==================== design 1
Design 1, clock distribution:
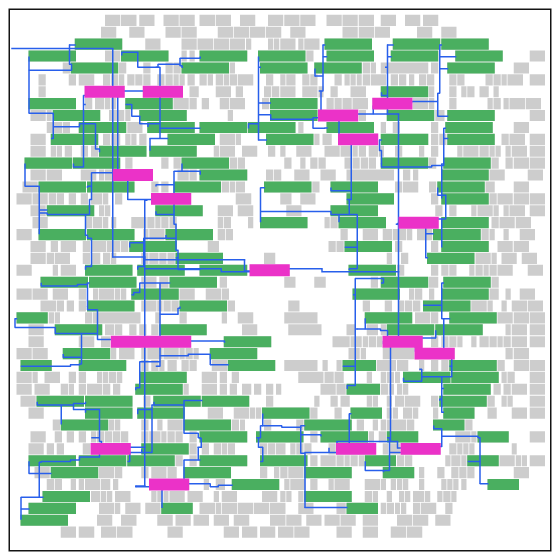

## src/rtl/ahb_regbank_pkg.sv

```systemverilog
// Shared AHB-Lite encodings and FSM state type for the register bank slave.
// Pure declarations: no latency, no backpressure.
package ahb_regbank_pkg;

   localparam logic [1:0] HTRANS_IDLE   = 2'b00;
   localparam logic [1:0] HTRANS_BUSY   = 2'b01;
   localparam logic [1:0] HTRANS_NONSEQ = 2'b10;
   localparam logic [1:0] HTRANS_SEQ    = 2'b11;

   localparam logic HRESP_OKAY  = 1'b0;
   localparam logic HRESP_ERROR = 1'b1;

   typedef enum logic [2:0] {
      ST_IDLE,
      ST_WR_DATA,
      ST_RD_DATA,
      ST_RD_WAIT,
      ST_ERR1,
      ST_ERR2
   } state_e;

endpackage

```

## src/rtl/ahb_strb_gen.sv

```systemverilog
// Byte-lane strobe from (offset, hsize): lanes offset .. offset+2^hsize-1 set.
// Purely combinational, zero latency, no backpressure.
module ahb_strb_gen #(
   parameter int LANES = 4,
   parameter int OFF_W = $clog2(LANES)
) (
   input  logic [OFF_W-1:0] offset_i,
   input  logic [2:0]       hsize_i,
   output logic [LANES-1:0] strb_o
);

   int lo;
   int hi;

   always_comb begin
      strb_o = '0;
      lo     = int'(offset_i);
      hi     = lo + (1 << hsize_i);
      for (int l = 0; l < LANES; l++) begin
         strb_o[l] = (l >= lo) && (l < hi);
      end
   end

endmodule

```

## src/rtl/ahb_regbank_fanin.sv

```systemverilog
// AHB-Lite slave register bank with byte strobes and two-cycle ERROR on illegal access.
// Writes and READ_PIPE=0 reads are zero-wait; READ_PIPE=1 reads and errors hold hready low one cycle.
module ahb_regbank_fanin
   import ahb_regbank_pkg::*;
#(
   parameter int                    DATA_WIDTH = 32,
   parameter int                    N_REGS     = 4,
   parameter int                    ADDR_WIDTH = $clog2(N_REGS) + $clog2(DATA_WIDTH/8),
   parameter int                    READ_PIPE  = 0,
   parameter logic [DATA_WIDTH-1:0] RESET_VAL  = '0
) (
   input  logic                         clk,
   input  logic                         rst_n,
   input  logic                         s_ahb_hsel,
   input  logic                         s_ahb_hwrite,
   input  logic [1:0]                   s_ahb_htrans,
   input  logic [2:0]                   s_ahb_hsize,
   input  logic [ADDR_WIDTH-1:0]        s_ahb_haddr,
   input  logic [DATA_WIDTH-1:0]        s_ahb_hwdata,
   output logic                         s_ahb_hready,
   output logic [DATA_WIDTH-1:0]        s_ahb_hrdata,
   output logic                         s_ahb_hresp,
   output logic [N_REGS*DATA_WIDTH-1:0] reg_q,
   output logic [N_REGS-1:0]            reg_wr
);

   localparam int LANES = DATA_WIDTH / 8;
   localparam int OFF_W = $clog2(LANES);
   localparam int IDX_W = (ADDR_WIDTH > OFF_W) ? (ADDR_WIDTH - OFF_W) : 1;

   state_e                state_q;
   logic                  hready_q;
   logic                  hresp_q;
   logic [IDX_W-1:0]      idx_q;
   logic [OFF_W-1:0]      off_q;
   logic [2:0]            size_q;
   logic [DATA_WIDTH-1:0] regs_q [N_REGS];
   logic [N_REGS-1:0]     reg_wr_q;
   logic [DATA_WIDTH-1:0] rdata_q;

   logic [OFF_W-1:0]      addr_off;
   logic [IDX_W-1:0]      addr_idx;
   logic                  size_bad;
   logic                  align_bad;
   logic                  range_bad;
   logic                  acc_illegal;
   logic                  accept;
   logic [LANES-1:0]      strb;
   logic [DATA_WIDTH-1:0] rd_word_d;
   logic [DATA_WIDTH-1:0] wr_word_d;

   assign accept = s_ahb_hsel && hready_q &&
                   ((s_ahb_htrans == HTRANS_NONSEQ) || (s_ahb_htrans == HTRANS_SEQ));

   always_comb begin
      addr_off  = s_ahb_haddr[OFF_W-1:0];
      addr_idx  = IDX_W'(s_ahb_haddr >> OFF_W);
      size_bad  = s_ahb_hsize > 3'(OFF_W);
      align_bad = 1'b0;
      for (int b = 0; b < OFF_W; b++) begin
         if ((b < int'(s_ahb_hsize)) && addr_off[b]) begin
            align_bad = 1'b1;
         end
      end
      range_bad   = int'(addr_idx) >= N_REGS;
      acc_illegal = size_bad | align_bad | range_bad;
   end

   always_ff @(posedge clk) begin
      if (!rst_n) begin
         state_q  <= ST_IDLE;
         hready_q <= 1'b1;
         hresp_q  <= HRESP_OKAY;
         idx_q    <= '0;
         off_q    <= '0;
         size_q   <= '0;
      end else begin
         case (state_q)
            ST_RD_WAIT: begin
               state_q  <= ST_RD_DATA;
               hready_q <= 1'b1;
               hresp_q  <= HRESP_OKAY;
            end
            ST_ERR1: begin
               state_q  <= ST_ERR2;
               hready_q <= 1'b1;
               hresp_q  <= HRESP_ERROR;
            end
            default: begin
               // IDLE, WR_DATA, RD_DATA and ERR2 all take a pipelined address phase
               if (accept) begin
                  idx_q  <= addr_idx;
                  off_q  <= addr_off;
                  size_q <= s_ahb_hsize;
                  if (acc_illegal) begin
                     state_q  <= ST_ERR1;
                     hready_q <= 1'b0;
                     hresp_q  <= HRESP_ERROR;
                  end else if (s_ahb_hwrite) begin
                     state_q  <= ST_WR_DATA;
                     hready_q <= 1'b1;
                     hresp_q  <= HRESP_OKAY;
                  end else if (READ_PIPE != 0) begin
                     state_q  <= ST_RD_WAIT;
                     hready_q <= 1'b0;
                     hresp_q  <= HRESP_OKAY;
                  end else begin
                     state_q  <= ST_RD_DATA;
                     hready_q <= 1'b1;
                     hresp_q  <= HRESP_OKAY;
                  end
               end else begin
                  state_q  <= ST_IDLE;
                  hready_q <= 1'b1;
                  hresp_q  <= HRESP_OKAY;
               end
            end
         endcase
      end
   end

   ahb_strb_gen #(
      .LANES (LANES),
      .OFF_W (OFF_W)
   ) u_strb (
      .offset_i (off_q),
      .hsize_i  (size_q),
      .strb_o   (strb)
   );

   always_comb begin
      rd_word_d = '0;
      for (int i = 0; i < N_REGS; i++) begin
         if (idx_q == IDX_W'(i)) begin
            rd_word_d = regs_q[i];
         end
      end
      wr_word_d = rd_word_d;
      for (int l = 0; l < LANES; l++) begin
         if (strb[l]) begin
            wr_word_d[l*8 +: 8] = s_ahb_hwdata[l*8 +: 8];
         end
      end
   end

   always_ff @(posedge clk) begin
      if (!rst_n) begin
         for (int i = 0; i < N_REGS; i++) begin
            regs_q[i] <= RESET_VAL;
         end
         reg_wr_q <= '0;
      end else begin
         reg_wr_q <= '0;
         if (state_q == ST_WR_DATA) begin
            for (int i = 0; i < N_REGS; i++) begin
               if (idx_q == IDX_W'(i)) begin
                  regs_q[i]   <= wr_word_d;
                  reg_wr_q[i] <= 1'b1;
               end
            end
         end
      end
   end

   // Captured at the end of RD_WAIT so a write completing just before is already visible
   always_ff @(posedge clk) begin
      if (!rst_n) begin
         rdata_q <= '0;
      end else if (state_q == ST_RD_WAIT) begin
         rdata_q <= rd_word_d;
      end else begin
         rdata_q <= '0;
      end
   end

   always_comb begin
      reg_q = '0;
      for (int i = 0; i < N_REGS; i++) begin
         reg_q[i*DATA_WIDTH +: DATA_WIDTH] = regs_q[i];
      end
   end

   assign s_ahb_hready = hready_q;
   assign s_ahb_hresp  = hresp_q;
   assign s_ahb_hrdata = (READ_PIPE != 0) ? rdata_q :
                         ((state_q == ST_RD_DATA) ? rd_word_d : '0);
   assign reg_wr       = reg_wr_q;

endmodule

```

## config.mk

```make
export PLATFORM = sky130hd
export DESIGN_NAME = ahb_regbank_fanin
export DESIGN_NICKNAME = d
export VERILOG_FILES = /design/src/rtl/ahb_regbank_pkg.sv /design/src/rtl/ahb_strb_gen.sv /design/src/rtl/ahb_regbank_fanin.sv
export SDC_FILE = /design/constraint.sdc
export NUM_CORES = 1
export LEC_CHECK = 0
export ABC_AREA = 1
export CAP_MARGIN = 20
export CORE_UTILIZATION = 47
export CTS_BUF_LIST = sky130_fd_sc_hd__clkbuf_4 sky130_fd_sc_hd__clkbuf_8 sky130_fd_sc_hd__clkbuf_16
export CTS_CLUSTER_SIZE = 28
export DETAILED_ROUTE_END_ITERATION = 12
export PLACE_DENSITY_LB_ADDON = 0.2
export SETUP_SLACK_MARGIN = 0.2
export SLEW_MARGIN = 20
export SYNTH_ARGS = -nofsm -noshare
export SYNTH_HDL_FRONTEND = slang
export SYNTH_HIERARCHICAL = 1
export SYNTH_SLANG_ARGS = --single-unit
export TNS_END_PERCENT = 50
```

## constraint.sdc

```tcl
create_clock -name clk -period 4.7 [get_ports clk]
set_input_delay 1.41 -clock clk [delete_from_list [all_inputs] [get_ports clk]]
set_output_delay 1.41 -clock clk [all_outputs]
set_load 0.02 [all_outputs]
```

==================== design 2
==> config.mk <==
export PLATFORM = sky130hd
export DESIGN_NAME = simon_sequence
export DESIGN_NICKNAME = d
export VERILOG_FILES = /design/src/rtl/simon_sequence.sv
export SDC_FILE = /design/constraint.sdc
export NUM_CORES = 1
export LEC_CHECK = 0
export CAP_MARGIN = 20
export CORE_MARGIN = 4
export CORE_UTILIZATION = 40
export CTS_BUF_LIST = sky130_fd_sc_hd__clkbuf_8
export CTS_CLUSTER_SIZE = 16
export DETAILED_ROUTE_END_ITERATION = 16
export PLACE_DENSITY = 0.54
export SKIP_CTS_REPAIR_TIMING = 1
export SLEW_MARGIN = 20
export SYNTH_ARGS = -nofsm -noshare
export SYNTH_HDL_FRONTEND = slang
export SYNTH_SLANG_ARGS = --single-unit
==> constraint.sdc <==
create_clock -name clk -period 6.3 [get_ports clk]
set_input_delay 1.26 -clock clk [delete_from_list [all_inputs] [get_ports clk]]
set_output_delay 1.26 -clock clk [all_outputs]
set_load 0.1 [all_outputs]
==> src/rtl/simon_sequence.sv <==
// Simon pattern store: appends one LFSR symbol per round and replays
// the stored sequence as timed show pulses for the LED driver.
module simon_sequence #(
    parameter int MAX_LEN    = 16,
    parameter int ON_CYCLES  = 25_000_000,
    parameter int OFF_CYCLES = 12_500_000
) (
    input  logic                       clk,
    input  logic                       rst,
    input  logic [1:0]                 rnd,
    input  logic                       start,
    input  logic                       next_round,
    output logic                       show_valid,
    output logic [1:0]                 show_sym,
    output logic                       busy,
    output logic                       done,
    output logic [$clog2(MAX_LEN):0]   len,
    output logic                       full,
    input  logic [$clog2(MAX_LEN)-1:0] rd_idx,
    output logic [1:0]                 rd_sym
);

    localparam int IW   = $clog2(MAX_LEN);
    localparam int LW   = IW + 1;
    localparam int TMAX = (ON_CYCLES > OFF_CYCLES) ? ON_CYCLES : OFF_CYCLES;
    localparam int TW   = (TMAX > 1) ? $clog2(TMAX) : 1;

    localparam logic [TW-1:0] ON_LD  = TW'(ON_CYCLES - 1);
    localparam logic [TW-1:0] OFF_LD = TW'(OFF_CYCLES - 1);
    localparam logic [LW-1:0] LEN_MAX = LW'(MAX_LEN);

    typedef enum logic [2:0] {
        S_IDLE,
        S_APPEND,
        S_PLAY_ON,
        S_PLAY_OFF,
        S_DONE
    } state_t;

    state_t        state, state_n;
    logic [LW-1:0] len_n;
    logic [IW-1:0] idx, idx_n;
    logic [TW-1:0] tmr, tmr_n;
    logic          we;
    logic          last;
    logic [1:0]    sym_n;

    logic [1:0] mem [MAX_LEN];

    assign last   = (LW'(idx) == len - LW'(1));
    assign rd_sym = mem[rd_idx];

    // The first symbol of a fresh sequence is written on the same edge
    // that starts its display, so bypass the memory for it.
    always_comb begin
        sym_n = mem[idx_n];
        if (we && len == '0) begin
            sym_n = rnd;
        end
    end

    always_comb begin
        state_n = state;
        len_n   = len;
        idx_n   = idx;
        tmr_n   = tmr;
        we      = 1'b0;
        unique case (state)
            S_IDLE: begin
                if (start) begin
                    len_n   = '0;
                    state_n = S_APPEND;
                end else if (next_round) begin
                    if (full) begin
                        idx_n   = '0;
                        tmr_n   = ON_LD;
                        state_n = S_PLAY_ON;
                    end else begin
                        state_n = S_APPEND;
                    end
                end
            end
            S_APPEND: begin
                we      = 1'b1;
                len_n   = len + 1'b1;
                idx_n   = '0;
                tmr_n   = ON_LD;
                state_n = S_PLAY_ON;
            end
            S_PLAY_ON: begin
                if (tmr == '0) begin
                    tmr_n   = OFF_LD;
                    state_n = S_PLAY_OFF;
                end else begin
                    tmr_n = tmr - 1'b1;
                end
            end
            S_PLAY_OFF: begin
                if (tmr != '0) begin
                    tmr_n = tmr - 1'b1;
                end else if (last) begin
                    state_n = S_DONE;
                end else begin
                    idx_n   = idx + 1'b1;
                    tmr_n   = ON_LD;
                    state_n = S_PLAY_ON;
                end
            end
            S_DONE: begin
                state_n = S_IDLE;
            end
            default: begin
                state_n = S_IDLE;
            end
        endcase
    end

    always_ff @(posedge clk) begin
        if (rst) begin
            state      <= S_IDLE;
            len        <= '0;
            idx        <= '0;
            tmr        <= '0;
            show_valid <= 1'b0;
            show_sym   <= 2'b00;
            busy       <= 1'b0;
            done       <= 1'b0;
            full       <= 1'b0;
        end else begin
            state      <= state_n;
            len        <= len_n;
            idx        <= idx_n;
            tmr        <= tmr_n;
            show_valid <= (state_n == S_PLAY_ON);
            show_sym   <= (state_n == S_PLAY_ON) ? sym_n : 2'b00;
            busy       <= (state_n != S_IDLE);
            done       <= (state_n == S_DONE);
            full       <= (len_n == LEN_MAX);
        end
    end

    always_ff @(posedge clk) begin
        if (we && !rst) begin
            mem[len[IW-1:0]] <= rnd;
        end
    end

endmodule

==================== design 3
$ cat config.mk
export PLATFORM = sky130hd
export DESIGN_NAME = if_stage
export DESIGN_NICKNAME = d
export VERILOG_FILES = /design/src/rtl/if_stage.sv
export SDC_FILE = /design/constraint.sdc
export NUM_CORES = 1
export LEC_CHECK = 0
export CAP_MARGIN = 20
export CORE_ASPECT_RATIO = 0.6
export CORE_MARGIN = 3
export CORE_UTILIZATION = 52
export CTS_BUF_LIST = sky130_fd_sc_hd__clkbuf_8
export DETAILED_ROUTE_END_ITERATION = 6
export HOLD_SLACK_MARGIN = 0.08
export PLACE_DENSITY = 0.88
export SYNTH_ARGS = -nofsm -noshare
export SYNTH_HDL_FRONTEND = slang
export SYNTH_SLANG_ARGS = --single-unit
$ cat constraint.sdc
create_clock -name clk -period 3.33 [get_ports clk]
set_clock_uncertainty 0.15 [all_clocks]
set_input_delay 0.666 -clock clk [delete_from_list [all_inputs] [get_ports clk]]
set_output_delay 0.666 -clock clk [all_outputs]
set_load 0.02 [all_outputs]
$ cat src/rtl/if_stage.sv
// Instruction fetch stage: owns the fetch PC, drives instruction memory and
// fills the IF/ID pipeline register. A one-entry hold buffer keeps a word
// that arrives while downstream is stalled, and an HLT opcode parks the
// stage until a branch redirect restarts it.
module if_stage #(
  parameter logic [15:0] RESET_PC = 16'h0000
) (
  input  logic        clk,
  input  logic        rst,
  input  logic        stall,
  input  logic        branch_taken,
  input  logic [15:0] branch_target,
  output logic        imem_req,
  output logic [15:0] imem_addr,
  input  logic [15:0] imem_data,
  input  logic        imem_valid,
  output logic [15:0] pc,
  output logic [15:0] if_id_instr,
  output logic [15:0] if_id_pc,
  output logic        if_id_valid,
  output logic        halted
);

  typedef enum logic [1:0] {
    StFetch = 2'd0,
    StHold  = 2'd1,
    StHalt  = 2'd2
  } state_e;

  state_e      state_q, state_d;
  logic [15:0] pc_q, pc_d;
  logic [15:0] if_id_instr_q, if_id_instr_d;
  logic [15:0] if_id_pc_q, if_id_pc_d;
  logic        if_id_valid_q, if_id_valid_d;
  logic [15:0] hold_q, hold_d;

  logic [15:0] pc_inc;
  logic        data_is_hlt;
  logic        hold_is_hlt;

  assign pc_inc      = pc_q + 16'd2;
  assign data_is_hlt = (imem_data[15:12] == 4'hF);
  assign hold_is_hlt = (hold_q[15:12] == 4'hF);

  // Outputs come straight from registered state only.
  assign imem_req    = (state_q == StFetch);
  assign imem_addr   = pc_q;
  assign pc          = pc_q;
  assign halted      = (state_q == StHalt);
  assign if_id_instr = if_id_instr_q;
  assign if_id_pc    = if_id_pc_q;
  assign if_id_valid = if_id_valid_q;

  // Next-state logic: a redirect overrides everything, including stall.
  always_comb begin
    state_d       = state_q;
    pc_d          = pc_q;
    if_id_instr_d = if_id_instr_q;
    if_id_pc_d    = if_id_pc_q;
    if_id_valid_d = if_id_valid_q;
    hold_d        = hold_q;

    if (branch_taken) begin
      pc_d          = {branch_target[15:1], 1'b0};
      if_id_valid_d = 1'b0;
      hold_d        = 16'h0000;
      state_d       = StFetch;
    end else begin
      unique case (state_q)
        StFetch: begin
          if (imem_valid) begin
            if (stall) begin
              hold_d  = imem_data;
              state_d = StHold;
            end else begin
              if_id_instr_d = imem_data;
              if_id_pc_d    = pc_q;
              if_id_valid_d = 1'b1;
              if (data_is_hlt) begin
                state_d = StHalt;
              end else begin
                pc_d = pc_inc;
              end
            end
          end else if (!stall) begin
            if_id_valid_d = 1'b0;
          end
        end
        StHold: begin
          if (!stall) begin
            if_id_instr_d = hold_q;
            if_id_pc_d    = pc_q;
            if_id_valid_d = 1'b1;
            if (hold_is_hlt) begin
              state_d = StHalt;
            end else begin
              pc_d    = pc_inc;
              state_d = StFetch;
            end
          end
        end
        StHalt: begin
          // The HLT word leaves IF/ID once downstream takes it.
          if (!stall) begin
            if_id_valid_d = 1'b0;
          end
        end
        default: begin
          state_d = StFetch;
        end
      endcase
    end
  end

  // State registers with asynchronous active-high reset.
  always_ff @(posedge clk or posedge rst) begin
    if (rst) begin
      state_q       <= StFetch;
      pc_q          <= {RESET_PC[15:1], 1'b0};
      if_id_instr_q <= 16'h0000;
      if_id_pc_q    <= 16'h0000;
      if_id_valid_q <= 1'b0;
      hold_q        <= 16'h0000;
    end else begin
      state_q       <= state_d;
      pc_q          <= pc_d;
      if_id_instr_q <= if_id_instr_d;
      if_id_pc_q    <= if_id_pc_d;
      if_id_valid_q <= if_id_valid_d;
      hold_q        <= hold_d;
    end
  end

endmodule

==================== design 4
File: src/rtl/instruction_fetch_pkg.sv
// Shared front-end constants.
// Imported by fetch, decode and execute.
`ifndef XLEN
`define XLEN 32
`endif

package instruction_fetch_pkg;

  localparam logic [31:0] NOP_INSTR = 32'h0000_0013;
  localparam int unsigned PC_STRIDE = 4;

endpackage

File: src/rtl/fetch_fifo.sv
// In-order response buffer for the fetch stage.
// Flush beats push; push and pop may share a cycle.
module fetch_fifo #(
  parameter  int W     = 64,
  parameter  int DEPTH = 4,
  localparam int CW    = $clog2(DEPTH + 1)
) (
  input  logic          clk,
  input  logic          rst,
  input  logic          push_i,
  input  logic [W-1:0]  data_i,
  input  logic          pop_i,
  input  logic          flush_i,
  output logic [W-1:0]  data_o,
  output logic [CW-1:0] count_o
);

  localparam int PW = (DEPTH > 1) ? $clog2(DEPTH) : 1;
  localparam logic [PW-1:0] LAST = PW'(DEPTH - 1);

  logic [W-1:0]  mem_q [DEPTH];
  logic [PW-1:0] wr_q, wr_d;
  logic [PW-1:0] rd_q, rd_d;
  logic [CW-1:0] cnt_q, cnt_d;
  logic          do_push;
  logic          do_pop;

  assign do_pop  = pop_i && (cnt_q != '0);
  assign do_push = push_i &&
                   ((cnt_q != CW'(DEPTH)) || do_pop);

  // Pointer and occupancy next-state.
  always_comb begin
    wr_d  = wr_q;
    rd_d  = rd_q;
    cnt_d = cnt_q;
    if (flush_i) begin
      wr_d  = '0;
      rd_d  = '0;
      cnt_d = '0;
    end else begin
      if (do_push)
        wr_d = (wr_q == LAST) ? '0 : wr_q + PW'(1);
      if (do_pop)
        rd_d = (rd_q == LAST) ? '0 : rd_q + PW'(1);
      cnt_d = cnt_q + CW'(do_push) - CW'(do_pop);
    end
  end

  // Pointer and occupancy registers.
  always_ff @(posedge clk or posedge rst) begin
    if (rst) begin
      wr_q  <= '0;
      rd_q  <= '0;
      cnt_q <= '0;
    end else begin
      wr_q  <= wr_d;
      rd_q  <= rd_d;
      cnt_q <= cnt_d;
    end
  end

  // Entry storage; validity is tracked by the count.
  always_ff @(posedge clk) begin
    if (do_push && !flush_i)
      mem_q[wr_q] <= data_i;
  end

  assign data_o  = mem_q[rd_q];
  assign count_o = cnt_q;

endmodule

File: src/rtl/instruction_fetch.sv
// Sequential instruction fetch with response buffer.
// Redirect flushes wrong-path work; bubbles are NOPs.
`ifndef XLEN
`define XLEN 32
`endif

module instruction_fetch
  import instruction_fetch_pkg::*;
#(
  parameter int              XLEN     = `XLEN,
  parameter logic [XLEN-1:0] RESET_PC = '0,
  parameter int              DEPTH    = 4
) (
  input  logic            clk,
  input  logic            rst,
  input  logic            halt,
  input  logic            redirect_valid,
  input  logic [XLEN-1:0] redirect_pc,
  output logic            imem_req_valid,
  input  logic            imem_req_ready,
  output logic [XLEN-1:0] imem_req_addr,
  input  logic            imem_rsp_valid,
  input  logic [XLEN-1:0] imem_rsp_data,
  output logic [XLEN-1:0] pc_out,
  output logic [XLEN-1:0] instruction_out,
  output logic            valid_out
);

  localparam int CW  = $clog2(DEPTH + 1);
  localparam int CW1 = CW + 1;
  localparam logic [XLEN-1:0] NOP    = XLEN'(NOP_INSTR);
  localparam logic [XLEN-1:0] STRIDE = XLEN'(PC_STRIDE);
  localparam logic [XLEN-1:0] ALIGN  = ~XLEN'(3);

  logic [XLEN-1:0]   fetch_pc_q, fetch_pc_d;
  logic [XLEN-1:0]   rsp_pc_q, rsp_pc_d;
  logic [XLEN-1:0]   pc_out_q, pc_out_d;
  logic [XLEN-1:0]   instr_q, instr_d;
  logic              valid_q, valid_d;
  logic [CW-1:0]     outst_q, outst_d;
  logic [CW-1:0]     drop_q, drop_d;
  logic [CW-1:0]     fifo_cnt;
  logic [2*XLEN-1:0] fifo_head;
  logic              credit;
  logic              fire;
  logic              keep;
  logic              pop;

  assign credit = ({1'b0, outst_q} + {1'b0, fifo_cnt})
                  < CW1'(DEPTH);

  assign imem_req_valid = !rst && !redirect_valid && credit;
  assign imem_req_addr  = fetch_pc_q;
  assign fire = imem_req_valid && imem_req_ready;

  assign keep = imem_rsp_valid && !redirect_valid &&
                (drop_q == '0);
  assign pop  = !halt && !redirect_valid &&
                (fifo_cnt != '0);

  fetch_fifo #(
    .W     (2 * XLEN),
    .DEPTH (DEPTH)
  ) u_fifo (
    .clk     (clk),
    .rst     (rst),
    .push_i  (keep),
    .data_i  ({rsp_pc_q, imem_rsp_data}),
    .pop_i   (pop),
    .flush_i (redirect_valid),
    .data_o  (fifo_head),
    .count_o (fifo_cnt)
  );

  // PC, credit, drop and output-register next-state.
  always_comb begin
    fetch_pc_d = fetch_pc_q;
    rsp_pc_d   = rsp_pc_q;
    pc_out_d   = pc_out_q;
    instr_d    = instr_q;
    valid_d    = valid_q;
    drop_d     = drop_q;
    outst_d    = outst_q + CW'(fire)
                 - CW'(imem_rsp_valid);
    if (redirect_valid) begin
      fetch_pc_d = redirect_pc & ALIGN;
      rsp_pc_d   = redirect_pc & ALIGN;
      // The in-flight count already covers every
      // unreturned request, including ones owed a drop.
      drop_d     = outst_q - CW'(imem_rsp_valid);
      instr_d    = NOP;
      valid_d    = 1'b0;
    end else begin
      if (fire)
        fetch_pc_d = fetch_pc_q + STRIDE;
      if (imem_rsp_valid) begin
        if (drop_q != '0)
          drop_d = drop_q - CW'(1);
        else
          rsp_pc_d = rsp_pc_q + STRIDE;
      end
      if (!halt) begin
        if (pop) begin
          pc_out_d = fifo_head[2*XLEN-1:XLEN];
          instr_d  = fifo_head[XLEN-1:0];
          valid_d  = 1'b1;
        end else begin
          instr_d  = NOP;
          valid_d  = 1'b0;
        end
      end
    end
  end

  // Stage state registers.
  always_ff @(posedge clk or posedge rst) begin
    if (rst) begin
      fetch_pc_q <= RESET_PC;
      rsp_pc_q   <= RESET_PC;
      pc_out_q   <= RESET_PC;
      instr_q    <= NOP;
      valid_q    <= 1'b0;
      outst_q    <= '0;
      drop_q     <= '0;
    end else begin
      fetch_pc_q <= fetch_pc_d;
      rsp_pc_q   <= rsp_pc_d;
      pc_out_q   <= pc_out_d;
      instr_q    <= instr_d;
      valid_q    <= valid_d;
      outst_q    <= outst_d;
      drop_q     <= drop_d;
    end
  end

  assign pc_out          = pc_out_q;
  assign instruction_out = instr_q;
  assign valid_out       = valid_q;

endmodule

File: config.mk
export PLATFORM = sky130hd
export DESIGN_NAME = instruction_fetch
export DESIGN_NICKNAME = d
export VERILOG_FILES = /design/src/rtl/instruction_fetch_pkg.sv /design/src/rtl/fetch_fifo.sv /design/src/rtl/instruction_fetch.sv
export SDC_FILE = /design/constraint.sdc
export NUM_CORES = 1
export LEC_CHECK = 0
export CAP_MARGIN = 0
export CORE_ASPECT_RATIO = 1.1
export CORE_MARGIN = 5
export CORE_UTILIZATION = 35
export DETAILED_ROUTE_END_ITERATION = 6
export SLEW_MARGIN = 30
export SYNTH_ARGS = -nofsm -noshare
export SYNTH_HDL_FRONTEND = slang
export SYNTH_SLANG_ARGS = --single-unit
export TNS_END_PERCENT = 1
File: constraint.sdc
create_clock -name clk -period 10.15 [get_ports clk]
set_input_delay 2.03 -clock clk [delete_from_list [all_inputs] [get_ports clk]]
set_output_delay 2.03 -clock clk [all_outputs]
set_load 0.1 [all_outputs]
Design 1, sequential cells grouped by signal name:
Other sequential cells in the stronger grey, the rest of the logic in the fainter grey.
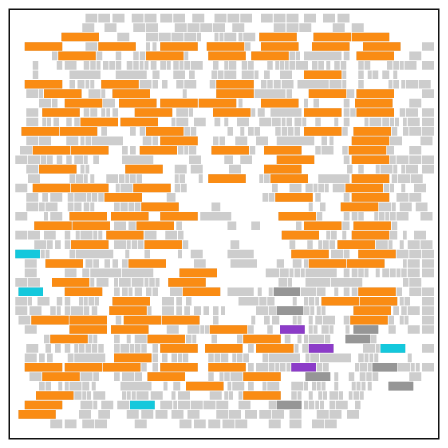
[purple] size_q | placed flops: 3
[orange] regs_q | placed flops: 128 | where: spread over the die
[cyan] reg_wr | placed flops: 4
not coloured: 8

About 'clock distribution' of design 1:
[magenta] clock drivers | count: 17
[green] flip-flops | count: 143
[blue] clock wires | length: 1,610 um
flops lie: spread over the die

==> results.json, design 1 <==
{
  "top_layer_used": "met4",
  "fp_util_pct": 47.8,
  "synthAdderAreaFrac_pct": 0.650,
  "vdd_drop_max_uv": 222,
  "ys_sh_aoi_pct": 12.9,
  "r2r_setup_slack_ns": 1.78,
  "ys_sh_simple_pct": 22.3,
  "die_h_um": 123,
  "power.density_nw_per_um2": 337,
  "switching_share_pct": 26.0,
  "routed_wl_um": 22000,
  "whs_path_depth": 2,
  "cp.arrival_ns": 2.84,
  "ctsResizeCount": 0,
  "cp_slowest_cell": "dfxtp_2",
  "r2r_cells": 11,
  "viasPerCell": 5.80,
  "top_area_cell": "edfxtp_1",
  "pg_clk_uw": 1330,
  "hold_end": "size_q[2]",
  "leakagePower_uw": 0.00355,
  "buffers": 220,
  "netlist_area_um2": 6930,
  "logic_area_um2": 2550,
  "outcome": "completed",
  "cts_root_buf": "clkbuf_16"
}
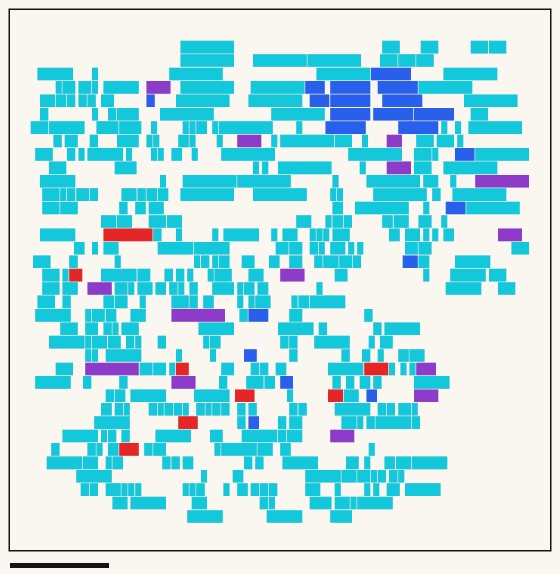
Design 2: sizing map
The bar under the picture is 20 um long.
[purple] _6 and larger | cells: 14
[red] _3 and _4 cells | cells: 8
[blue] _2 cells | cells: 21
[cyan] _0 and _1 cells | cells: 407

==> results.json, design 2 <==
{
  "outcome": "completed",
  "ys_area_um2": 4120,
  "cp_slowest_cell": "clkdlybuf4s50_1",
  "logic_gates": 324,
  "fp_util_pct": 41.6,
  "largestClassByArea": "multi-input combinational cells",
  "hold_violations": 0,
  "cp.arrival_ns": 4.01,
  "wl_met1_um": 5180,
  "post-route-util_pct": 47.0,
  "synth_top_cell_by_count": "nor2_1",
  "met1_usage_pct": 26.7,
  "crit_path_end": "rd_sym[1]",
  "finalSetupViolations": 0,
  "fill_cells": 957,
  "pg_clk_uw": 467,
  "hp-start": "tmr[9]"
}
Design 4, sequential cells grouped by signal name:
Other sequential cells in the stronger grey, the rest of the logic in the fainter grey.
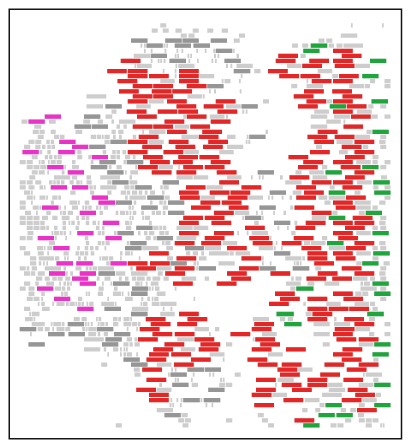
[red] u_fifo.mem_q | placed flops: 248
[magenta] imem_req_addr | placed flops: 30 | where: left middle
[green] instruction_out | placed flops: 32 | where: a vertical strip on the right

Design 4, clock distribution:
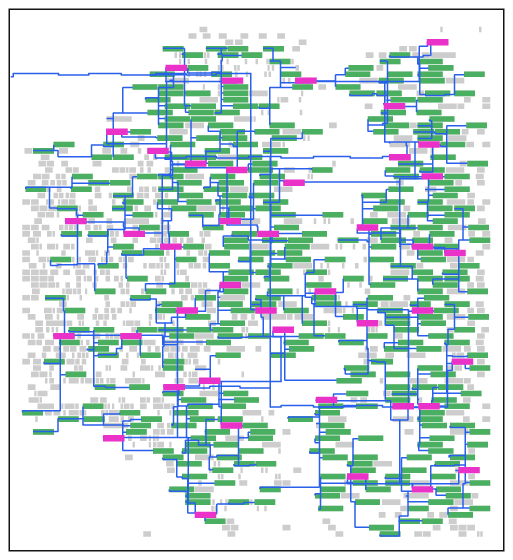
[green] flip-flops | count: 384
[magenta] clock drivers | count: 42
[blue] clock wires | length: 5,180 um
flops lie: spread over the die
routed clock nets: 43

==> results.json, design 4 <==
{
  "gp_congestion": 0.843,
  "cp.depth": 5,
  "cp.arrival_ns": 4.42,
  "outcome": "completed",
  "top_area_cell": "edfxtp_1",
  "route.met2.wl_um": 16800,
  "area_leaders": "edfxtp_1 48%, dfrtp_1 22%, mux4_2 9.1%",
  "clock_cell_area_share_pct": 7.84,
  "cts_tree": "built",
  "vdd_drop_max_uv": 153,
  "stdcell_count": 1756,
  "wl_per_cell_um": 20.3,
  "worstPathCellList": "buf_2 > buf_4 > or4_4 > nor3_1 > clkdlybuf4s50_1",
  "synthDistinctLibCells": 53,
  "ioPinCount": 168,
  "layout_top_cell": "edfxtp_1"
}
Design 3, signal metal coverage by tile:
The bar under the picture is 20 um long. The die is cut into 22 by 13 equal tiles; dark purple is low, yellow is high, scaled to the fullest tile. Values are wire area over tile area, all layers added.
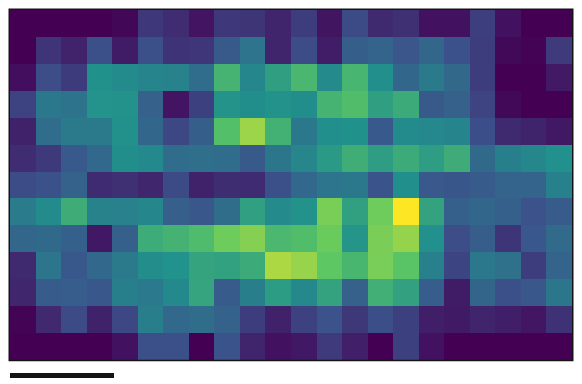
densest ninth of the die: middle
nearly empty tiles: 8.7%
tiles over half the peak: 20%
mean over tiles: 0.18
fullest tile: 0.56
emptiest ninth of the die: top right
via count: 2,750
Tot GR Track Use: 24.0%
drt wl/cell: 17.0 um

Design 3, sequential cells grouped by signal name:
Other sequential cells in the stronger grey, the rest of the logic in the fainter grey.
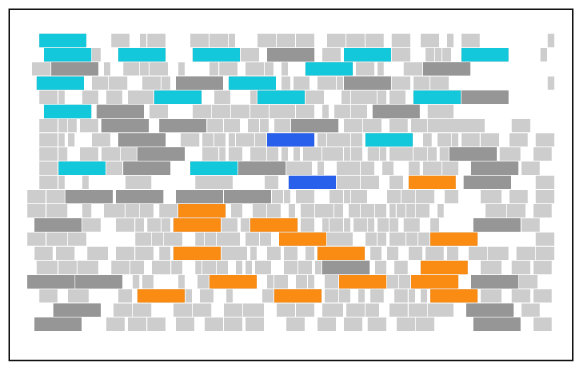
[cyan] if_id_instr | placed flops: 16
[blue] state_q | placed flops: 2
[orange] imem_addr | placed flops: 15
not coloured: 32

==> results.json, design 3 <==
{
  "synth_top_cell_by_count": "dfrtp_1",
  "ys_warn_count": 0,
  "coreArea_um2": 5780,
  "die_w_um": 108,
  "xor_area_share_pct": 0,
  "final_cell_mix": "99 x clkdlybuf4s50_1, 65 x dfrtp_1, 30 x nor2_1, 17 x mux2i_1",
  "cp_slowest_cell": "clkdlybuf4s50_1",
  "top_area_cell": "dfrtp_1",
  "outcome": "completed",
  "grt_setup_unrepaired": "no",
  "power.density_nw_per_um2": 627,
  "flop_cell": "dfrtp_1",
  "clockPowerShare_pct": 24.7,
  "warning_count": 29,
  "first_pass_iters": 4,
  "avgSynthCellArea_um2": 10.5,
  "grt_overflow_total": 0,
  "clock.fmax_ghz": 0.377
}

==> gallery <==
Cell outlines without signal wires.
Plate I
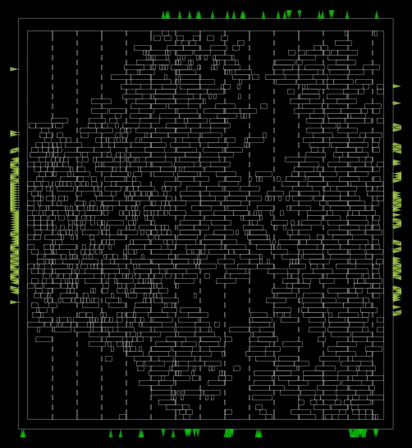
Plate II
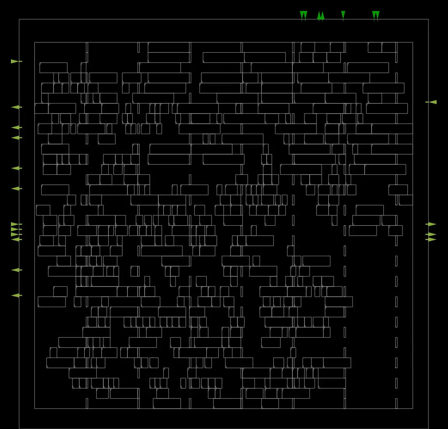
Plate III
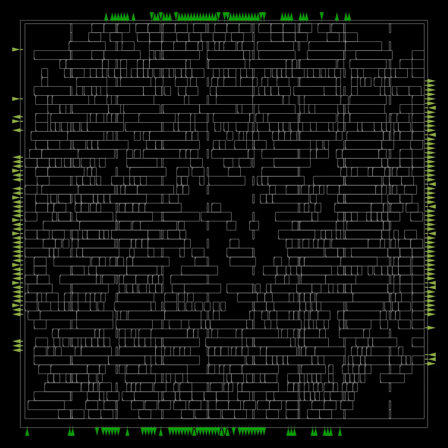
Plate IV
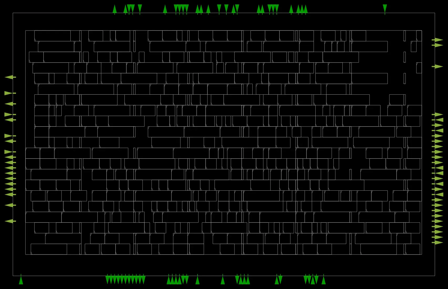
The one with the fewest cells is Plate IV.
The one with the most cells is Plate I.
| from | picture |
|---|---|
| design 3 | Plate IV |
| design 4 | Plate I |
| design 2 | Plate II |
| design 1 | Plate III |


==================== design 5
`config.mk`:
```
export PLATFORM = sky130hd
export DESIGN_NAME = seg7_scan_mux
export DESIGN_NICKNAME = d
export VERILOG_FILES = /design/src/rtl/seg7_scan_mux.sv
export SDC_FILE = /design/constraint.sdc
export NUM_CORES = 1
export LEC_CHECK = 0
export CAP_MARGIN = 20
export CORE_MARGIN = 2
export CORE_UTILIZATION = 39
export DETAILED_ROUTE_END_ITERATION = 16
export HOLD_SLACK_MARGIN = 0.08
export PLACE_DENSITY = 0.73
export SETUP_SLACK_MARGIN = 0.05
export SYNTH_ARGS = -nofsm -noshare
export SYNTH_HDL_FRONTEND = slang
export SYNTH_SLANG_ARGS = --single-unit
```
`constraint.sdc`:
```
create_clock -name clk -period 2.6 [get_ports clk]
set_input_delay 0.52 -clock clk [delete_from_list [all_inputs] [get_ports clk]]
set_output_delay 0.52 -clock clk [all_outputs]
set_load 0.02 [all_outputs]
```
`src/rtl/seg7_scan_mux.sv`:
```
// rtl/seg7_scan_mux.sv - four-digit multiplexed seven-segment scanner with frame-aligned input capture
// Optional leading-zero blanking: define LEADING_ZERO_BLANK_EN.
module seg7_scan_mux #(
  parameter int SCAN_DIV = 50000
) (
  input  logic       clk,
  input  logic       rst_n,
  input  logic       en,
  input  logic [0:6] D1,
  input  logic [0:6] D2,
  input  logic [0:6] D3,
  input  logic [0:6] D4,
  output logic [0:6] SEG,
  output logic [3:0] AN,
  output logic       frame_done
);

  localparam int               CNT_W   = (SCAN_DIV > 1) ? $clog2(SCAN_DIV) : 1;
  localparam logic [CNT_W-1:0] CNT_MAX = CNT_W'(SCAN_DIV - 1);
  localparam logic [0:6]       BLANK   = 7'h7F;

  logic [CNT_W-1:0] cnt_q, cnt_d;
  logic [1:0]       idx_q, idx_d;
  logic             running_q, running_d;
  logic [0:6]       sh_q [4];
  logic [0:6]       sh_d [4];
  logic [0:6]       disp [4];
  logic [3:0]       an_q, an_d;
  logic [0:6]       seg_q, seg_d;
  logic             fd_q, fd_d;
  logic             tick;

  assign tick       = en && (cnt_q == CNT_MAX);
  assign SEG        = seg_q;
  assign AN         = an_q;
  assign frame_done = fd_q;

`ifdef LEADING_ZERO_BLANK_EN
  logic blank4, blank3, blank2;
  always_comb begin
    // A digit is blanked only if it is "0" and every more-significant digit is blanked too.
    blank4  = (sh_q[3] == 7'h01);
    blank3  = blank4 && (sh_q[2] == 7'h01);
    blank2  = blank3 && (sh_q[1] == 7'h01);
    disp[0] = sh_q[0];
    disp[1] = blank2 ? BLANK : sh_q[1];
    disp[2] = blank3 ? BLANK : sh_q[2];
    disp[3] = blank4 ? BLANK : sh_q[3];
  end
`else
  always_comb begin
    for (int i = 0; i < 4; i++) disp[i] = sh_q[i];
  end
`endif

  always_comb begin
    cnt_d     = cnt_q;
    idx_d     = idx_q;
    running_d = running_q;
    sh_d      = sh_q;
    an_d      = 4'hF;
    seg_d     = BLANK;
    fd_d      = 1'b0;
    if (!en) begin
      cnt_d     = '0;
      idx_d     = 2'd0;
      running_d = 1'b0;
    end else begin
      cnt_d     = tick ? '0 : cnt_q + CNT_W'(1);
      idx_d     = tick ? idx_q + 2'd1 : idx_q;
      running_d = 1'b1;
      if (!running_q) begin
        // First enabled cycle shows the freshly captured units digit, avoiding a blank slot.
        sh_d  = '{D1, D2, D3, D4};
        an_d  = 4'b1110;
        seg_d = D1;
      end else begin
        an_d  = ~(4'b0001 << idx_q);
        seg_d = disp[idx_q];
        if (tick && (idx_q == 2'd3)) begin
          sh_d = '{D1, D2, D3, D4};
          fd_d = 1'b1;
        end
      end
    end
  end

  always_ff @(posedge clk or negedge rst_n) begin
    if (!rst_n) begin
      cnt_q     <= '0;
      idx_q     <= 2'd0;
      running_q <= 1'b0;
      for (int i = 0; i < 4; i++) sh_q[i] <= BLANK;
      an_q      <= 4'hF;
      seg_q     <= BLANK;
      fd_q      <= 1'b0;
    end else begin
      cnt_q     <= cnt_d;
      idx_q     <= idx_d;
      running_q <= running_d;
      sh_q      <= sh_d;
      an_q      <= an_d;
      seg_q     <= seg_d;
      fd_q      <= fd_d;
    end
  end

endmodule

```
==================== design 6
--- config.mk ---
export PLATFORM = sky130hd
export DESIGN_NAME = data_brk
export DESIGN_NICKNAME = d
export VERILOG_FILES = /design/src/rtl/data_brk.sv
export SDC_FILE = /design/constraint.sdc
export NUM_CORES = 1
export LEC_CHECK = 0
export ABC_AREA = 1
export CAP_MARGIN = 20
export CORE_ASPECT_RATIO = 1.1
export CORE_MARGIN = 1.5
export CORE_UTILIZATION = 41
export DETAILED_ROUTE_END_ITERATION = 16
export HOLD_SLACK_MARGIN = 0.06
export MAX_ROUTING_LAYER = met4
export PLACE_DENSITY = 0.81
export SLEW_MARGIN = 20
export SYNTH_ARGS = -nofsm -noshare
export SYNTH_HDL_FRONTEND = slang
export SYNTH_SLANG_ARGS = --single-unit
--- constraint.sdc ---
create_clock -name clk -period 1.8 [get_ports clk]
set_input_delay 0.18 -clock clk [delete_from_list [all_inputs] [get_ports clk]]
set_output_delay 0.18 -clock clk [all_outputs]
set_load 0.01 [all_outputs]
--- src/rtl/data_brk.sv ---
`default_nettype none
// +--------------------------------------------------------------------+
// | Module  : data_brk                                                 |
// | Purpose : PDP-8/E data-break arbiter and B0-B3 memory sequencer    |
// | Rev     : 1.0  initial release                                     |
// +--------------------------------------------------------------------+
module data_brk #(
  parameter int N_REQ = 4
) (
  input  logic                clk,
  input  logic                reset,
  input  logic                clear,
  input  logic [N_REQ-1:0]    req,
  input  logic [N_REQ*15-1:0] dev_addr,
  input  logic [N_REQ*12-1:0] dev_wdata,
  input  logic [N_REQ-1:0]    dev_wr,
  input  logic [N_REQ-1:0]    dev_inc,
  input  logic                brk_go,
  input  logic [0:11]         mdout,
  output logic                brk_req,
  output logic                brk_active,
  output logic [0:14]         mem_addr,
  output logic [0:11]         mem_wdata,
  output logic                mem_we,
  output logic [N_REQ-1:0]    dev_ack,
  output logic [0:11]         brk_data,
  output logic                brk_ovf
);

  typedef enum logic [2:0] {
    ST_IDLE = 3'd0,
    ST_REQ  = 3'd1,
    ST_B0   = 3'd2,
    ST_B1   = 3'd3,
    ST_B2   = 3'd4,
    ST_B3   = 3'd5
  } state_t;

  localparam logic [11:0] c_WORD_MAX = 12'o7777;

  state_t             r_state,      w_state_nxt;
  logic               r_brk_req,    w_brk_req_nxt;
  logic               r_brk_active, w_brk_active_nxt;
  logic [14:0]        r_mem_addr,   w_mem_addr_nxt;
  logic [11:0]        r_mem_wdata,  w_mem_wdata_nxt;
  logic               r_mem_we,     w_mem_we_nxt;
  logic [N_REQ-1:0]   r_dev_ack,    w_dev_ack_nxt;
  logic [11:0]        r_brk_data,   w_brk_data_nxt;
  logic               r_brk_ovf,    w_brk_ovf_nxt;
  logic [N_REQ-1:0]   r_win_oh,     w_win_oh_nxt;
  logic [11:0]        r_wdata,      w_wdata_nxt;
  logic               r_wr,         w_wr_nxt;
  logic               r_inc,        w_inc_nxt;
  logic               r_clr_pend,   w_clr_pend_nxt;
  logic               w_init;

  logic [N_REQ-1:0]   w_sel_oh;
  logic [14:0]        w_sel_addr;
  logic [11:0]        w_sel_wdata;
  logic               w_sel_wr;
  logic               w_sel_inc;
  logic [11:0]        w_rd;
  logic [11:0]        w_inc_word;

  // Scan from the lowest priority upward so the lowest set index wins.
  always_comb begin
    w_sel_oh    = '0;
    w_sel_addr  = '0;
    w_sel_wdata = '0;
    w_sel_wr    = 1'b0;
    w_sel_inc   = 1'b0;
    for (int i = N_REQ - 1; i >= 0; i--) begin
      if (req[i]) begin
        w_sel_oh    = '0;
        w_sel_oh[i] = 1'b1;
        w_sel_addr  = dev_addr[i*15 +: 15];
        w_sel_wdata = dev_wdata[i*12 +: 12];
        w_sel_wr    = dev_wr[i];
        w_sel_inc   = dev_inc[i];
      end
    end
  end

  assign w_rd       = mdout;
  assign w_inc_word = w_rd + 12'd1;

  always_comb begin
    w_state_nxt      = r_state;
    w_brk_req_nxt    = r_brk_req;
    w_brk_active_nxt = r_brk_active;
    w_mem_addr_nxt   = r_mem_addr;
    w_mem_wdata_nxt  = r_mem_wdata;
    w_mem_we_nxt     = 1'b0;
    w_dev_ack_nxt    = '0;
    w_brk_data_nxt   = r_brk_data;
    w_brk_ovf_nxt    = r_brk_ovf;
    w_win_oh_nxt     = r_win_oh;
    w_wdata_nxt      = r_wdata;
    w_wr_nxt         = r_wr;
    w_inc_nxt        = r_inc;
    w_clr_pend_nxt   = r_clr_pend;
    w_init           = 1'b0;

    case (r_state)
      ST_IDLE: begin
        if (clear) begin
          w_init = 1'b1;
        end else if (|req) begin
          w_state_nxt   = ST_REQ;
          w_brk_req_nxt = 1'b1;
        end
      end

      ST_REQ: begin
        if (clear) begin
          w_init = 1'b1;
        end else if (req == '0) begin
          w_state_nxt   = ST_IDLE;
          w_brk_req_nxt = 1'b0;
        end else if (brk_go) begin
          w_state_nxt      = ST_B0;
          w_brk_req_nxt    = 1'b0;
          w_brk_active_nxt = 1'b1;
          w_mem_addr_nxt   = w_sel_addr;
          w_win_oh_nxt     = w_sel_oh;
          w_wdata_nxt      = w_sel_wdata;
          w_wr_nxt         = w_sel_wr;
          w_inc_nxt        = w_sel_inc;
          w_clr_pend_nxt   = 1'b0;
        end
      end

      ST_B0: begin
        w_state_nxt    = ST_B1;
        w_clr_pend_nxt = r_clr_pend | clear;
      end

      // Memory data is settled by now; form the result and the write word.
      ST_B1: begin
        w_state_nxt    = ST_B2;
        w_clr_pend_nxt = r_clr_pend | clear;
        w_mem_we_nxt   = r_inc | r_wr;
        if (r_inc) begin
          w_mem_wdata_nxt = w_inc_word;
          w_brk_data_nxt  = w_inc_word;
          w_brk_ovf_nxt   = (w_rd == c_WORD_MAX);
        end else begin
          w_brk_data_nxt = w_rd;
          w_brk_ovf_nxt  = 1'b0;
          if (r_wr) begin
            w_mem_wdata_nxt = r_wdata;
          end
        end
      end

      ST_B2: begin
        w_state_nxt    = ST_B3;
        w_clr_pend_nxt = r_clr_pend | clear;
        w_dev_ack_nxt  = r_win_oh;
      end

      // The winner's own request is ignored here: it is still high while it sees its ack.
      ST_B3: begin
        w_brk_active_nxt = 1'b0;
        w_clr_pend_nxt   = 1'b0;
        if (!(r_clr_pend || clear) && (|(req & ~r_win_oh))) begin
          w_state_nxt   = ST_REQ;
          w_brk_req_nxt = 1'b1;
        end else begin
          w_state_nxt   = ST_IDLE;
          w_brk_req_nxt = 1'b0;
        end
      end

      default: begin
        w_init = 1'b1;
      end
    endcase

    if (w_init) begin
      w_state_nxt      = ST_IDLE;
      w_brk_req_nxt    = 1'b0;
      w_brk_active_nxt = 1'b0;
      w_mem_addr_nxt   = '0;
      w_mem_wdata_nxt  = '0;
      w_mem_we_nxt     = 1'b0;
      w_dev_ack_nxt    = '0;
      w_brk_data_nxt   = '0;
      w_brk_ovf_nxt    = 1'b0;
      w_win_oh_nxt     = '0;
      w_wdata_nxt      = '0;
      w_wr_nxt         = 1'b0;
      w_inc_nxt        = 1'b0;
      w_clr_pend_nxt   = 1'b0;
    end
  end

  always_ff @(posedge clk) begin
    if (reset) begin
      r_state      <= ST_IDLE;
      r_brk_req    <= 1'b0;
      r_brk_active <= 1'b0;
      r_mem_addr   <= '0;
      r_mem_wdata  <= '0;
      r_mem_we     <= 1'b0;
      r_dev_ack    <= '0;
      r_brk_data   <= '0;
      r_brk_ovf    <= 1'b0;
      r_win_oh     <= '0;
      r_wdata      <= '0;
      r_wr         <= 1'b0;
      r_inc        <= 1'b0;
      r_clr_pend   <= 1'b0;
    end else begin
      r_state      <= w_state_nxt;
      r_brk_req    <= w_brk_req_nxt;
      r_brk_active <= w_brk_active_nxt;
      r_mem_addr   <= w_mem_addr_nxt;
      r_mem_wdata  <= w_mem_wdata_nxt;
      r_mem_we     <= w_mem_we_nxt;
      r_dev_ack    <= w_dev_ack_nxt;
      r_brk_data   <= w_brk_data_nxt;
      r_brk_ovf    <= w_brk_ovf_nxt;
      r_win_oh     <= w_win_oh_nxt;
      r_wdata      <= w_wdata_nxt;
      r_wr         <= w_wr_nxt;
      r_inc        <= w_inc_nxt;
      r_clr_pend   <= w_clr_pend_nxt;
    end
  end

  assign brk_req    = r_brk_req;
  assign brk_active = r_brk_active;
  assign mem_addr   = r_mem_addr;
  assign mem_wdata  = r_mem_wdata;
  assign mem_we     = r_mem_we;
  assign dev_ack    = r_dev_ack;
  assign brk_data   = r_brk_data;
  assign brk_ovf    = r_brk_ovf;

endmodule
`default_nettype wire
Design 6, the metal 4 layer:
The bar under the picture is 20 um long. Supply wires on this layer in grey.
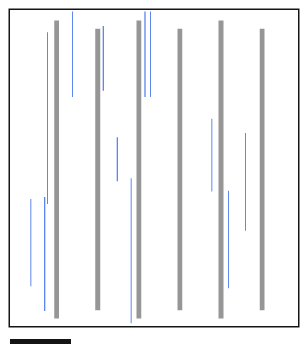
main direction: vertical
wire length on this layer: 377 um
share of all routed wire: 3.0%
nets with wire on the layer: 10
drt total wl: 12,600 um
via count: 4,710

==> results.json, design 6 <==
{
  "outcome": "completed",
  "r2r_cells": 7,
  "logic_gates": 482,
  "maxCapViolCount": 0,
  "ys_sh_aoi_pct": 11.7,
  "flops": 69,
  "layout_top_cell": "nand2_1",
  "grt_overflow_total": 0,
  "synthToLayoutAreaGrowth_pct": 57.1,
  "htreeDepth": 3,
  "met1_usage_pct": 31.1,
  "ctsResizeCount": 0,
  "whs_path_depth": 2,
  "synthAdderAreaFrac_pct": 0.327,
  "pg_seq_uw": 1570,
  "route.detailed.drc": 0,
  "inv_count": 63,
  "crit_type": "reg2reg",
  "antenna_cells": 0,
  "crit_family": "buffers and inverters",
  "coreArea_um2": 8960,
  "ys_sh_simple_pct": 41.8,
  "largest_register_ffs": 15,
  "hold_violations": 0,
  "nWellTaps": 114,
  "rows": 36,
  "grt_setup_unrepaired": "no",
  "hold_end": "dev_ack[0]"
}
Design 5, clock distribution:
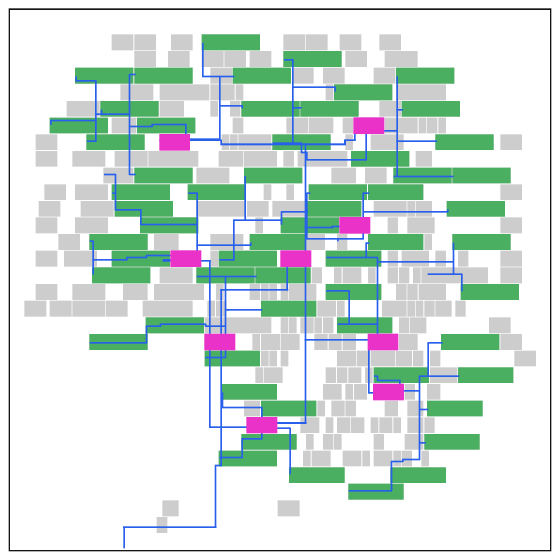
[blue] clock wires | length: 769 um
[magenta] clock drivers | count: 9
[green] flip-flops | count: 59
flops lie: spread over the die
final setup skew: 0.0127 ns
Clock Power: 914 uW

==> results.json, design 5 <==
{
  "maxCapViolCount": 0,
  "ctsHoldBuffers": 0,
  "ant_nets": 0,
  "dieArea_um2": 7790,
  "crit_family": "AND-OR/OR-AND gates",
  "async_flop_share_pct": 100,
  "common_cells": "39 x dfstp_2, 33 x nor2_1, 20 x dfrtp_1, 20 x mux2_4, 12 x xnor2_1",
  "clk_path_buf_depth": 2,
  "fp_nets": 249,
  "synth_top_cell_by_count": "dfstp_2",
  "ys_sh_aoi_pct": 3.16,
  "outcome": "completed",
  "comb_share_pct": 32.8,
  "antenna_found_initial": 0,
  "use_met3_pct": 4.66
}

==================== design 7
Design 7, cell outlines without signal wires:
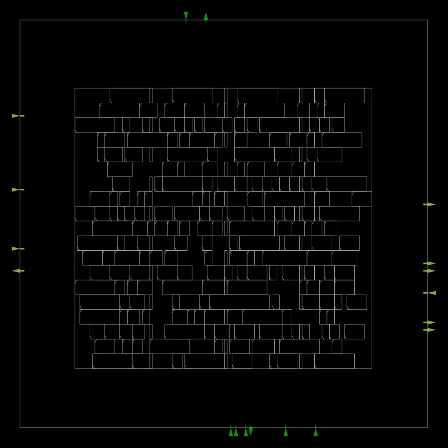

File: src/rtl/aibcr3aux_dlycal_pkg.sv
// rtl/aibcr3aux_dlycal_pkg.sv - shared types and defaults for the aux strobe delay calibrator
package aibcr3aux_dlycal_pkg;

  // Calibration controller states
  typedef enum logic [2:0] {
    ST_IDLE   = 3'd0,
    ST_SETTLE = 3'd1,
    ST_SAMPLE = 3'd2,
    ST_DECIDE = 3'd3,
    ST_DONE   = 3'd4,
    ST_ERR    = 3'd5
  } state_e;

  // Outcome of one majority vote; NONE marks "no step taken yet"
  typedef enum logic [1:0] {
    DIR_NONE = 2'd0,
    DIR_UP   = 2'd1,
    DIR_DN   = 2'd2,
    DIR_TIE  = 2'd3
  } dir_e;

  localparam int CODE_W_DEF     = 4;
  localparam int CODE_INIT_DEF  = 8;
  localparam int VOTE_N_DEF     = 8;
  localparam int SETTLE_CYC_DEF = 16;
  localparam int MAX_STEPS_DEF  = 16;

  // True when the new direction undoes the previous step (the lock condition)
  function automatic logic dir_reversed(input dir_e last_dir, input dir_e new_dir);
    return ((last_dir == DIR_UP) && (new_dir == DIR_DN)) ||
           ((last_dir == DIR_DN) && (new_dir == DIR_UP));
  endfunction

endpackage

File: src/rtl/aibcr3aux_dlycal_vote.sv
// rtl/aibcr3aux_dlycal_vote.sv - phase-detector vote counter and majority compare
module aibcr3aux_dlycal_vote
  import aibcr3aux_dlycal_pkg::*;
#(
  parameter int VOTE_N = VOTE_N_DEF
) (
  input  logic clk,
  input  logic rst,
  input  logic clr,
  input  logic en,
  input  logic pd_valid,
  input  logic pd_early,
  output dir_e dir,
  output logic vote_done
);

  localparam int CW = $clog2(VOTE_N + 1);
  localparam logic [CW-1:0] VOTE_MAX  = CW'(VOTE_N);
  localparam logic [CW-1:0] VOTE_LAST = CW'(VOTE_N - 1);
  localparam logic [CW-1:0] VOTE_HALF = CW'(VOTE_N / 2);

  logic [CW-1:0] pcnt_q, pcnt_d;
  logic [CW-1:0] ecnt_q, ecnt_d;

  // Count pulses and early votes; saturate at VOTE_N so nothing wraps
  always_comb begin
    pcnt_d    = pcnt_q;
    ecnt_d    = ecnt_q;
    vote_done = 1'b0;
    if (clr) begin
      pcnt_d = '0;
      ecnt_d = '0;
    end else if (en && pd_valid && (pcnt_q < VOTE_MAX)) begin
      pcnt_d    = pcnt_q + 1'b1;
      ecnt_d    = pd_early ? ecnt_q + 1'b1 : ecnt_q;
      vote_done = (pcnt_q == VOTE_LAST);
    end
  end

  // Majority compare on the registered totals, valid the cycle after vote_done
  always_comb begin
    if (ecnt_q > VOTE_HALF)      dir = DIR_UP;
    else if (ecnt_q < VOTE_HALF) dir = DIR_DN;
    else                         dir = DIR_TIE;
  end

  // Vote counter registers
  always_ff @(posedge clk) begin
    if (rst) begin
      pcnt_q <= '0;
      ecnt_q <= '0;
    end else begin
      pcnt_q <= pcnt_d;
      ecnt_q <= ecnt_d;
    end
  end

endmodule

File: src/rtl/aibcr3aux_cndn_dlycal.sv
// rtl/aibcr3aux_cndn_dlycal.sv - aux strobe input-delay calibration controller
module aibcr3aux_cndn_dlycal
  import aibcr3aux_dlycal_pkg::*;
#(
  parameter int CODE_W     = CODE_W_DEF,
  parameter int CODE_INIT  = CODE_INIT_DEF,
  parameter int VOTE_N     = VOTE_N_DEF,
  parameter int SETTLE_CYC = SETTLE_CYC_DEF,
  parameter int MAX_STEPS  = MAX_STEPS_DEF
) (
  input  logic              clk,
  input  logic              rst,
  input  logic              cal_start,
  input  logic              csr_man_en,
  input  logic [CODE_W-1:0] csr_man_code,
  input  logic              pd_valid,
  input  logic              pd_early,
  output logic [CODE_W-1:0] dly_code,
  output logic              dly_ovrden,
  output logic              cal_busy,
  output logic              cal_done,
  output logic              cal_err
);

  localparam int SCW = $clog2(SETTLE_CYC + 1);
  localparam int STW = $clog2(MAX_STEPS);
  localparam logic [CODE_W-1:0] CODE_RST  = CODE_W'(CODE_INIT);
  localparam logic [CODE_W-1:0] CODE_MAX  = {CODE_W{1'b1}};
  localparam logic [SCW-1:0]    SETTLE_LAST = SCW'(SETTLE_CYC - 1);
  localparam logic [STW-1:0]    STEP_LAST   = STW'(MAX_STEPS - 1);

  state_e            state_q, state_d;
  dir_e              last_dir_q, last_dir_d;
  logic [CODE_W-1:0] code_q, code_d;
  logic              ovrden_q, ovrden_d;
  logic              busy_q, busy_d;
  logic              done_q, done_d;
  logic              err_q, err_d;
  logic [SCW-1:0]    settle_cnt_q, settle_cnt_d;
  logic [STW-1:0]    step_cnt_q, step_cnt_d;

  dir_e vote_dir;
  logic vote_done;
  logic vote_clr;
  logic vote_en;

  // Counters are cleared throughout SETTLE so SAMPLE always starts from zero
  assign vote_clr = (state_q == ST_SETTLE);
  assign vote_en  = (state_q == ST_SAMPLE) && !csr_man_en;

  aibcr3aux_dlycal_vote #(
    .VOTE_N(VOTE_N)
  ) u_vote (
    .clk      (clk),
    .rst      (rst),
    .clr      (vote_clr),
    .en       (vote_en),
    .pd_valid (pd_valid),
    .pd_early (pd_early),
    .dir      (vote_dir),
    .vote_done(vote_done)
  );

  // Next-state and next-output logic; manual override beats everything but rst
  always_comb begin
    state_d      = state_q;
    last_dir_d   = last_dir_q;
    code_d       = code_q;
    ovrden_d     = ovrden_q;
    busy_d       = busy_q;
    done_d       = done_q;
    err_d        = err_q;
    settle_cnt_d = settle_cnt_q;
    step_cnt_d   = step_cnt_q;

    if (csr_man_en) begin
      state_d      = ST_IDLE;
      code_d       = csr_man_code;
      ovrden_d     = 1'b1;
      busy_d       = 1'b0;
      settle_cnt_d = '0;
    end else begin
      case (state_q)
        ST_IDLE, ST_DONE, ST_ERR: begin
          if (cal_start) begin
            state_d      = ST_SETTLE;
            code_d       = CODE_RST;
            ovrden_d     = 1'b1;
            busy_d       = 1'b1;
            done_d       = 1'b0;
            err_d        = 1'b0;
            settle_cnt_d = '0;
            step_cnt_d   = '0;
            last_dir_d   = DIR_NONE;
          end
        end
        ST_SETTLE: begin
          if (settle_cnt_q == SETTLE_LAST) begin
            settle_cnt_d = '0;
            state_d      = ST_SAMPLE;
          end else begin
            settle_cnt_d = settle_cnt_q + 1'b1;
          end
        end
        ST_SAMPLE: begin
          if (vote_done) state_d = ST_DECIDE;
        end
        ST_DECIDE: begin
          if ((vote_dir == DIR_TIE) || dir_reversed(last_dir_q, vote_dir)) begin
            state_d = ST_DONE;
            busy_d  = 1'b0;
            done_d  = 1'b1;
          end else if (((vote_dir == DIR_UP) && (code_q == CODE_MAX)) ||
                       ((vote_dir == DIR_DN) && (code_q == '0)) ||
                       (step_cnt_q == STEP_LAST)) begin
            state_d = ST_ERR;
            busy_d  = 1'b0;
            err_d   = 1'b1;
          end else begin
            code_d       = (vote_dir == DIR_UP) ? code_q + 1'b1 : code_q - 1'b1;
            step_cnt_d   = step_cnt_q + 1'b1;
            last_dir_d   = vote_dir;
            settle_cnt_d = '0;
            state_d      = ST_SETTLE;
          end
        end
        default: state_d = ST_IDLE;
      endcase
    end
  end

  // Controller registers with synchronous reset
  always_ff @(posedge clk) begin
    if (rst) begin
      state_q      <= ST_IDLE;
      last_dir_q   <= DIR_NONE;
      code_q       <= CODE_RST;
      ovrden_q     <= 1'b0;
      busy_q       <= 1'b0;
      done_q       <= 1'b0;
      err_q        <= 1'b0;
      settle_cnt_q <= '0;
      step_cnt_q   <= '0;
    end else begin
      state_q      <= state_d;
      last_dir_q   <= last_dir_d;
      code_q       <= code_d;
      ovrden_q     <= ovrden_d;
      busy_q       <= busy_d;
      done_q       <= done_d;
      err_q        <= err_d;
      settle_cnt_q <= settle_cnt_d;
      step_cnt_q   <= step_cnt_d;
    end
  end

  assign dly_code   = code_q;
  assign dly_ovrden = ovrden_q;
  assign cal_busy   = busy_q;
  assign cal_done   = done_q;
  assign cal_err    = err_q;

endmodule

File: config.mk
export PLATFORM = sky130hd
export DESIGN_NAME = aibcr3aux_cndn_dlycal
export DESIGN_NICKNAME = d
export VERILOG_FILES = /design/src/rtl/aibcr3aux_dlycal_pkg.sv /design/src/rtl/aibcr3aux_dlycal_vote.sv /design/src/rtl/aibcr3aux_cndn_dlycal.sv
export SDC_FILE = /design/constraint.sdc
export NUM_CORES = 1
export LEC_CHECK = 0
export CORE_MARGIN = 10
export CORE_UTILIZATION = 55
export DETAILED_ROUTE_END_ITERATION = 16
export HOLD_SLACK_MARGIN = 0.06
export PLACE_DENSITY = 0.74
export SYNTH_ARGS = -nofsm -noshare
export SYNTH_HDL_FRONTEND = slang
export SYNTH_SLANG_ARGS = --single-unit
File: constraint.sdc
create_clock -name clk -period 3.1 [get_ports clk]
set_clock_uncertainty 0.15 [all_clocks]
set_input_delay 0.775 -clock clk [delete_from_list [all_inputs] [get_ports clk]]
set_output_delay 0.775 -clock clk [all_outputs]
set_load 0.02 [all_outputs]
==================== design 8
===== config.mk =====
export PLATFORM = sky130hd
export DESIGN_NAME = fuzzify_ec_2
export DESIGN_NICKNAME = d
export VERILOG_FILES = /design/src/rtl/fuzzify_ec_2.sv
export SDC_FILE = /design/constraint.sdc
export NUM_CORES = 1
export LEC_CHECK = 0
export CORE_MARGIN = 8
export CORE_UTILIZATION = 45
export DETAILED_ROUTE_END_ITERATION = 8
export DONT_BUFFER_PORTS = 1
export SYNTH_ARGS = -nofsm -noshare
export SYNTH_HDL_FRONTEND = slang
export SYNTH_SLANG_ARGS = --single-unit

===== constraint.sdc =====
create_clock -name clk -period 2.3 [get_ports clk]
set_input_delay 0.46 -clock clk [delete_from_list [all_inputs] [get_ports clk]]
set_output_delay 0.46 -clock clk [all_outputs]
set_load 0.01 [all_outputs]

===== src/rtl/fuzzify_ec_2.sv =====
// Error-change fuzzifier: EC = e(k) - e(k-1), scaled by 2^QUANT_SHIFT and
// quantised onto the 17-level universe 0..16 (8 = ZE), two-stage valid/ready pipe.
module fuzzify_ec_2 #(
    parameter int DATA_W      = 16,
    parameter int QUANT_SHIFT = 4
) (
    input  logic                     clk,
    input  logic                     rst,
    input  logic                     clr,
    input  logic                     err_valid,
    input  logic signed [DATA_W-1:0] err_in,
    output logic                     err_ready,
    output logic                     ec_valid,
    input  logic                     ec_ready,
    output logic [4:0]               fuzzy_EC,
    output logic                     ec_sat
);

    // state | meaning
    // PRIME | no previous sample held; next accepted sample emits ZE
    // RUN   | prev holds e(k-1); accepted samples produce a real difference
    typedef enum logic {
        PRIME = 1'b0,
        RUN   = 1'b1
    } state_t;

    localparam logic signed [DATA_W+1:0] IDX_ZE  = (DATA_W+2)'(8);
    localparam logic signed [DATA_W+1:0] IDX_MAX = (DATA_W+2)'(16);

    state_t                   state;
    state_t                   state_nxt;
    logic                     adv;
    logic                     accept;
    logic                     s1_valid;
    logic signed [DATA_W:0]   diff;
    logic signed [DATA_W:0]   diff_nxt;
    logic signed [DATA_W-1:0] prev;
    logic signed [DATA_W:0]   q;
    logic signed [DATA_W+1:0] idx;
    logic [4:0]               idx_clamped;
    logic                     sat_nxt;

    // The whole pipe moves as one unit, so a single enable gates both stages.
    assign adv       = !ec_valid || ec_ready;
    assign err_ready = adv;
    assign accept    = err_valid && adv;

    always_ff @(posedge clk) begin
        if (rst) begin
            state <= PRIME;
        end else begin
            state <= state_nxt;
        end
    end

    always_comb begin
        state_nxt = state;
        if (clr) begin
            state_nxt = PRIME;
        end else if (accept) begin
            state_nxt = RUN;
        end
    end

    // One extra bit keeps the difference of any two samples exact.
    always_comb begin
        diff_nxt = '0;
        if (state == RUN) begin
            diff_nxt = (DATA_W+1)'(err_in) - (DATA_W+1)'(prev);
        end
    end

    assign q   = diff >>> QUANT_SHIFT;
    assign idx = (DATA_W+2)'(q) + IDX_ZE;

    always_comb begin
        idx_clamped = idx[4:0];
        sat_nxt     = 1'b0;
        if (idx[DATA_W+1]) begin
            idx_clamped = 5'd0;
            sat_nxt     = 1'b1;
        end else if (idx > IDX_MAX) begin
            idx_clamped = 5'd16;
            sat_nxt     = 1'b1;
        end
    end

    always_ff @(posedge clk) begin
        if (rst) begin
            s1_valid <= 1'b0;
            diff     <= '0;
            prev     <= '0;
            ec_valid <= 1'b0;
            fuzzy_EC <= 5'd8;
            ec_sat   <= 1'b0;
        end else begin
            if (adv) begin
                ec_valid <= s1_valid;
                if (s1_valid) begin
                    fuzzy_EC <= idx_clamped;
                    ec_sat   <= sat_nxt;
                end
            end
            // clr drops S1 and any sample offered with it, but leaves S2 alone.
            if (clr) begin
                s1_valid <= 1'b0;
            end else if (adv) begin
                s1_valid <= err_valid;
                if (err_valid) begin
                    diff <= diff_nxt;
                    prev <= err_in;
                end
            end
        end
    end

endmodule


Design 8, cell outlines without signal wires:
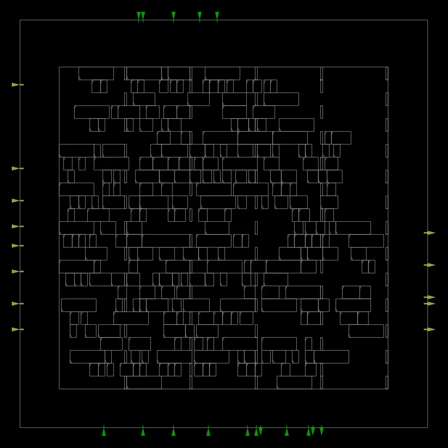
Placement Rows: 25
Tapcells: 67
final core occ: 50.1%

==> results.json, design 8 <==
{
  "outcome": "completed",
  "xor_area_share_pct": 4.36,
  "inv_count": 22,
  "avgSynthCellArea_um2": 8.10,
  "drive_gt1_share_pct": 8.00,
  "muxShareOfSynthArea_pct": 0.962,
  "dr_wl_met3_um": 233,
  "antenna_cells": 0,
  "hold_class": "in2reg",
  "first_pass_iters": 4,
  "cts_tree": "built",
  "top_power_group": "sequential cells",
  "largest_register_ffs": 16,
  "place_ws_ns": 0.113,
  "ioPinCount": 29,
  "route.met2.wl_um": 2180,
  "ctsResizeCount": 0,
  "required_ns": 2.47,
  "use_met2_pct": 21.1,
  "final-nonclk-buf-share_pct": 0.951,
  "warning_count": 26
}
Design 7, signal metal coverage by tile:
The bar under the picture is 20 um long. The die is cut into 15 by 15 equal tiles; dark purple is low, yellow is high, scaled to the fullest tile. Values are wire area over tile area, all layers added.
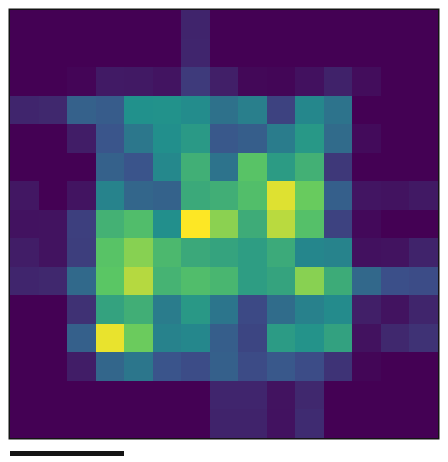
tiles over half the peak: 19%
nearly empty tiles: 36%
fullest tile: 0.50
mean over tiles: 0.11
emptiest ninth of the die: top right
densest ninth of the die: middle
drt wl/cell: 16.0 um
drt total wl: 3990 um

## Picture notes: 'cell outlines without signal wires' of design 7
Tapcells: 31
Placement Rows: 19
Post-Layout Cell Count: 250
sequential portion of the cell area: 30.9%

==> results.json, design 7 <==
{
  "outcome": "completed",
  "wl_met1_um": 1700,
  "fin_crit_ns": 2.40,
  "drt_iter0_drc": 163,
  "dieArea_um2": 5640,
  "grt_pass1_vias": 1533,
  "worstReg2RegStart": "u_vote.ecnt_q[0]",
  "ant_nets": 0,
  "largestClassByArea": "multi-input combinational cells",
  "ys_area_um2": 1670,
  "dp.cells": 242,
  "regArea_um2": 601,
  "top_usage_layer": "met2",
  "synthAdderAreaFrac_pct": 6.44,
  "required_ns": 3.15,
  "grt_overflow_total": 0,
  "finalMaxSlewViolations": 0,
  "layout_top_cell": "dfxtp_1",
  "common_cells": "30 x dfxtp_1, 20 x nor2_1, 15 x a21oi_1",
  "p_int_uw": 599,
  "antenna_cells": 0,
  "fill_cells": 250,
  "synthDistinctLibCells": 51
}

==================== design 9
Design 9, clock distribution:
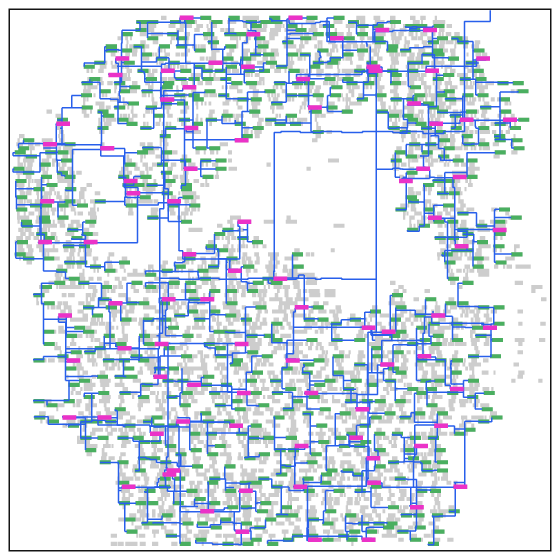

**config.mk**
```make
export PLATFORM = sky130hd
export DESIGN_NAME = mul_rs_flat
export DESIGN_NICKNAME = d
export VERILOG_FILES = /design/src/rtl/ooo_pkg.sv /design/src/rtl/mul_rs_if.sv /design/src/rtl/mul_rs_picker.sv /design/src/rtl/mul_rs.sv /design/src/flat_wrapper.sv
export SDC_FILE = /design/constraint.sdc
export NUM_CORES = 2
export LEC_CHECK = 0
export CAP_MARGIN = 10
export CORE_MARGIN = 2
export CORE_UTILIZATION = 27
export CTS_CLUSTER_SIZE = 28
export DETAILED_ROUTE_END_ITERATION = 7
export DONT_BUFFER_PORTS = 1
export PLACE_DENSITY = 0.45
export SKIP_LAST_GASP = 1
export SLEW_MARGIN = 20
export SYNTH_ARGS = -nofsm -noshare
export SYNTH_HDL_FRONTEND = slang
export SYNTH_HIERARCHICAL = 1
export SYNTH_SLANG_ARGS = --single-unit
```
**constraint.sdc**
```tcl
create_clock -name clk_i -period 3.05 [get_ports clk_i]
set_clock_uncertainty 0.1 [all_clocks]
set_input_delay 0.4575 -clock clk_i [delete_from_list [all_inputs] [get_ports clk_i]]
set_output_delay 0.4575 -clock clk_i [all_outputs]
set_load 0.1 [all_outputs]
```
**src/rtl/ooo_pkg.sv**
```systemverilog
// Shared out-of-order core types: reservation-station entry and multiply issue bundle.
package ooo_pkg;

   localparam int OOO_TAG_W = 5;

   typedef struct packed {
      logic                 valid;
      logic [31:0]          pc;
      logic [31:0]          inst;
      logic [OOO_TAG_W-1:0] dest_tag;
      logic                 rs1_ready;
      logic [OOO_TAG_W-1:0] rs1_tag;
      logic [31:0]          rs1_value;
      logic                 rs2_ready;
      logic [OOO_TAG_W-1:0] rs2_tag;
      logic [31:0]          rs2_value;
   } mul_rs_entry_t;

   typedef struct packed {
      logic                 valid;
      logic [31:0]          pc;
      logic [31:0]          inst;
      logic [31:0]          rs1_value;
      logic [31:0]          rs2_value;
      logic [OOO_TAG_W-1:0] dest_tag;
   } mul_issue_t;

endpackage

```
**src/rtl/mul_rs_if.sv**
```systemverilog
// Dispatch, CDB and issue signals of the multiply reservation station.
interface mul_rs_if
   import ooo_pkg::*;
#(
   parameter int TAG_W = OOO_TAG_W
);
   logic             dispatch_valid_i;
   logic             dispatch_ready_o;
   logic [31:0]      dispatch_pc_i;
   logic [31:0]      dispatch_inst_i;
   logic [TAG_W-1:0] dispatch_dest_tag_i;
   logic             rs1_ready_i;
   logic             rs2_ready_i;
   logic [TAG_W-1:0] rs1_tag_i;
   logic [TAG_W-1:0] rs2_tag_i;
   logic [31:0]      rs1_value_i;
   logic [31:0]      rs2_value_i;
   logic             cdb_valid_i;
   logic [TAG_W-1:0] cdb_tag_i;
   logic [31:0]      cdb_value_i;
   logic             mul_ready_i;
   logic             mul_request_o;
   logic [31:0]      pc_o;
   logic [31:0]      inst_o;
   logic [31:0]      rs1_value_o;
   logic [31:0]      rs2_value_o;
   logic [TAG_W-1:0] dest_tag_o;

   modport slave (
      input  dispatch_valid_i, dispatch_pc_i, dispatch_inst_i, dispatch_dest_tag_i,
      input  rs1_ready_i, rs2_ready_i, rs1_tag_i, rs2_tag_i, rs1_value_i, rs2_value_i,
      input  cdb_valid_i, cdb_tag_i, cdb_value_i, mul_ready_i,
      output dispatch_ready_o, mul_request_o, pc_o, inst_o,
      output rs1_value_o, rs2_value_o, dest_tag_o
   );

   modport master (
      output dispatch_valid_i, dispatch_pc_i, dispatch_inst_i, dispatch_dest_tag_i,
      output rs1_ready_i, rs2_ready_i, rs1_tag_i, rs2_tag_i, rs1_value_i, rs2_value_i,
      output cdb_valid_i, cdb_tag_i, cdb_value_i, mul_ready_i,
      input  dispatch_ready_o, mul_request_o, pc_o, inst_o,
      input  rs1_value_o, rs2_value_o, dest_tag_o
   );
endinterface

```
**src/rtl/mul_rs_picker.sv**
```systemverilog
// Issue selector: one-hot grant over eligible entries. With MUL_RS_AGE_ORDER_EN the
// oldest eligible entry wins (age matrix input), otherwise the lowest index wins.
module mul_rs_picker #(
   parameter int DEPTH = 4
) (
   input  logic [DEPTH-1:0]            eligible_i,
`ifdef MUL_RS_AGE_ORDER_EN
   input  logic [DEPTH-1:0][DEPTH-1:0] age_i,
`endif
   output logic [DEPTH-1:0]            grant_o,
   output logic                        found_o
);
   assign found_o = |eligible_i;

`ifdef MUL_RS_AGE_ORDER_EN
   // age_i[j][i] set means entry j was allocated before entry i
   for (genvar gi = 0; gi < DEPTH; gi++) begin : g_col
      logic [DEPTH-1:0] older_vec;
      for (genvar gj = 0; gj < DEPTH; gj++) begin : g_row
         if (gj == gi) begin : g_self
            assign older_vec[gj] = 1'b0;
         end else begin : g_other
            assign older_vec[gj] = age_i[gj][gi] & eligible_i[gj];
         end
      end
      assign grant_o[gi] = eligible_i[gi] & ~(|older_vec);
   end
`else
   assign grant_o = eligible_i & (~eligible_i + DEPTH'(1));
`endif

endmodule

```
**src/rtl/mul_rs.sv**
```systemverilog
// Multiply reservation station: CDB wakeup, single registered issue stage.
// Optional oldest-first selection when MUL_RS_AGE_ORDER_EN is defined.
module mul_rs
   import ooo_pkg::*;
#(
   parameter int DEPTH = 4,
   parameter int TAG_W = OOO_TAG_W
) (
   input logic     clk_i,
   input logic     reset_i,
   input logic     flush_i,
   mul_rs_if.slave bus
);
   mul_rs_entry_t    entries_q [DEPTH];
   mul_rs_entry_t    entries_d [DEPTH];
   mul_rs_entry_t    new_entry;
   mul_issue_t       out_q, out_d;
   logic [DEPTH-1:0] valid_vec, eligible_vec, grant_vec, alloc_vec;
   logic             found, dispatch_fire, load, issue_fire;
   logic [TAG_W-1:0] cdb_tag;

   assign cdb_tag = bus.cdb_tag_i;

   for (genvar gi = 0; gi < DEPTH; gi++) begin : g_vec
      assign valid_vec[gi]    = entries_q[gi].valid;
      assign eligible_vec[gi] = entries_q[gi].valid & entries_q[gi].rs1_ready &
                                entries_q[gi].rs2_ready;
   end

   // lowest free slot
   assign alloc_vec     = ~valid_vec & (valid_vec + DEPTH'(1));
   assign dispatch_fire = bus.dispatch_valid_i & ~(&valid_vec);
   assign load          = ~out_q.valid | bus.mul_ready_i;
   assign issue_fire    = load & found;

`ifdef MUL_RS_AGE_ORDER_EN
   logic [DEPTH-1:0][DEPTH-1:0] age_q, age_d;

   always_comb begin
      age_d = age_q;
      for (int i = 0; i < DEPTH; i++) begin
         if (dispatch_fire && alloc_vec[i]) begin
            age_d[i] = '0;
            for (int j = 0; j < DEPTH; j++) begin
               if (valid_vec[j]) age_d[j][i] = 1'b1;
            end
         end
      end
   end

   always_ff @(posedge clk_i) begin
      if (reset_i) age_q <= '0;
      else         age_q <= age_d;
   end

   mul_rs_picker #(.DEPTH(DEPTH)) u_picker (
      .eligible_i (eligible_vec),
      .age_i      (age_q),
      .grant_o    (grant_vec),
      .found_o    (found)
   );
`else
   mul_rs_picker #(.DEPTH(DEPTH)) u_picker (
      .eligible_i (eligible_vec),
      .grant_o    (grant_vec),
      .found_o    (found)
   );
`endif

   // a source still waiting at dispatch may be satisfied by this cycle's broadcast
   always_comb begin
      new_entry           = '0;
      new_entry.valid     = 1'b1;
      new_entry.pc        = bus.dispatch_pc_i;
      new_entry.inst      = bus.dispatch_inst_i;
      new_entry.dest_tag  = bus.dispatch_dest_tag_i;
      new_entry.rs1_tag   = bus.rs1_tag_i;
      new_entry.rs2_tag   = bus.rs2_tag_i;
      new_entry.rs1_ready = bus.rs1_ready_i | (bus.cdb_valid_i & (bus.rs1_tag_i == cdb_tag));
      new_entry.rs2_ready = bus.rs2_ready_i | (bus.cdb_valid_i & (bus.rs2_tag_i == cdb_tag));
      new_entry.rs1_value = bus.rs1_ready_i ? bus.rs1_value_i : bus.cdb_value_i;
      new_entry.rs2_value = bus.rs2_ready_i ? bus.rs2_value_i : bus.cdb_value_i;
   end

   always_comb begin
      entries_d = entries_q;
      for (int i = 0; i < DEPTH; i++) begin
         if (bus.cdb_valid_i && entries_q[i].valid) begin
            if (!entries_q[i].rs1_ready && entries_q[i].rs1_tag == cdb_tag) begin
               entries_d[i].rs1_ready = 1'b1;
               entries_d[i].rs1_value = bus.cdb_value_i;
            end
            if (!entries_q[i].rs2_ready && entries_q[i].rs2_tag == cdb_tag) begin
               entries_d[i].rs2_ready = 1'b1;
               entries_d[i].rs2_value = bus.cdb_value_i;
            end
         end
         if (issue_fire && grant_vec[i]) entries_d[i].valid = 1'b0;
         if (dispatch_fire && alloc_vec[i]) entries_d[i] = new_entry;
         if (flush_i) entries_d[i].valid = 1'b0;
      end
   end

   // an empty load drops the request but keeps the last payload
   always_comb begin
      out_d = out_q;
      if (flush_i) begin
         out_d.valid = 1'b0;
      end else if (load) begin
         out_d.valid = found;
         for (int i = 0; i < DEPTH; i++) begin
            if (grant_vec[i]) begin
               out_d.pc        = entries_q[i].pc;
               out_d.inst      = entries_q[i].inst;
               out_d.rs1_value = entries_q[i].rs1_value;
               out_d.rs2_value = entries_q[i].rs2_value;
               out_d.dest_tag  = entries_q[i].dest_tag;
            end
         end
      end
   end

   always_ff @(posedge clk_i) begin
      if (reset_i) begin
         for (int i = 0; i < DEPTH; i++) entries_q[i] <= '0;
         out_q <= '0;
      end else begin
         for (int i = 0; i < DEPTH; i++) entries_q[i] <= entries_d[i];
         out_q <= out_d;
      end
   end

   assign bus.dispatch_ready_o = ~(&valid_vec);
   assign bus.mul_request_o    = out_q.valid;
   assign bus.pc_o             = out_q.pc;
   assign bus.inst_o           = out_q.inst;
   assign bus.rs1_value_o      = out_q.rs1_value;
   assign bus.rs2_value_o      = out_q.rs2_value;
   assign bus.dest_tag_o       = out_q.dest_tag;

endmodule

```
**src/flat_wrapper.sv**
```systemverilog
// flat-port wrapper written by rule: the top's interface ports become plain ports
module mul_rs_flat import ooo_pkg::*;
#(
   parameter int DEPTH = 4,
   parameter int TAG_W = OOO_TAG_W
)
  (clk_i, reset_i, flush_i, bus_dispatch_valid_i, bus_dispatch_pc_i, bus_dispatch_inst_i, bus_dispatch_dest_tag_i, bus_rs1_ready_i, bus_rs2_ready_i, bus_rs1_tag_i, bus_rs2_tag_i, bus_rs1_value_i, bus_rs2_value_i, bus_cdb_valid_i, bus_cdb_tag_i, bus_cdb_value_i, bus_mul_ready_i, bus_dispatch_ready_o, bus_mul_request_o, bus_pc_o, bus_inst_o, bus_rs1_value_o, bus_rs2_value_o, bus_dest_tag_o);
  mul_rs_if #(.TAG_W(TAG_W)) bus_i ();
  input logic clk_i;
  input logic reset_i;
  input logic flush_i;
  input wire logic [$bits(bus_i.dispatch_valid_i)-1:0] bus_dispatch_valid_i;
  input wire logic [$bits(bus_i.dispatch_pc_i)-1:0] bus_dispatch_pc_i;
  input wire logic [$bits(bus_i.dispatch_inst_i)-1:0] bus_dispatch_inst_i;
  input wire logic [$bits(bus_i.dispatch_dest_tag_i)-1:0] bus_dispatch_dest_tag_i;
  input wire logic [$bits(bus_i.rs1_ready_i)-1:0] bus_rs1_ready_i;
  input wire logic [$bits(bus_i.rs2_ready_i)-1:0] bus_rs2_ready_i;
  input wire logic [$bits(bus_i.rs1_tag_i)-1:0] bus_rs1_tag_i;
  input wire logic [$bits(bus_i.rs2_tag_i)-1:0] bus_rs2_tag_i;
  input wire logic [$bits(bus_i.rs1_value_i)-1:0] bus_rs1_value_i;
  input wire logic [$bits(bus_i.rs2_value_i)-1:0] bus_rs2_value_i;
  input wire logic [$bits(bus_i.cdb_valid_i)-1:0] bus_cdb_valid_i;
  input wire logic [$bits(bus_i.cdb_tag_i)-1:0] bus_cdb_tag_i;
  input wire logic [$bits(bus_i.cdb_value_i)-1:0] bus_cdb_value_i;
  input wire logic [$bits(bus_i.mul_ready_i)-1:0] bus_mul_ready_i;
  output wire logic [$bits(bus_i.dispatch_ready_o)-1:0] bus_dispatch_ready_o;
  output wire logic [$bits(bus_i.mul_request_o)-1:0] bus_mul_request_o;
  output wire logic [$bits(bus_i.pc_o)-1:0] bus_pc_o;
  output wire logic [$bits(bus_i.inst_o)-1:0] bus_inst_o;
  output wire logic [$bits(bus_i.rs1_value_o)-1:0] bus_rs1_value_o;
  output wire logic [$bits(bus_i.rs2_value_o)-1:0] bus_rs2_value_o;
  output wire logic [$bits(bus_i.dest_tag_o)-1:0] bus_dest_tag_o;
  assign bus_i.dispatch_valid_i = bus_dispatch_valid_i;
  assign bus_i.dispatch_pc_i = bus_dispatch_pc_i;
  assign bus_i.dispatch_inst_i = bus_dispatch_inst_i;
  assign bus_i.dispatch_dest_tag_i = bus_dispatch_dest_tag_i;
  assign bus_i.rs1_ready_i = bus_rs1_ready_i;
  assign bus_i.rs2_ready_i = bus_rs2_ready_i;
  assign bus_i.rs1_tag_i = bus_rs1_tag_i;
  assign bus_i.rs2_tag_i = bus_rs2_tag_i;
  assign bus_i.rs1_value_i = bus_rs1_value_i;
  assign bus_i.rs2_value_i = bus_rs2_value_i;
  assign bus_i.cdb_valid_i = bus_cdb_valid_i;
  assign bus_i.cdb_tag_i = bus_cdb_tag_i;
  assign bus_i.cdb_value_i = bus_cdb_value_i;
  assign bus_i.mul_ready_i = bus_mul_ready_i;
  assign bus_dispatch_ready_o = bus_i.dispatch_ready_o;
  assign bus_mul_request_o = bus_i.mul_request_o;
  assign bus_pc_o = bus_i.pc_o;
  assign bus_inst_o = bus_i.inst_o;
  assign bus_rs1_value_o = bus_i.rs1_value_o;
  assign bus_rs2_value_o = bus_i.rs2_value_o;
  assign bus_dest_tag_o = bus_i.dest_tag_o;
  mul_rs #(.DEPTH(DEPTH), .TAG_W(TAG_W)) u_core (.clk_i(clk_i), .reset_i(reset_i), .flush_i(flush_i), .bus(bus_i));
endmodule
```
==================== design 10
===== config.mk =====
export PLATFORM = sky130hd
export DESIGN_NAME = mem_arbiter
export DESIGN_NICKNAME = d
export VERILOG_FILES = /design/src/rtl/mem_arbiter.sv
export SDC_FILE = /design/constraint.sdc
export NUM_CORES = 1
export LEC_CHECK = 0
export CORE_MARGIN = 5
export CORE_UTILIZATION = 30
export CTS_CLUSTER_DIAMETER = 60
export DETAILED_ROUTE_END_ITERATION = 8
export PLACE_DENSITY_LB_ADDON = 0.2
export SETUP_SLACK_MARGIN = 0.1
export SLEW_MARGIN = 0
export SYNTH_ARGS = -nofsm -noshare
export SYNTH_HDL_FRONTEND = slang
export SYNTH_SLANG_ARGS = --single-unit

===== constraint.sdc =====
create_clock -name clk -period 3 [get_ports clk]
set_clock_uncertainty 0.2 [all_clocks]
set_input_delay 0.6 -clock clk [delete_from_list [all_inputs] [get_ports clk]]
set_output_delay 0.6 -clock clk [all_outputs]
set_load 0.02 [all_outputs]

===== src/rtl/mem_arbiter.sv =====
// mem_arbiter
// Arbitrates an instruction-fetch port and a data load/store port onto one
// shared single-port memory. One access is in flight at a time. The flow is
// IDLE -> WAIT -> RESP -> IDLE. A tie between the two requesters is broken
// round-robin. An access that sees no memory acknowledge within TIMEOUT WAIT
// cycles is aborted. It then completes with zero data and sets a sticky err flag.
//
// Ports
//   clk, rst                 clock, synchronous active-high reset
//   if_req, if_addr          fetch request and byte address
//   if_rdata, if_ack         fetch data (zero unless acked), one-cycle ack
//   d_req, d_wren, d_addr,   data request: store/load select, byte address,
//   d_wdata, d_be            store data and byte enables
//   d_rdata, d_ack           load data (zero unless acked, zero for stores), ack
//   m_req, m_wren, m_addr,   shared memory request bundle, driven only in WAIT
//   m_wdata, m_be
//   m_rdata, m_ack           memory read data and completion pulse
//   busy                     high whenever the arbiter is not in IDLE
//   err                      sticky timeout flag, cleared only by rst
module mem_arbiter #(
    parameter int unsigned TIMEOUT = 16
) (
    input  logic        clk,
    input  logic        rst,

    input  logic        if_req,
    input  logic [31:0] if_addr,
    output logic [31:0] if_rdata,
    output logic        if_ack,

    input  logic        d_req,
    input  logic        d_wren,
    input  logic [31:0] d_addr,
    input  logic [31:0] d_wdata,
    input  logic [3:0]  d_be,
    output logic [31:0] d_rdata,
    output logic        d_ack,

    output logic        m_req,
    output logic        m_wren,
    output logic [31:0] m_addr,
    output logic [31:0] m_wdata,
    output logic [3:0]  m_be,
    input  logic [31:0] m_rdata,
    input  logic        m_ack,

    output logic        busy,
    output logic        err
);

    typedef enum logic [1:0] {
        IDLE,
        WAIT,
        RESP
    } state_t;

    // The counter holds the number of WAIT cycles already spent without an ack.
    // Its last legal value ends the access.
    localparam logic [4:0] CNT_LAST = 5'(TIMEOUT - 1);

    state_t      state;
    logic        gnt_d;      // current access belongs to the data port
    logic        last_d;     // most recent grant went to the data port
    logic [4:0]  cnt;

    logic        grant_d;
    logic        timed_out;
    logic        wait_done;
    logic [31:0] resp_data;

    always_comb begin
        // Data wins when it is alone, or when both ports request and fetch had the last grant.
        grant_d   = d_req && (!if_req || !last_d);
        timed_out = !m_ack && (cnt == CNT_LAST);
        wait_done = m_ack || timed_out;
        // A store ack and an aborted access both return zero.
        resp_data = '0;
        if (m_ack && !(gnt_d && m_wren)) begin
            resp_data = m_rdata;
        end
    end

    always_ff @(posedge clk) begin
        if (rst) begin
            state    <= IDLE;
            gnt_d    <= 1'b0;
            last_d   <= 1'b0;
            cnt      <= '0;
            m_req    <= 1'b0;
            m_wren   <= 1'b0;
            m_addr   <= '0;
            m_wdata  <= '0;
            m_be     <= '0;
            if_ack   <= 1'b0;
            if_rdata <= '0;
            d_ack    <= 1'b0;
            d_rdata  <= '0;
            busy     <= 1'b0;
            err      <= 1'b0;
        end else begin
            case (state)
                IDLE: begin
                    if (if_req || d_req) begin
                        // The m_* registers double as the latched request, so the
                        // bundle holds steady however the requester behaves later.
                        gnt_d  <= grant_d;
                        last_d <= grant_d;
                        cnt    <= '0;
                        m_req  <= 1'b1;
                        busy   <= 1'b1;
                        state  <= WAIT;
                        if (grant_d) begin
                            m_wren  <= d_wren;
                            m_addr  <= d_addr;
                            m_wdata <= d_wdata;
                            m_be    <= d_be;
                        end else begin
                            m_wren  <= 1'b0;
                            m_addr  <= if_addr;
                            m_wdata <= '0;
                            m_be    <= '1;
                        end
                    end
                end

                WAIT: begin
                    if (wait_done) begin
                        m_req   <= 1'b0;
                        m_wren  <= 1'b0;
                        m_addr  <= '0;
                        m_wdata <= '0;
                        m_be    <= '0;
                        state   <= RESP;
                        if (timed_out) begin
                            err <= 1'b1;
                        end
                        if (gnt_d) begin
                            d_ack   <= 1'b1;
                            d_rdata <= resp_data;
                        end else begin
                            if_ack   <= 1'b1;
                            if_rdata <= resp_data;
                        end
                    end else begin
                        cnt <= cnt + 5'd1;
                    end
                end

                RESP: begin
                    if_ack   <= 1'b0;
                    if_rdata <= '0;
                    d_ack    <= 1'b0;
                    d_rdata  <= '0;
                    busy     <= 1'b0;
                    state    <= IDLE;
                end

                default: begin
                    state <= IDLE;
                end
            endcase
        end
    end

endmodule


==================== design 11
===== config.mk =====
export PLATFORM = sky130hd
export DESIGN_NAME = poly_coef_extractor
export DESIGN_NICKNAME = d
export VERILOG_FILES = /design/src/rtl/poly_coef_extractor.sv
export SDC_FILE = /design/constraint.sdc
export NUM_CORES = 1
export LEC_CHECK = 0
export CORE_MARGIN = 2
export CORE_UTILIZATION = 55
export DETAILED_ROUTE_END_ITERATION = 16
export PLACE_DENSITY = 0.73
export SYNTH_ARGS = -nofsm -noshare
export SYNTH_HDL_FRONTEND = slang
export SYNTH_SLANG_ARGS = --single-unit

===== constraint.sdc =====
create_clock -name clk -period 13.4 [get_ports clk]
set_clock_uncertainty 0.05 [all_clocks]
set_input_delay 2.01 -clock clk [delete_from_list [all_inputs] [get_ports clk]]
set_output_delay 2.01 -clock clk [all_outputs]
set_load 0.02 [all_outputs]

===== src/rtl/poly_coef_extractor.sv =====
// poly_coef_extractor
// Drives an external black-box evaluator F(x,y,z) through seven fixed sample
// points and recovers the seven signed coefficients of
//   F = a x^2 + b x + c y^2 + d y + e z^2 + f z + g
// from the returned values.
//
// Ports
//   clk              : single clock, rising edge
//   rst              : asynchronous active-low reset
//   start            : one-cycle run request (ignored while busy)
//   ev_rst           : active-low restart to the evaluator (low one cycle per step)
//   ev_en            : evaluator enable (high while launching / waiting)
//   ev_in0..ev_in2   : x, y, z sample point (unsigned 4-bit)
//   ev_out           : signed 19-bit evaluator result
//   ev_done          : evaluator result-ready flag (accepted on its rising edge)
//   a..g             : recovered coefficients (signed 5-bit)
//   busy/valid/err/timeout : run status
module poly_coef_extractor #(
  parameter int TIMEOUT = 255
) (
  input  logic               clk,
  input  logic               rst,
  input  logic               start,
  output logic               ev_rst,
  output logic               ev_en,
  output logic [3:0]         ev_in0,
  output logic [3:0]         ev_in1,
  output logic [3:0]         ev_in2,
  input  logic signed [18:0] ev_out,
  input  logic               ev_done,
  output logic signed [4:0]  a,
  output logic signed [4:0]  b,
  output logic signed [4:0]  c,
  output logic signed [4:0]  d,
  output logic signed [4:0]  e,
  output logic signed [4:0]  f,
  output logic signed [4:0]  g,
  output logic               busy,
  output logic               valid,
  output logic               err,
  output logic               timeout
);

  localparam logic [2:0] IDLE    = 3'd0;
  localparam logic [2:0] LAUNCH  = 3'd1;
  localparam logic [2:0] WAIT    = 3'd2;
  localparam logic [2:0] CAPTURE = 3'd3;
  localparam logic [2:0] COMPUTE = 3'd4;
  localparam logic [2:0] DONE    = 3'd5;

  localparam logic [2:0] LAST_STEP = 3'd6;

  // Wait counter holds 0..TIMEOUT-1; the last value marks the final allowed cycle.
  localparam int              CW        = (TIMEOUT < 2) ? 1 : $clog2(TIMEOUT);
  localparam logic [CW-1:0]   CNT_ZERO  = CW'(0);
  localparam logic [CW-1:0]   CNT_ONE   = CW'(1);
  localparam logic [CW-1:0]   WAIT_LAST = CW'(TIMEOUT - 1);

  // Sample point for each step, packed as {x, y, z}.
  function automatic logic [11:0] step_inputs(input logic [2:0] step);
    logic [11:0] pt;
    case (step)
      3'd0:    pt = {4'd0, 4'd0, 4'd0};
      3'd1:    pt = {4'd2, 4'd0, 4'd0};
      3'd2:    pt = {4'd1, 4'd0, 4'd0};
      3'd3:    pt = {4'd0, 4'd2, 4'd0};
      3'd4:    pt = {4'd0, 4'd1, 4'd0};
      3'd5:    pt = {4'd0, 4'd0, 4'd2};
      3'd6:    pt = {4'd0, 4'd0, 4'd1};
      default: pt = 12'h000;
    endcase
    return pt;
  endfunction

  // True when a 19-bit value fits the signed 5-bit range [-16, 15].
  function automatic logic in_range(input logic signed [18:0] v);
    return (v[18:4] == 15'h0000) || (v[18:4] == 15'h7fff);
  endfunction

  logic [2:0]         state_r, state_s;
  logic [2:0]         step_r, step_s;
  logic [CW-1:0]      wait_cnt_r;
  logic               done_prev_r;
  logic               start_ok_s, done_edge_s, timeout_hit_s;
  logic [11:0]        in_s;
  logic signed [18:0] res_r [0:6];

  logic signed [18:0] px_s, qx_s, tx_s, py_s, qy_s, ty_s, pz_s, qz_s, tz_s;
  logic signed [18:0] a_s, b_s, c_s, d_s, e_s, f_s, g_s;
  logic               err_s;

  logic               ev_rst_r, ev_en_r, busy_r, valid_r, err_r, timeout_r;
  logic [3:0]         ev_in0_r, ev_in1_r, ev_in2_r;
  logic signed [4:0]  a_r, b_r, c_r, d_r, e_r, f_r, g_r;

  assign start_ok_s    = start && ((state_r == IDLE) || (state_r == DONE));
  // Only a fresh 0->1 transition counts, so a level left over from an earlier
  // step or run is never mistaken for a new result.
  assign done_edge_s   = (state_r == WAIT) && ev_done && !done_prev_r;
  assign timeout_hit_s = (state_r == WAIT) && !done_edge_s && (wait_cnt_r == WAIT_LAST);
  assign in_s          = step_inputs(step_s);

  // Next-state logic of the run sequencer.
  always_comb begin
    state_s = state_r;
    case (state_r)
      IDLE, DONE: begin
        if (start) state_s = LAUNCH;
        else       state_s = state_r;
      end
      LAUNCH:  state_s = WAIT;
      WAIT: begin
        if (done_edge_s)        state_s = CAPTURE;
        else if (timeout_hit_s) state_s = DONE;
        else                    state_s = WAIT;
      end
      CAPTURE: begin
        if (step_r == LAST_STEP) state_s = COMPUTE;
        else                     state_s = LAUNCH;
      end
      COMPUTE: state_s = DONE;
      default: state_s = IDLE;
    endcase
  end

  // Step index for the upcoming cycle: restart at S0, advance after each capture.
  always_comb begin
    step_s = step_r;
    if (start_ok_s) begin
      step_s = 3'd0;
    end else if ((state_r == CAPTURE) && (step_r != LAST_STEP)) begin
      step_s = step_r + 3'd1;
    end else begin
      step_s = step_r;
    end
  end

  // Coefficient recovery: with P = 4a+2b, Q = a+b the even term P-2Q equals 2a.
  always_comb begin
    px_s  = res_r[1] - res_r[0];
    qx_s  = res_r[2] - res_r[0];
    tx_s  = px_s - (qx_s <<< 1);
    a_s   = tx_s >>> 1;
    b_s   = qx_s - a_s;
    py_s  = res_r[3] - res_r[0];
    qy_s  = res_r[4] - res_r[0];
    ty_s  = py_s - (qy_s <<< 1);
    c_s   = ty_s >>> 1;
    d_s   = qy_s - c_s;
    pz_s  = res_r[5] - res_r[0];
    qz_s  = res_r[6] - res_r[0];
    tz_s  = pz_s - (qz_s <<< 1);
    e_s   = tz_s >>> 1;
    f_s   = qz_s - e_s;
    g_s   = res_r[0];
    err_s = tx_s[0] | ty_s[0] | tz_s[0] |
            !in_range(a_s) | !in_range(b_s) | !in_range(c_s) | !in_range(d_s) |
            !in_range(e_s) | !in_range(f_s) | !in_range(g_s);
  end

  // Sequencer state, step index, wait counter and ev_done history.
  always_ff @(posedge clk or negedge rst) begin
    if (!rst) begin
      state_r     <= IDLE;
      step_r      <= 3'd0;
      wait_cnt_r  <= CNT_ZERO;
      done_prev_r <= 1'b0;
    end else begin
      state_r <= state_s;
      step_r  <= step_s;
      if (state_r == WAIT) wait_cnt_r <= wait_cnt_r + CNT_ONE;
      else                 wait_cnt_r <= CNT_ZERO;
      // Zero during LAUNCH; afterwards follows ev_done so a held level blocks acceptance.
      if (state_s == LAUNCH) done_prev_r <= 1'b0;
      else                   done_prev_r <= ev_done;
    end
  end

  // Per-step result capture; reset discards any partial run.
  always_ff @(posedge clk or negedge rst) begin
    if (!rst) begin
      for (int i = 0; i < 7; i++) res_r[i] <= 19'sd0;
    end else if (state_r == CAPTURE) begin
      res_r[step_r] <= ev_out;
    end else begin
      res_r[step_r] <= res_r[step_r];
    end
  end

  // Evaluator-facing outputs and busy, registered from the next state.
  always_ff @(posedge clk or negedge rst) begin
    if (!rst) begin
      ev_rst_r <= 1'b0;
      ev_en_r  <= 1'b0;
      busy_r   <= 1'b0;
      ev_in0_r <= 4'd0;
      ev_in1_r <= 4'd0;
      ev_in2_r <= 4'd0;
    end else begin
      ev_rst_r <= (state_s != LAUNCH);
      ev_en_r  <= (state_s == LAUNCH) || (state_s == WAIT);
      busy_r   <= (state_s == LAUNCH) || (state_s == WAIT) ||
                  (state_s == CAPTURE) || (state_s == COMPUTE);
      if ((state_s == LAUNCH) || (state_s == WAIT) || (state_s == CAPTURE)) begin
        {ev_in0_r, ev_in1_r, ev_in2_r} <= in_s;
      end else begin
        {ev_in0_r, ev_in1_r, ev_in2_r} <= 12'h000;
      end
    end
  end

  // Status flags and coefficient outputs.
  always_ff @(posedge clk or negedge rst) begin
    if (!rst) begin
      valid_r   <= 1'b0;
      err_r     <= 1'b0;
      timeout_r <= 1'b0;
      a_r <= 5'sd0; b_r <= 5'sd0; c_r <= 5'sd0; d_r <= 5'sd0;
      e_r <= 5'sd0; f_r <= 5'sd0; g_r <= 5'sd0;
    end else if (start_ok_s) begin
      valid_r   <= 1'b0;
      err_r     <= 1'b0;
      timeout_r <= 1'b0;
    end else if (timeout_hit_s) begin
      // Abort leaves the previous coefficients in place.
      valid_r   <= 1'b0;
      err_r     <= 1'b1;
      timeout_r <= 1'b1;
    end else if (state_r == COMPUTE) begin
      valid_r <= 1'b1;
      err_r   <= err_s;
      a_r <= a_s[4:0]; b_r <= b_s[4:0]; c_r <= c_s[4:0]; d_r <= d_s[4:0];
      e_r <= e_s[4:0]; f_r <= f_s[4:0]; g_r <= g_s[4:0];
    end else begin
      valid_r   <= valid_r;
      err_r     <= err_r;
      timeout_r <= timeout_r;
    end
  end

  assign ev_rst  = ev_rst_r;
  assign ev_en   = ev_en_r;
  assign ev_in0  = ev_in0_r;
  assign ev_in1  = ev_in1_r;
  assign ev_in2  = ev_in2_r;
  assign busy    = busy_r;
  assign valid   = valid_r;
  assign err     = err_r;
  assign timeout = timeout_r;
  assign a = a_r;
  assign b = b_r;
  assign c = c_r;
  assign d = d_r;
  assign e = e_r;
  assign f = f_r;
  assign g = g_r;

endmodule


Design 9, the metal 4 layer:
The bar under the picture is 100 um long. Supply wires on this layer in grey.
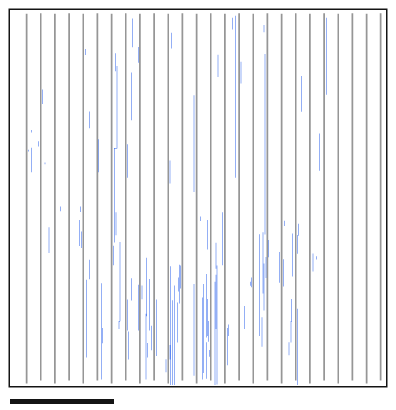
wire length on this layer: 3,680 um
longest straight run: 173 um
nets with wire on the layer: 60

About 'clock distribution' of design 9:
[blue] clock wires | length: 11,700 um
[green] flip-flops | count: 718
[magenta] clock drivers | count: 89
flops lie: spread over the die
routed clock nets: 90

==> results.json, design 9 <==
{
  "htreeDepth": 3,
  "critPathLaunch": "u_core/entries_q[513]",
  "finalSetupViolations": 0,
  "clk_path_buf_depth": 3,
  "synth-cells-yosys": 4133,
  "r2r_setup_slack_ns": 0.09,
  "regArea_um2": 14400,
  "grt_pass1_wl_um": 216000,
  "nWellTaps": 1650,
  "synth_seq_share_pct": 42.0,
  "logic_gates": 2964,
  "seq_area_share_pct": 31.9,
  "wl_met1_um": 67200,
  "design_area_um2": 45000,
  "ant_nets": 0,
  "met1_usage_pct": 29.5,
  "dp.cells": 5460,
  "antenna_found_initial": 42,
  "use_met2_pct": 33.8,
  "flop_cell": "dfxtp_1",
  "top_usage_layer": "met2",
  "largestClassByArea": "multi-input combinational cells",
  "routed_wl_um": 148000,
  "outcome": "completed",
  "area_leaders": "dfxtp_1 42%, mux2i_1 8.9%, nand2_1 8.6%",
  "cts_root_buf": "clkbuf_16",
  "grt_max_degree": 715,
  "first_pass_iters": 5
}
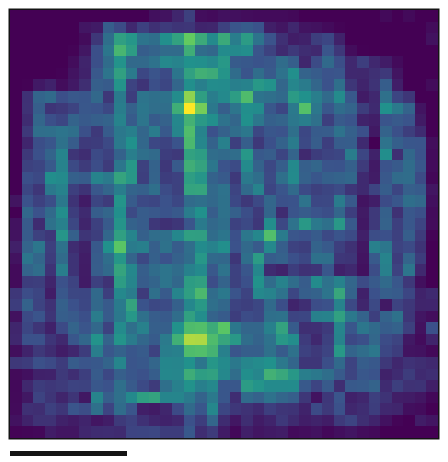
Design 11: signal metal coverage by tile
The bar under the picture is 50 um long. The die is cut into 37 by 37 equal tiles; dark purple is low, yellow is high, scaled to the fullest tile. Values are wire area over tile area, all layers added.
emptiest ninth of the die: top right
nearly empty tiles: 8.3%
mean over tiles: 0.24
tiles over half the peak: 7.7%
fullest tile: 0.93
drt total wl: 50,300 um
via count: 15,800
drt wl/cell: 19.3 um
Tot GR Track Use: 30.7%

Design 11, sequential cells grouped by signal name:
Other sequential cells in the stronger grey, the rest of the logic in the fainter grey.
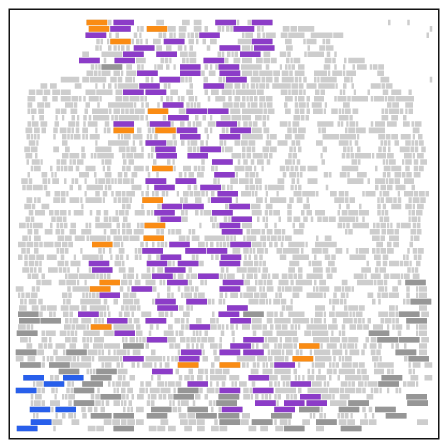
[purple] res_r | placed flops: 114
[blue] wait_cnt_r | placed flops: 8 | where: bottom left
[orange] g_s | placed flops: 19
not coloured: 54
Reg area: 4880 um2
sequential portion of the cell area: 25.2%

==> results.json, design 11 <==
{
  "antenna_found_initial": 0,
  "slew_headroom_pct": 23.1,
  "cts.sinks": 195,
  "endpoint_kind": "register",
  "cp_max_fo": 9,
  "top_area_cell": "dfrtp_1",
  "clock_cell_area_share_pct": 2.91,
  "synthDistinctLibCells": 79,
  "whs_path_depth": 2,
  "antenna_cells": 0,
  "max_flop_register": "res_r",
  "n_clock_buffer": 21,
  "outcome": "completed",
  "area_leaders": "dfrtp_1 28%, ha_1 12%, o21ai_0 7.2%",
  "fp_util_pct": 56.0,
  "fin_crit_sh_pct": 58.6,
  "worst_hold_slack_ns": 0.427,
  "required_ns": 13.64,
  "buffers": 84,
  "synth_flops": 195,
  "xor_area_share_pct": 7.68,
  "warning_count": 32,
  "worstReg2RegStart": "g_s[0]",
  "route.met2.wl_um": 22700,
  "final_cell_mix": "256 x o21ai_0, 255 x nand2_1, 243 x inv_1, 195 x dfrtp_1, 169 x ha_1",
  "first_pass_iters": 8
}
Design 10, the metal 4 layer:
The bar under the picture is 50 um long. Supply wires on this layer in grey.
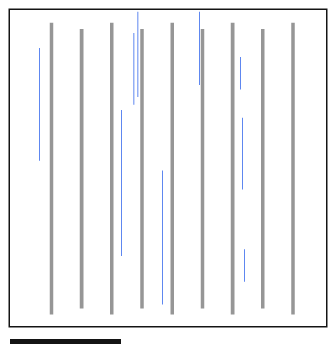
nets with wire on the layer: 6
main direction: vertical
wire length on this layer: 339 um

==> results.json, design 10 <==
{
  "required_ns": 3.15,
  "synth-cells-yosys": 520,
  "synthToLayoutAreaGrowth_pct": 67.7,
  "edf_count": 0,
  "final_cell_mix": "274 x clkdlybuf4s50_1, 146 x dfxtp_1, 97 x a22o_1, 41 x nand2_1, 36 x a21oi_1",
  "grt_overflow_total": 0,
  "outcome": "completed",
  "finalMaxSlewViolations": 0,
  "finalSetupViolations": 0,
  "antenna_cells": 0,
  "gp_congestion": 0.801,
  "clk_path_buf_depth": 2,
  "hold_class": "reg2reg",
  "worstReg2RegStart": "cnt[0]",
  "die_h_um": 142,
  "ys_sh_simple_pct": 10.1,
  "drt_iter0_drc": 114,
  "met1_usage_pct": 19.8,
  "synthDistinctLibCells": 34,
  "coreArea_um2": 17200,
  "fill_cells": 1600,
  "hp-start": "m_addr[30]",
  "wl_per_cell_um": 17.3,
  "common_cells": "146 x dfxtp_1, 97 x a22o_1, 41 x nand2_1"
}

==================== design 12
Design 12, the metal 4 layer:
The bar under the picture is 20 um long. Supply wires on this layer in grey.
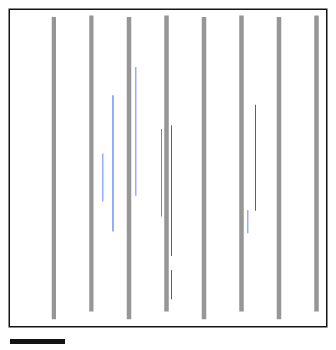

<file path="src/rtl/timer_dev.sv">
// timer_dev: memory-mapped countdown timer on the CPU data-memory bus.
// Register window (16 bytes at BASE): +0 CTRL, +4 PRESET, +8 COUNT (RO), +C reserved.
// IRQ is the masked interrupt flag and feeds a CP0 HWInt input.
module timer_dev #(
    parameter logic [31:0] BASE = 32'h0000_7F00
) (
    input  logic        clk,
    input  logic        reset,
    input  logic [29:0] Addr,
    input  logic [3:0]  WE,
    input  logic [31:0] WData,
    output logic [31:0] RData,
    output logic        IRQ
);

    typedef enum logic [1:0] {
        S_IDLE,
        S_LOAD,
        S_CNT,
        S_INT
    } state_t;

    state_t      state_q, state_d;
    logic [3:0]  ctrl_q, ctrl_d;      // [3] IM, [2:1] Mode, [0] Enable
    logic [31:0] preset_q, preset_d;
    logic [31:0] count_q, count_d;
    logic        irq_q, irq_d;

    logic        sel;
    logic [1:0]  idx;
    logic        wr;

    // Addr is a word address, so byte-address bits [31:4] sit at Addr[29:2].
    assign sel = (Addr[29:2] == BASE[31:4]);
    assign idx = Addr[1:0];
    assign wr  = sel && (WE == 4'b1111);

    // Zero-latency read mux, no side effects.
    always_comb begin
        RData = '0;
        if (sel) begin
            case (idx)
                2'd0:    RData = {28'd0, ctrl_q};
                2'd1:    RData = preset_q;
                2'd2:    RData = count_q;
                default: RData = '0;
            endcase
        end
    end

    // Timer sequencing, then CPU writes layered on top so a bus write to CTRL
    // overrides the Enable clear from INT and any register write drops the flag.
    always_comb begin
        state_d  = state_q;
        ctrl_d   = ctrl_q;
        preset_d = preset_q;
        count_d  = count_q;
        irq_d    = irq_q;

        case (state_q)
            S_IDLE: begin
                if (ctrl_q[0]) begin
                    state_d = S_LOAD;
                end
            end
            S_LOAD: begin
                count_d = preset_q;
                state_d = S_CNT;
            end
            S_CNT: begin
                if (!ctrl_q[0]) begin
                    state_d = S_IDLE;
                end else if (count_q > 32'd1) begin
                    count_d = count_q - 32'd1;
                end else begin
                    count_d = '0;
                    irq_d   = 1'b1;
                    state_d = S_INT;
                end
            end
            S_INT: begin
                state_d = S_IDLE;
                if (ctrl_q[2:1] == 2'b01) begin
                    irq_d = 1'b0;
                end else begin
                    ctrl_d[0] = 1'b0;
                end
            end
            default: begin
                state_d = S_IDLE;
            end
        endcase

        if (wr) begin
            case (idx)
                2'd0: begin
                    ctrl_d = WData[3:0];
                    irq_d  = 1'b0;
                end
                2'd1: begin
                    preset_d = WData;
                    irq_d    = 1'b0;
                end
                default: ;
            endcase
        end
    end

    // State and register update with asynchronous reset.
    always_ff @(posedge clk or posedge reset) begin
        if (reset) begin
            state_q  <= S_IDLE;
            ctrl_q   <= '0;
            preset_q <= '0;
            count_q  <= '0;
            irq_q    <= 1'b0;
        end else begin
            state_q  <= state_d;
            ctrl_q   <= ctrl_d;
            preset_q <= preset_d;
            count_q  <= count_d;
            irq_q    <= irq_d;
        end
    end

    assign IRQ = ctrl_q[3] & irq_q;

endmodule

</file>
<file path="config.mk">
export PLATFORM = sky130hd
export DESIGN_NAME = timer_dev
export DESIGN_NICKNAME = d
export VERILOG_FILES = /design/src/rtl/timer_dev.sv
export SDC_FILE = /design/constraint.sdc
export NUM_CORES = 1
export LEC_CHECK = 0
export ABC_CLOCK_PERIOD_IN_PS = 5800
export CORE_MARGIN = 2
export CORE_UTILIZATION = 35
export DETAILED_ROUTE_END_ITERATION = 16
export PLACE_DENSITY = 0.69
export SLEW_MARGIN = 5
export SYNTH_ARGS = -nofsm -noshare
export SYNTH_HDL_FRONTEND = slang
export SYNTH_SLANG_ARGS = --single-unit
export TNS_END_PERCENT = 100
</file>
<file path="constraint.sdc">
create_clock -name clk -period 5.8 [get_ports clk]
set_input_delay 1.16 -clock clk [delete_from_list [all_inputs] [get_ports clk]]
set_output_delay 1.16 -clock clk [all_outputs]
set_load 0.05 [all_outputs]
</file>
==================== design 13
**src/rtl/fetch_queue.sv**
```systemverilog
// fetch_queue: instruction prefetch buffer ahead of the decode path.
// Issues one word fetch at a time over a req/ack handshake, buffers
// returned {inst, pc} pairs in a DEPTH-entry FIFO and presents the head
// to the core with valid/ready. A redirect flushes the buffer and
// restarts fetch at the new PC.
//
// Ports:
//   clock, reset        : clock, asynchronous active-low reset
//   mem_req, mem_addr   : registered fetch request / word-aligned address
//   mem_ack, mem_rdata  : memory completion and returned instruction
//   inst_valid/inst/inst_pc, inst_ready : head of queue to the core
//   redirect, redirect_pc : flush and restart fetch
//   occupancy           : current number of buffered entries
module fetch_queue #(
  parameter int          DEPTH    = 4,
  parameter logic [63:0] RESET_PC = 64'h0
) (
  input  logic                       clock,
  input  logic                       reset,
  output logic                       mem_req,
  output logic [63:0]                mem_addr,
  input  logic                       mem_ack,
  input  logic [31:0]                mem_rdata,
  output logic                       inst_valid,
  output logic [31:0]                inst,
  output logic [63:0]                inst_pc,
  input  logic                       inst_ready,
  input  logic                       redirect,
  input  logic [63:0]                redirect_pc,
  output logic [$clog2(DEPTH+1)-1:0] occupancy
);
  localparam int AW = $clog2(DEPTH);
  localparam int CW = $clog2(DEPTH+1);

  logic [DEPTH-1:0][31:0] q_inst;
  logic [DEPTH-1:0][63:0] q_pc;
  logic [AW-1:0]          head, tail;
  logic [CW-1:0]          count;
  logic [63:0]            fetch_pc;
  logic                   drop;

  logic          complete, push, pop;
  logic [CW-1:0] count_next;
  logic          drop_next;
  logic [63:0]   eff_pc;
  logic          issue;

  assign complete = mem_req & mem_ack;
  assign push     = complete & ~drop & ~redirect;
  assign pop      = inst_valid & inst_ready & ~redirect;

  // Outputs depend on registered state only.
  assign inst_valid = (count != '0);
  assign inst       = q_inst[head];
  assign inst_pc    = q_pc[head];
  assign occupancy  = count;

  always_comb begin
    count_next = count + CW'(push) - CW'(pop);
    drop_next  = drop;
    eff_pc     = fetch_pc;
    if (complete && drop) drop_next = 1'b0;
    if (redirect) begin
      count_next = '0;
      // A request still in flight at redirect time returns stale data;
      // remember to throw it away when it completes.
      drop_next  = mem_req & ~mem_ack;
      eff_pc     = redirect_pc & ~64'd3;
    end
    // A pending request is never withdrawn; otherwise issue when the
    // response is guaranteed a free slot.
    issue = ~(mem_req & ~complete) && (count_next < CW'(DEPTH)) && ~drop_next;
  end

  always_ff @(posedge clock or negedge reset) begin
    if (!reset) begin
      q_inst   <= '0;
      q_pc     <= '0;
      head     <= '0;
      tail     <= '0;
      count    <= '0;
      fetch_pc <= RESET_PC;
      mem_req  <= 1'b0;
      mem_addr <= RESET_PC;
      drop     <= 1'b0;
    end else begin
      if (push) begin
        q_inst[tail] <= mem_rdata;
        q_pc[tail]   <= mem_addr;
      end
      if (redirect) begin
        head <= '0;
        tail <= '0;
      end else begin
        if (push) tail <= tail + AW'(1);
        if (pop)  head <= head + AW'(1);
      end
      count    <= count_next;
      drop     <= drop_next;
      fetch_pc <= eff_pc;
      if (mem_req && !complete) begin
        mem_req <= 1'b1;
      end else if (issue) begin
        mem_req  <= 1'b1;
        mem_addr <= eff_pc;
        fetch_pc <= eff_pc + 64'd4;
      end else begin
        mem_req <= 1'b0;
      end
    end
  end
endmodule
```
**config.mk**
```make
export PLATFORM = sky130hd
export DESIGN_NAME = fetch_queue
export DESIGN_NICKNAME = d
export VERILOG_FILES = /design/src/rtl/fetch_queue.sv
export SDC_FILE = /design/constraint.sdc
export NUM_CORES = 1
export LEC_CHECK = 0
export CAP_MARGIN = 20
export CORE_ASPECT_RATIO = 0.9
export CORE_MARGIN = 2
export CORE_UTILIZATION = 55
export DETAILED_ROUTE_END_ITERATION = 8
export HOLD_SLACK_MARGIN = 0.05
export PLACE_DENSITY = 0.78
export SLEW_MARGIN = 30
export SYNTH_ARGS = -nofsm -noshare
export SYNTH_HDL_FRONTEND = slang
export SYNTH_SLANG_ARGS = --single-unit
```
**constraint.sdc**
```tcl
create_clock -name clock -period 4 [get_ports clock]
set_input_delay 1.2 -clock clock [delete_from_list [all_inputs] [get_ports clock]]
set_output_delay 1.2 -clock clock [all_outputs]
set_load 0.01 [all_outputs]
```

==> gallery <==
Cell outlines without signal wires.
image #1
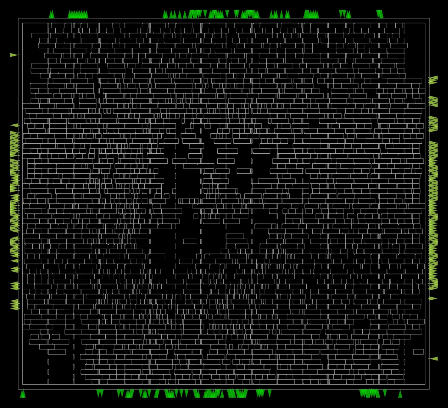
image #2
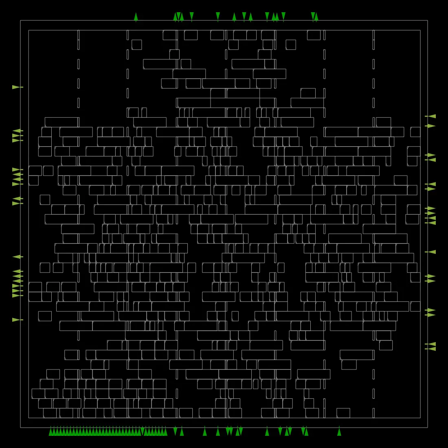
- design 13 = image #1
- design 12 = image #2

Design 13, the metal 4 layer:
The bar under the picture is 50 um long. Supply wires on this layer in grey.
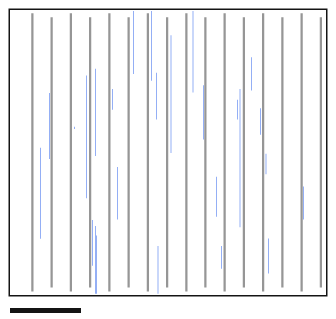
nets with wire on the layer: 16
main direction: vertical
wire length on this layer: 1,030 um
share of all routed wire: 1.8%
drt total wl: 56,600 um
via count: 15,100

Design 13, sequential cells grouped by signal name:
Other sequential cells in the stronger grey, the rest of the logic in the fainter grey.
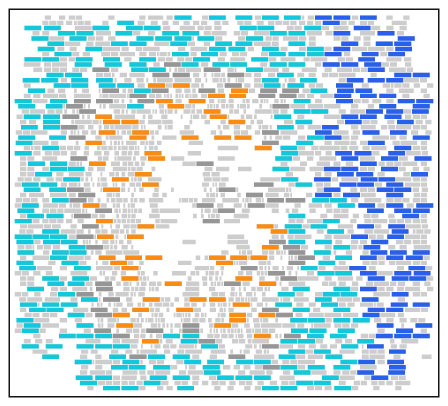
[orange] fetch_pc | placed flops: 64
[cyan] q_pc | placed flops: 256 | where: spread over the die
[blue] q_inst | placed flops: 128 | where: a vertical strip on the right

==> results.json, design 13 <==
{
  "outcome": "completed",
  "comb_power_share_pct": 34.6,
  "comb_power_uw": 7290,
  "dr_wl_met3_um": 3050,
  "worstReg2RegStart": "occupancy[0]",
  "muxShareOfSynthArea_pct": 29.7,
  "crit_type": "reg2out",
  "pg_seq_uw": 8330,
  "fill_cells": 2996,
  "top_area_cell": "dfrtp_1",
  "vdd_drop_max_uv": 410,
  "finalSetupViolations": 0,
  "cts.sinks": 521,
  "synthAdderAreaFrac_pct": 0.453,
  "clockPowerShare_pct": 25.7,
  "route.detailed.drc": 0,
  "hold_end": "q_pc[161]",
  "die_w_um": 223,
  "synth_flops": 521,
  "first_pass_iters": 5,
  "buffers": 331,
  "fp_nets": 1782,
  "use_met2_pct": 41.4,
  "fin_crit_sh_pct": 95.1
}
Design 12, signal metal coverage by tile:
The bar under the picture is 20 um long. The die is cut into 23 by 23 equal tiles; dark purple is low, yellow is high, scaled to the fullest tile. Values are wire area over tile area, all layers added.
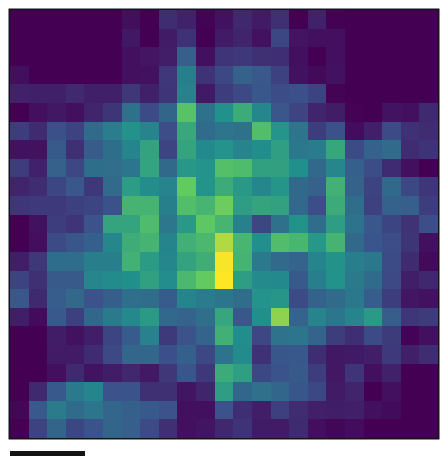
mean over tiles: 0.15
fullest tile: 0.62
densest ninth of the die: middle
nearly empty tiles: 16%
tiles over half the peak: 14%
emptiest ninth of the die: top right
Tot GR Track Use: 20.3%
drt total wl: 12,700 um
drt wl/cell: 18.6 um
via count: 4,003

## Picture notes: 'the metal 4 layer' of design 12
wire length on this layer: 247 um
nets with wire on the layer: 6
main direction: vertical
longest straight run: 49.0 um

==> results.json, design 12 <==
{
  "synth-cells-yosys": 452,
  "top_usage_layer": "met2",
  "cts_tree": "built",
  "dp.cells": 670,
  "logic_area_um2": 2270,
  "crit_family": "buffers and inverters",
  "stdcell_count": 686,
  "cts.sinks": 71,
  "logic_gates": 331,
  "clock_cell_area_share_pct": 5.88,
  "placed_area_um2": 5260,
  "layout_top_cell": "dfrtp_1",
  "synth_seq_share_pct": 41.7,
  "switching_share_pct": 20.3,
  "dr_wl_met3_um": 614,
  "hp-start": "preset_q[4]",
  "grt_pass1_vias": 3889,
  "avgSynthCellArea_um2": 9.42,
  "ys_area_um2": 4260,
  "cp.arrival_ns": 3.31,
  "finalMaxSlewViolations": 0,
  "drt_iter0_drc": 242,
  "worst_hold_slack_ns": 0.532,
  "outcome": "completed",
  "clk_path_buf_depth": 2,
  "cts_root_buf": "clkbuf_16",
  "cp_slowest_cell": "clkdlybuf4s50_1",
  "first_pass_iters": 5,
  "ys_warn_count": 0
}


## Gallery

Cell outlines without signal wires.
picture 1
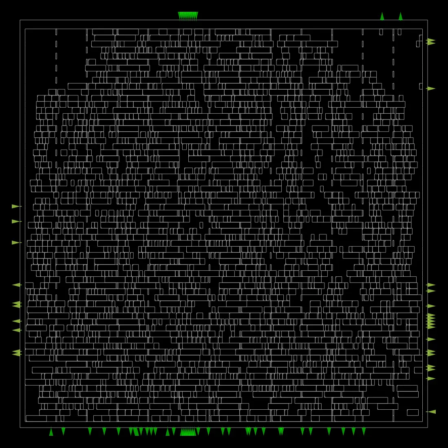
picture 2
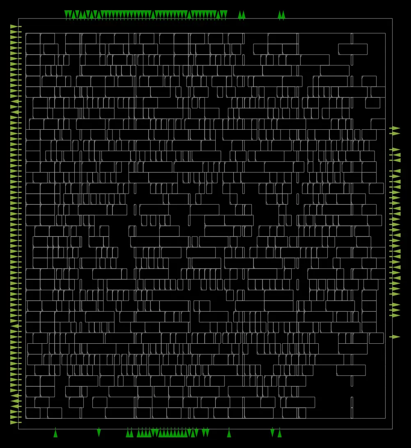
picture 3
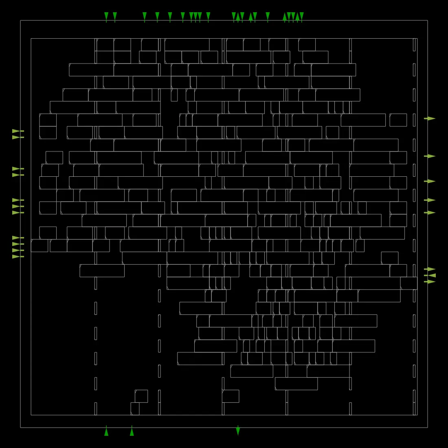
picture 4
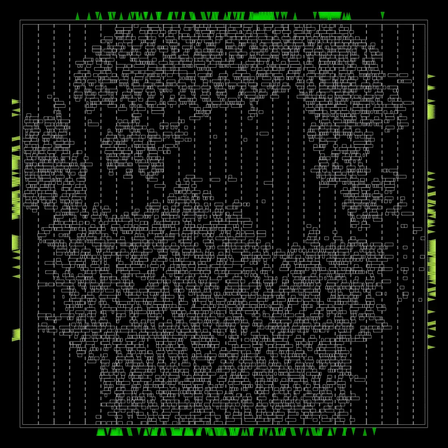
picture 5
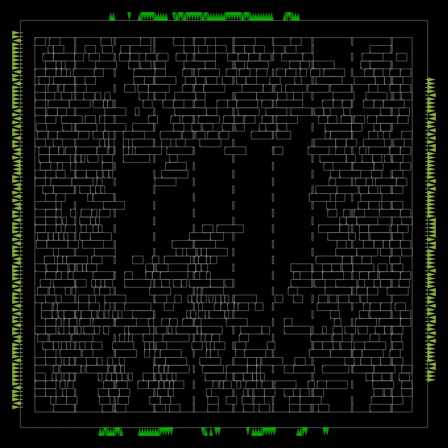
- picture 4 = design 9
- picture 1 = design 11
- picture 3 = design 5
- picture 2 = design 6
- picture 5 = design 10
- lowest utilization: picture 4


## Gallery

Signal metal coverage by tile.
shot_01.png
The bar under the picture is 20 um long. The die is cut into 18 by 18 equal tiles; dark purple is low, yellow is high, scaled to the fullest tile. Values are wire area over tile area, all layers added.
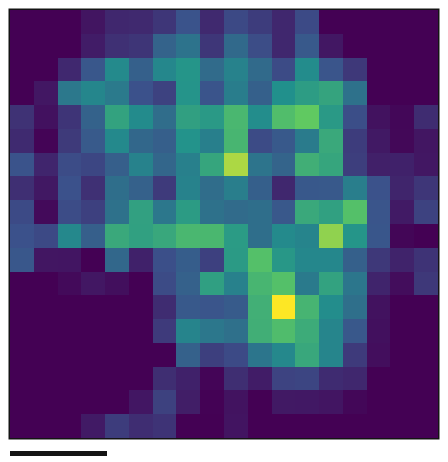
shot_02.png
The bar under the picture is 50 um long. The die is cut into 22 by 20 equal tiles; dark purple is low, yellow is high, scaled to the fullest tile. Values are wire area over tile area, all layers added.
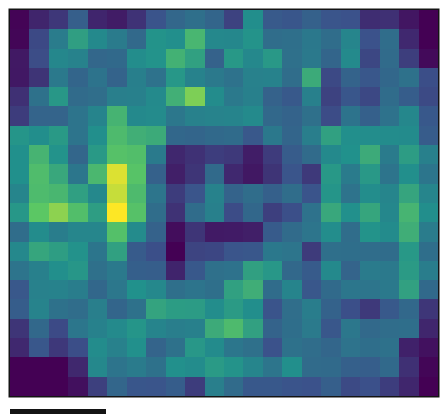
shot_03.png
The bar under the picture is 20 um long. The die is cut into 19 by 21 equal tiles; dark purple is low, yellow is high, scaled to the fullest tile. Values are wire area over tile area, all layers added.
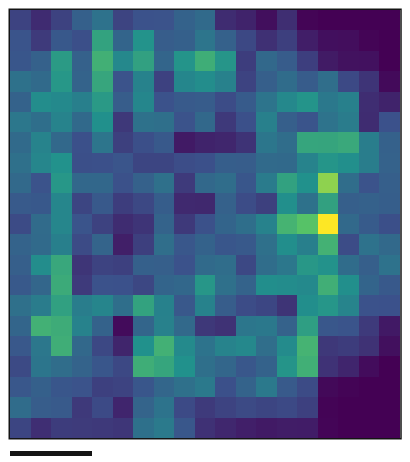
shot_04.png
The bar under the picture is 20 um long. The die is cut into 22 by 22 equal tiles; dark purple is low, yellow is high, scaled to the fullest tile. Values are wire area over tile area, all layers added.
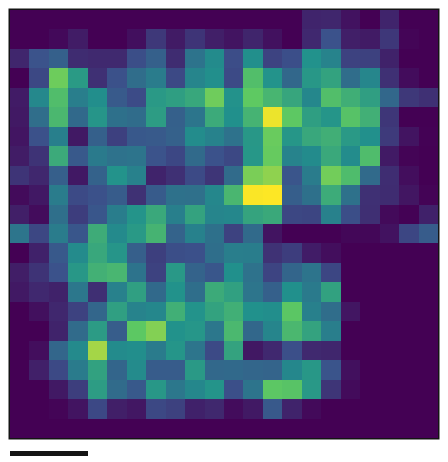
shot_05.png
The bar under the picture is 20 um long. The die is cut into 17 by 17 equal tiles; dark purple is low, yellow is high, scaled to the fullest tile. Values are wire area over tile area, all layers added.
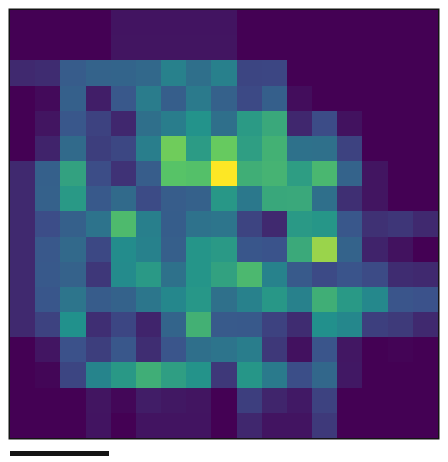
shot_06.png
The bar under the picture is 50 um long. The die is cut into 21 by 23 equal tiles; dark purple is low, yellow is high, scaled to the fullest tile. Values are wire area over tile area, all layers added.
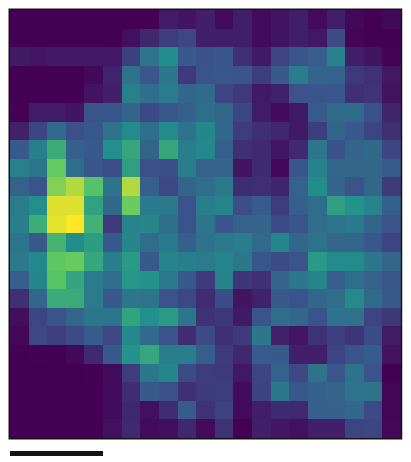
shot_03.png -> design 6
shot_01.png -> design 5
shot_05.png -> design 8
shot_06.png -> design 4
shot_02.png -> design 13
shot_04.png -> design 2

Key to shot_04.png:
nearly empty tiles: 24%
tiles over half the peak: 20%
densest ninth of the die: middle

Power figures rest on the tool's default switching activity, not on a simulated workload.
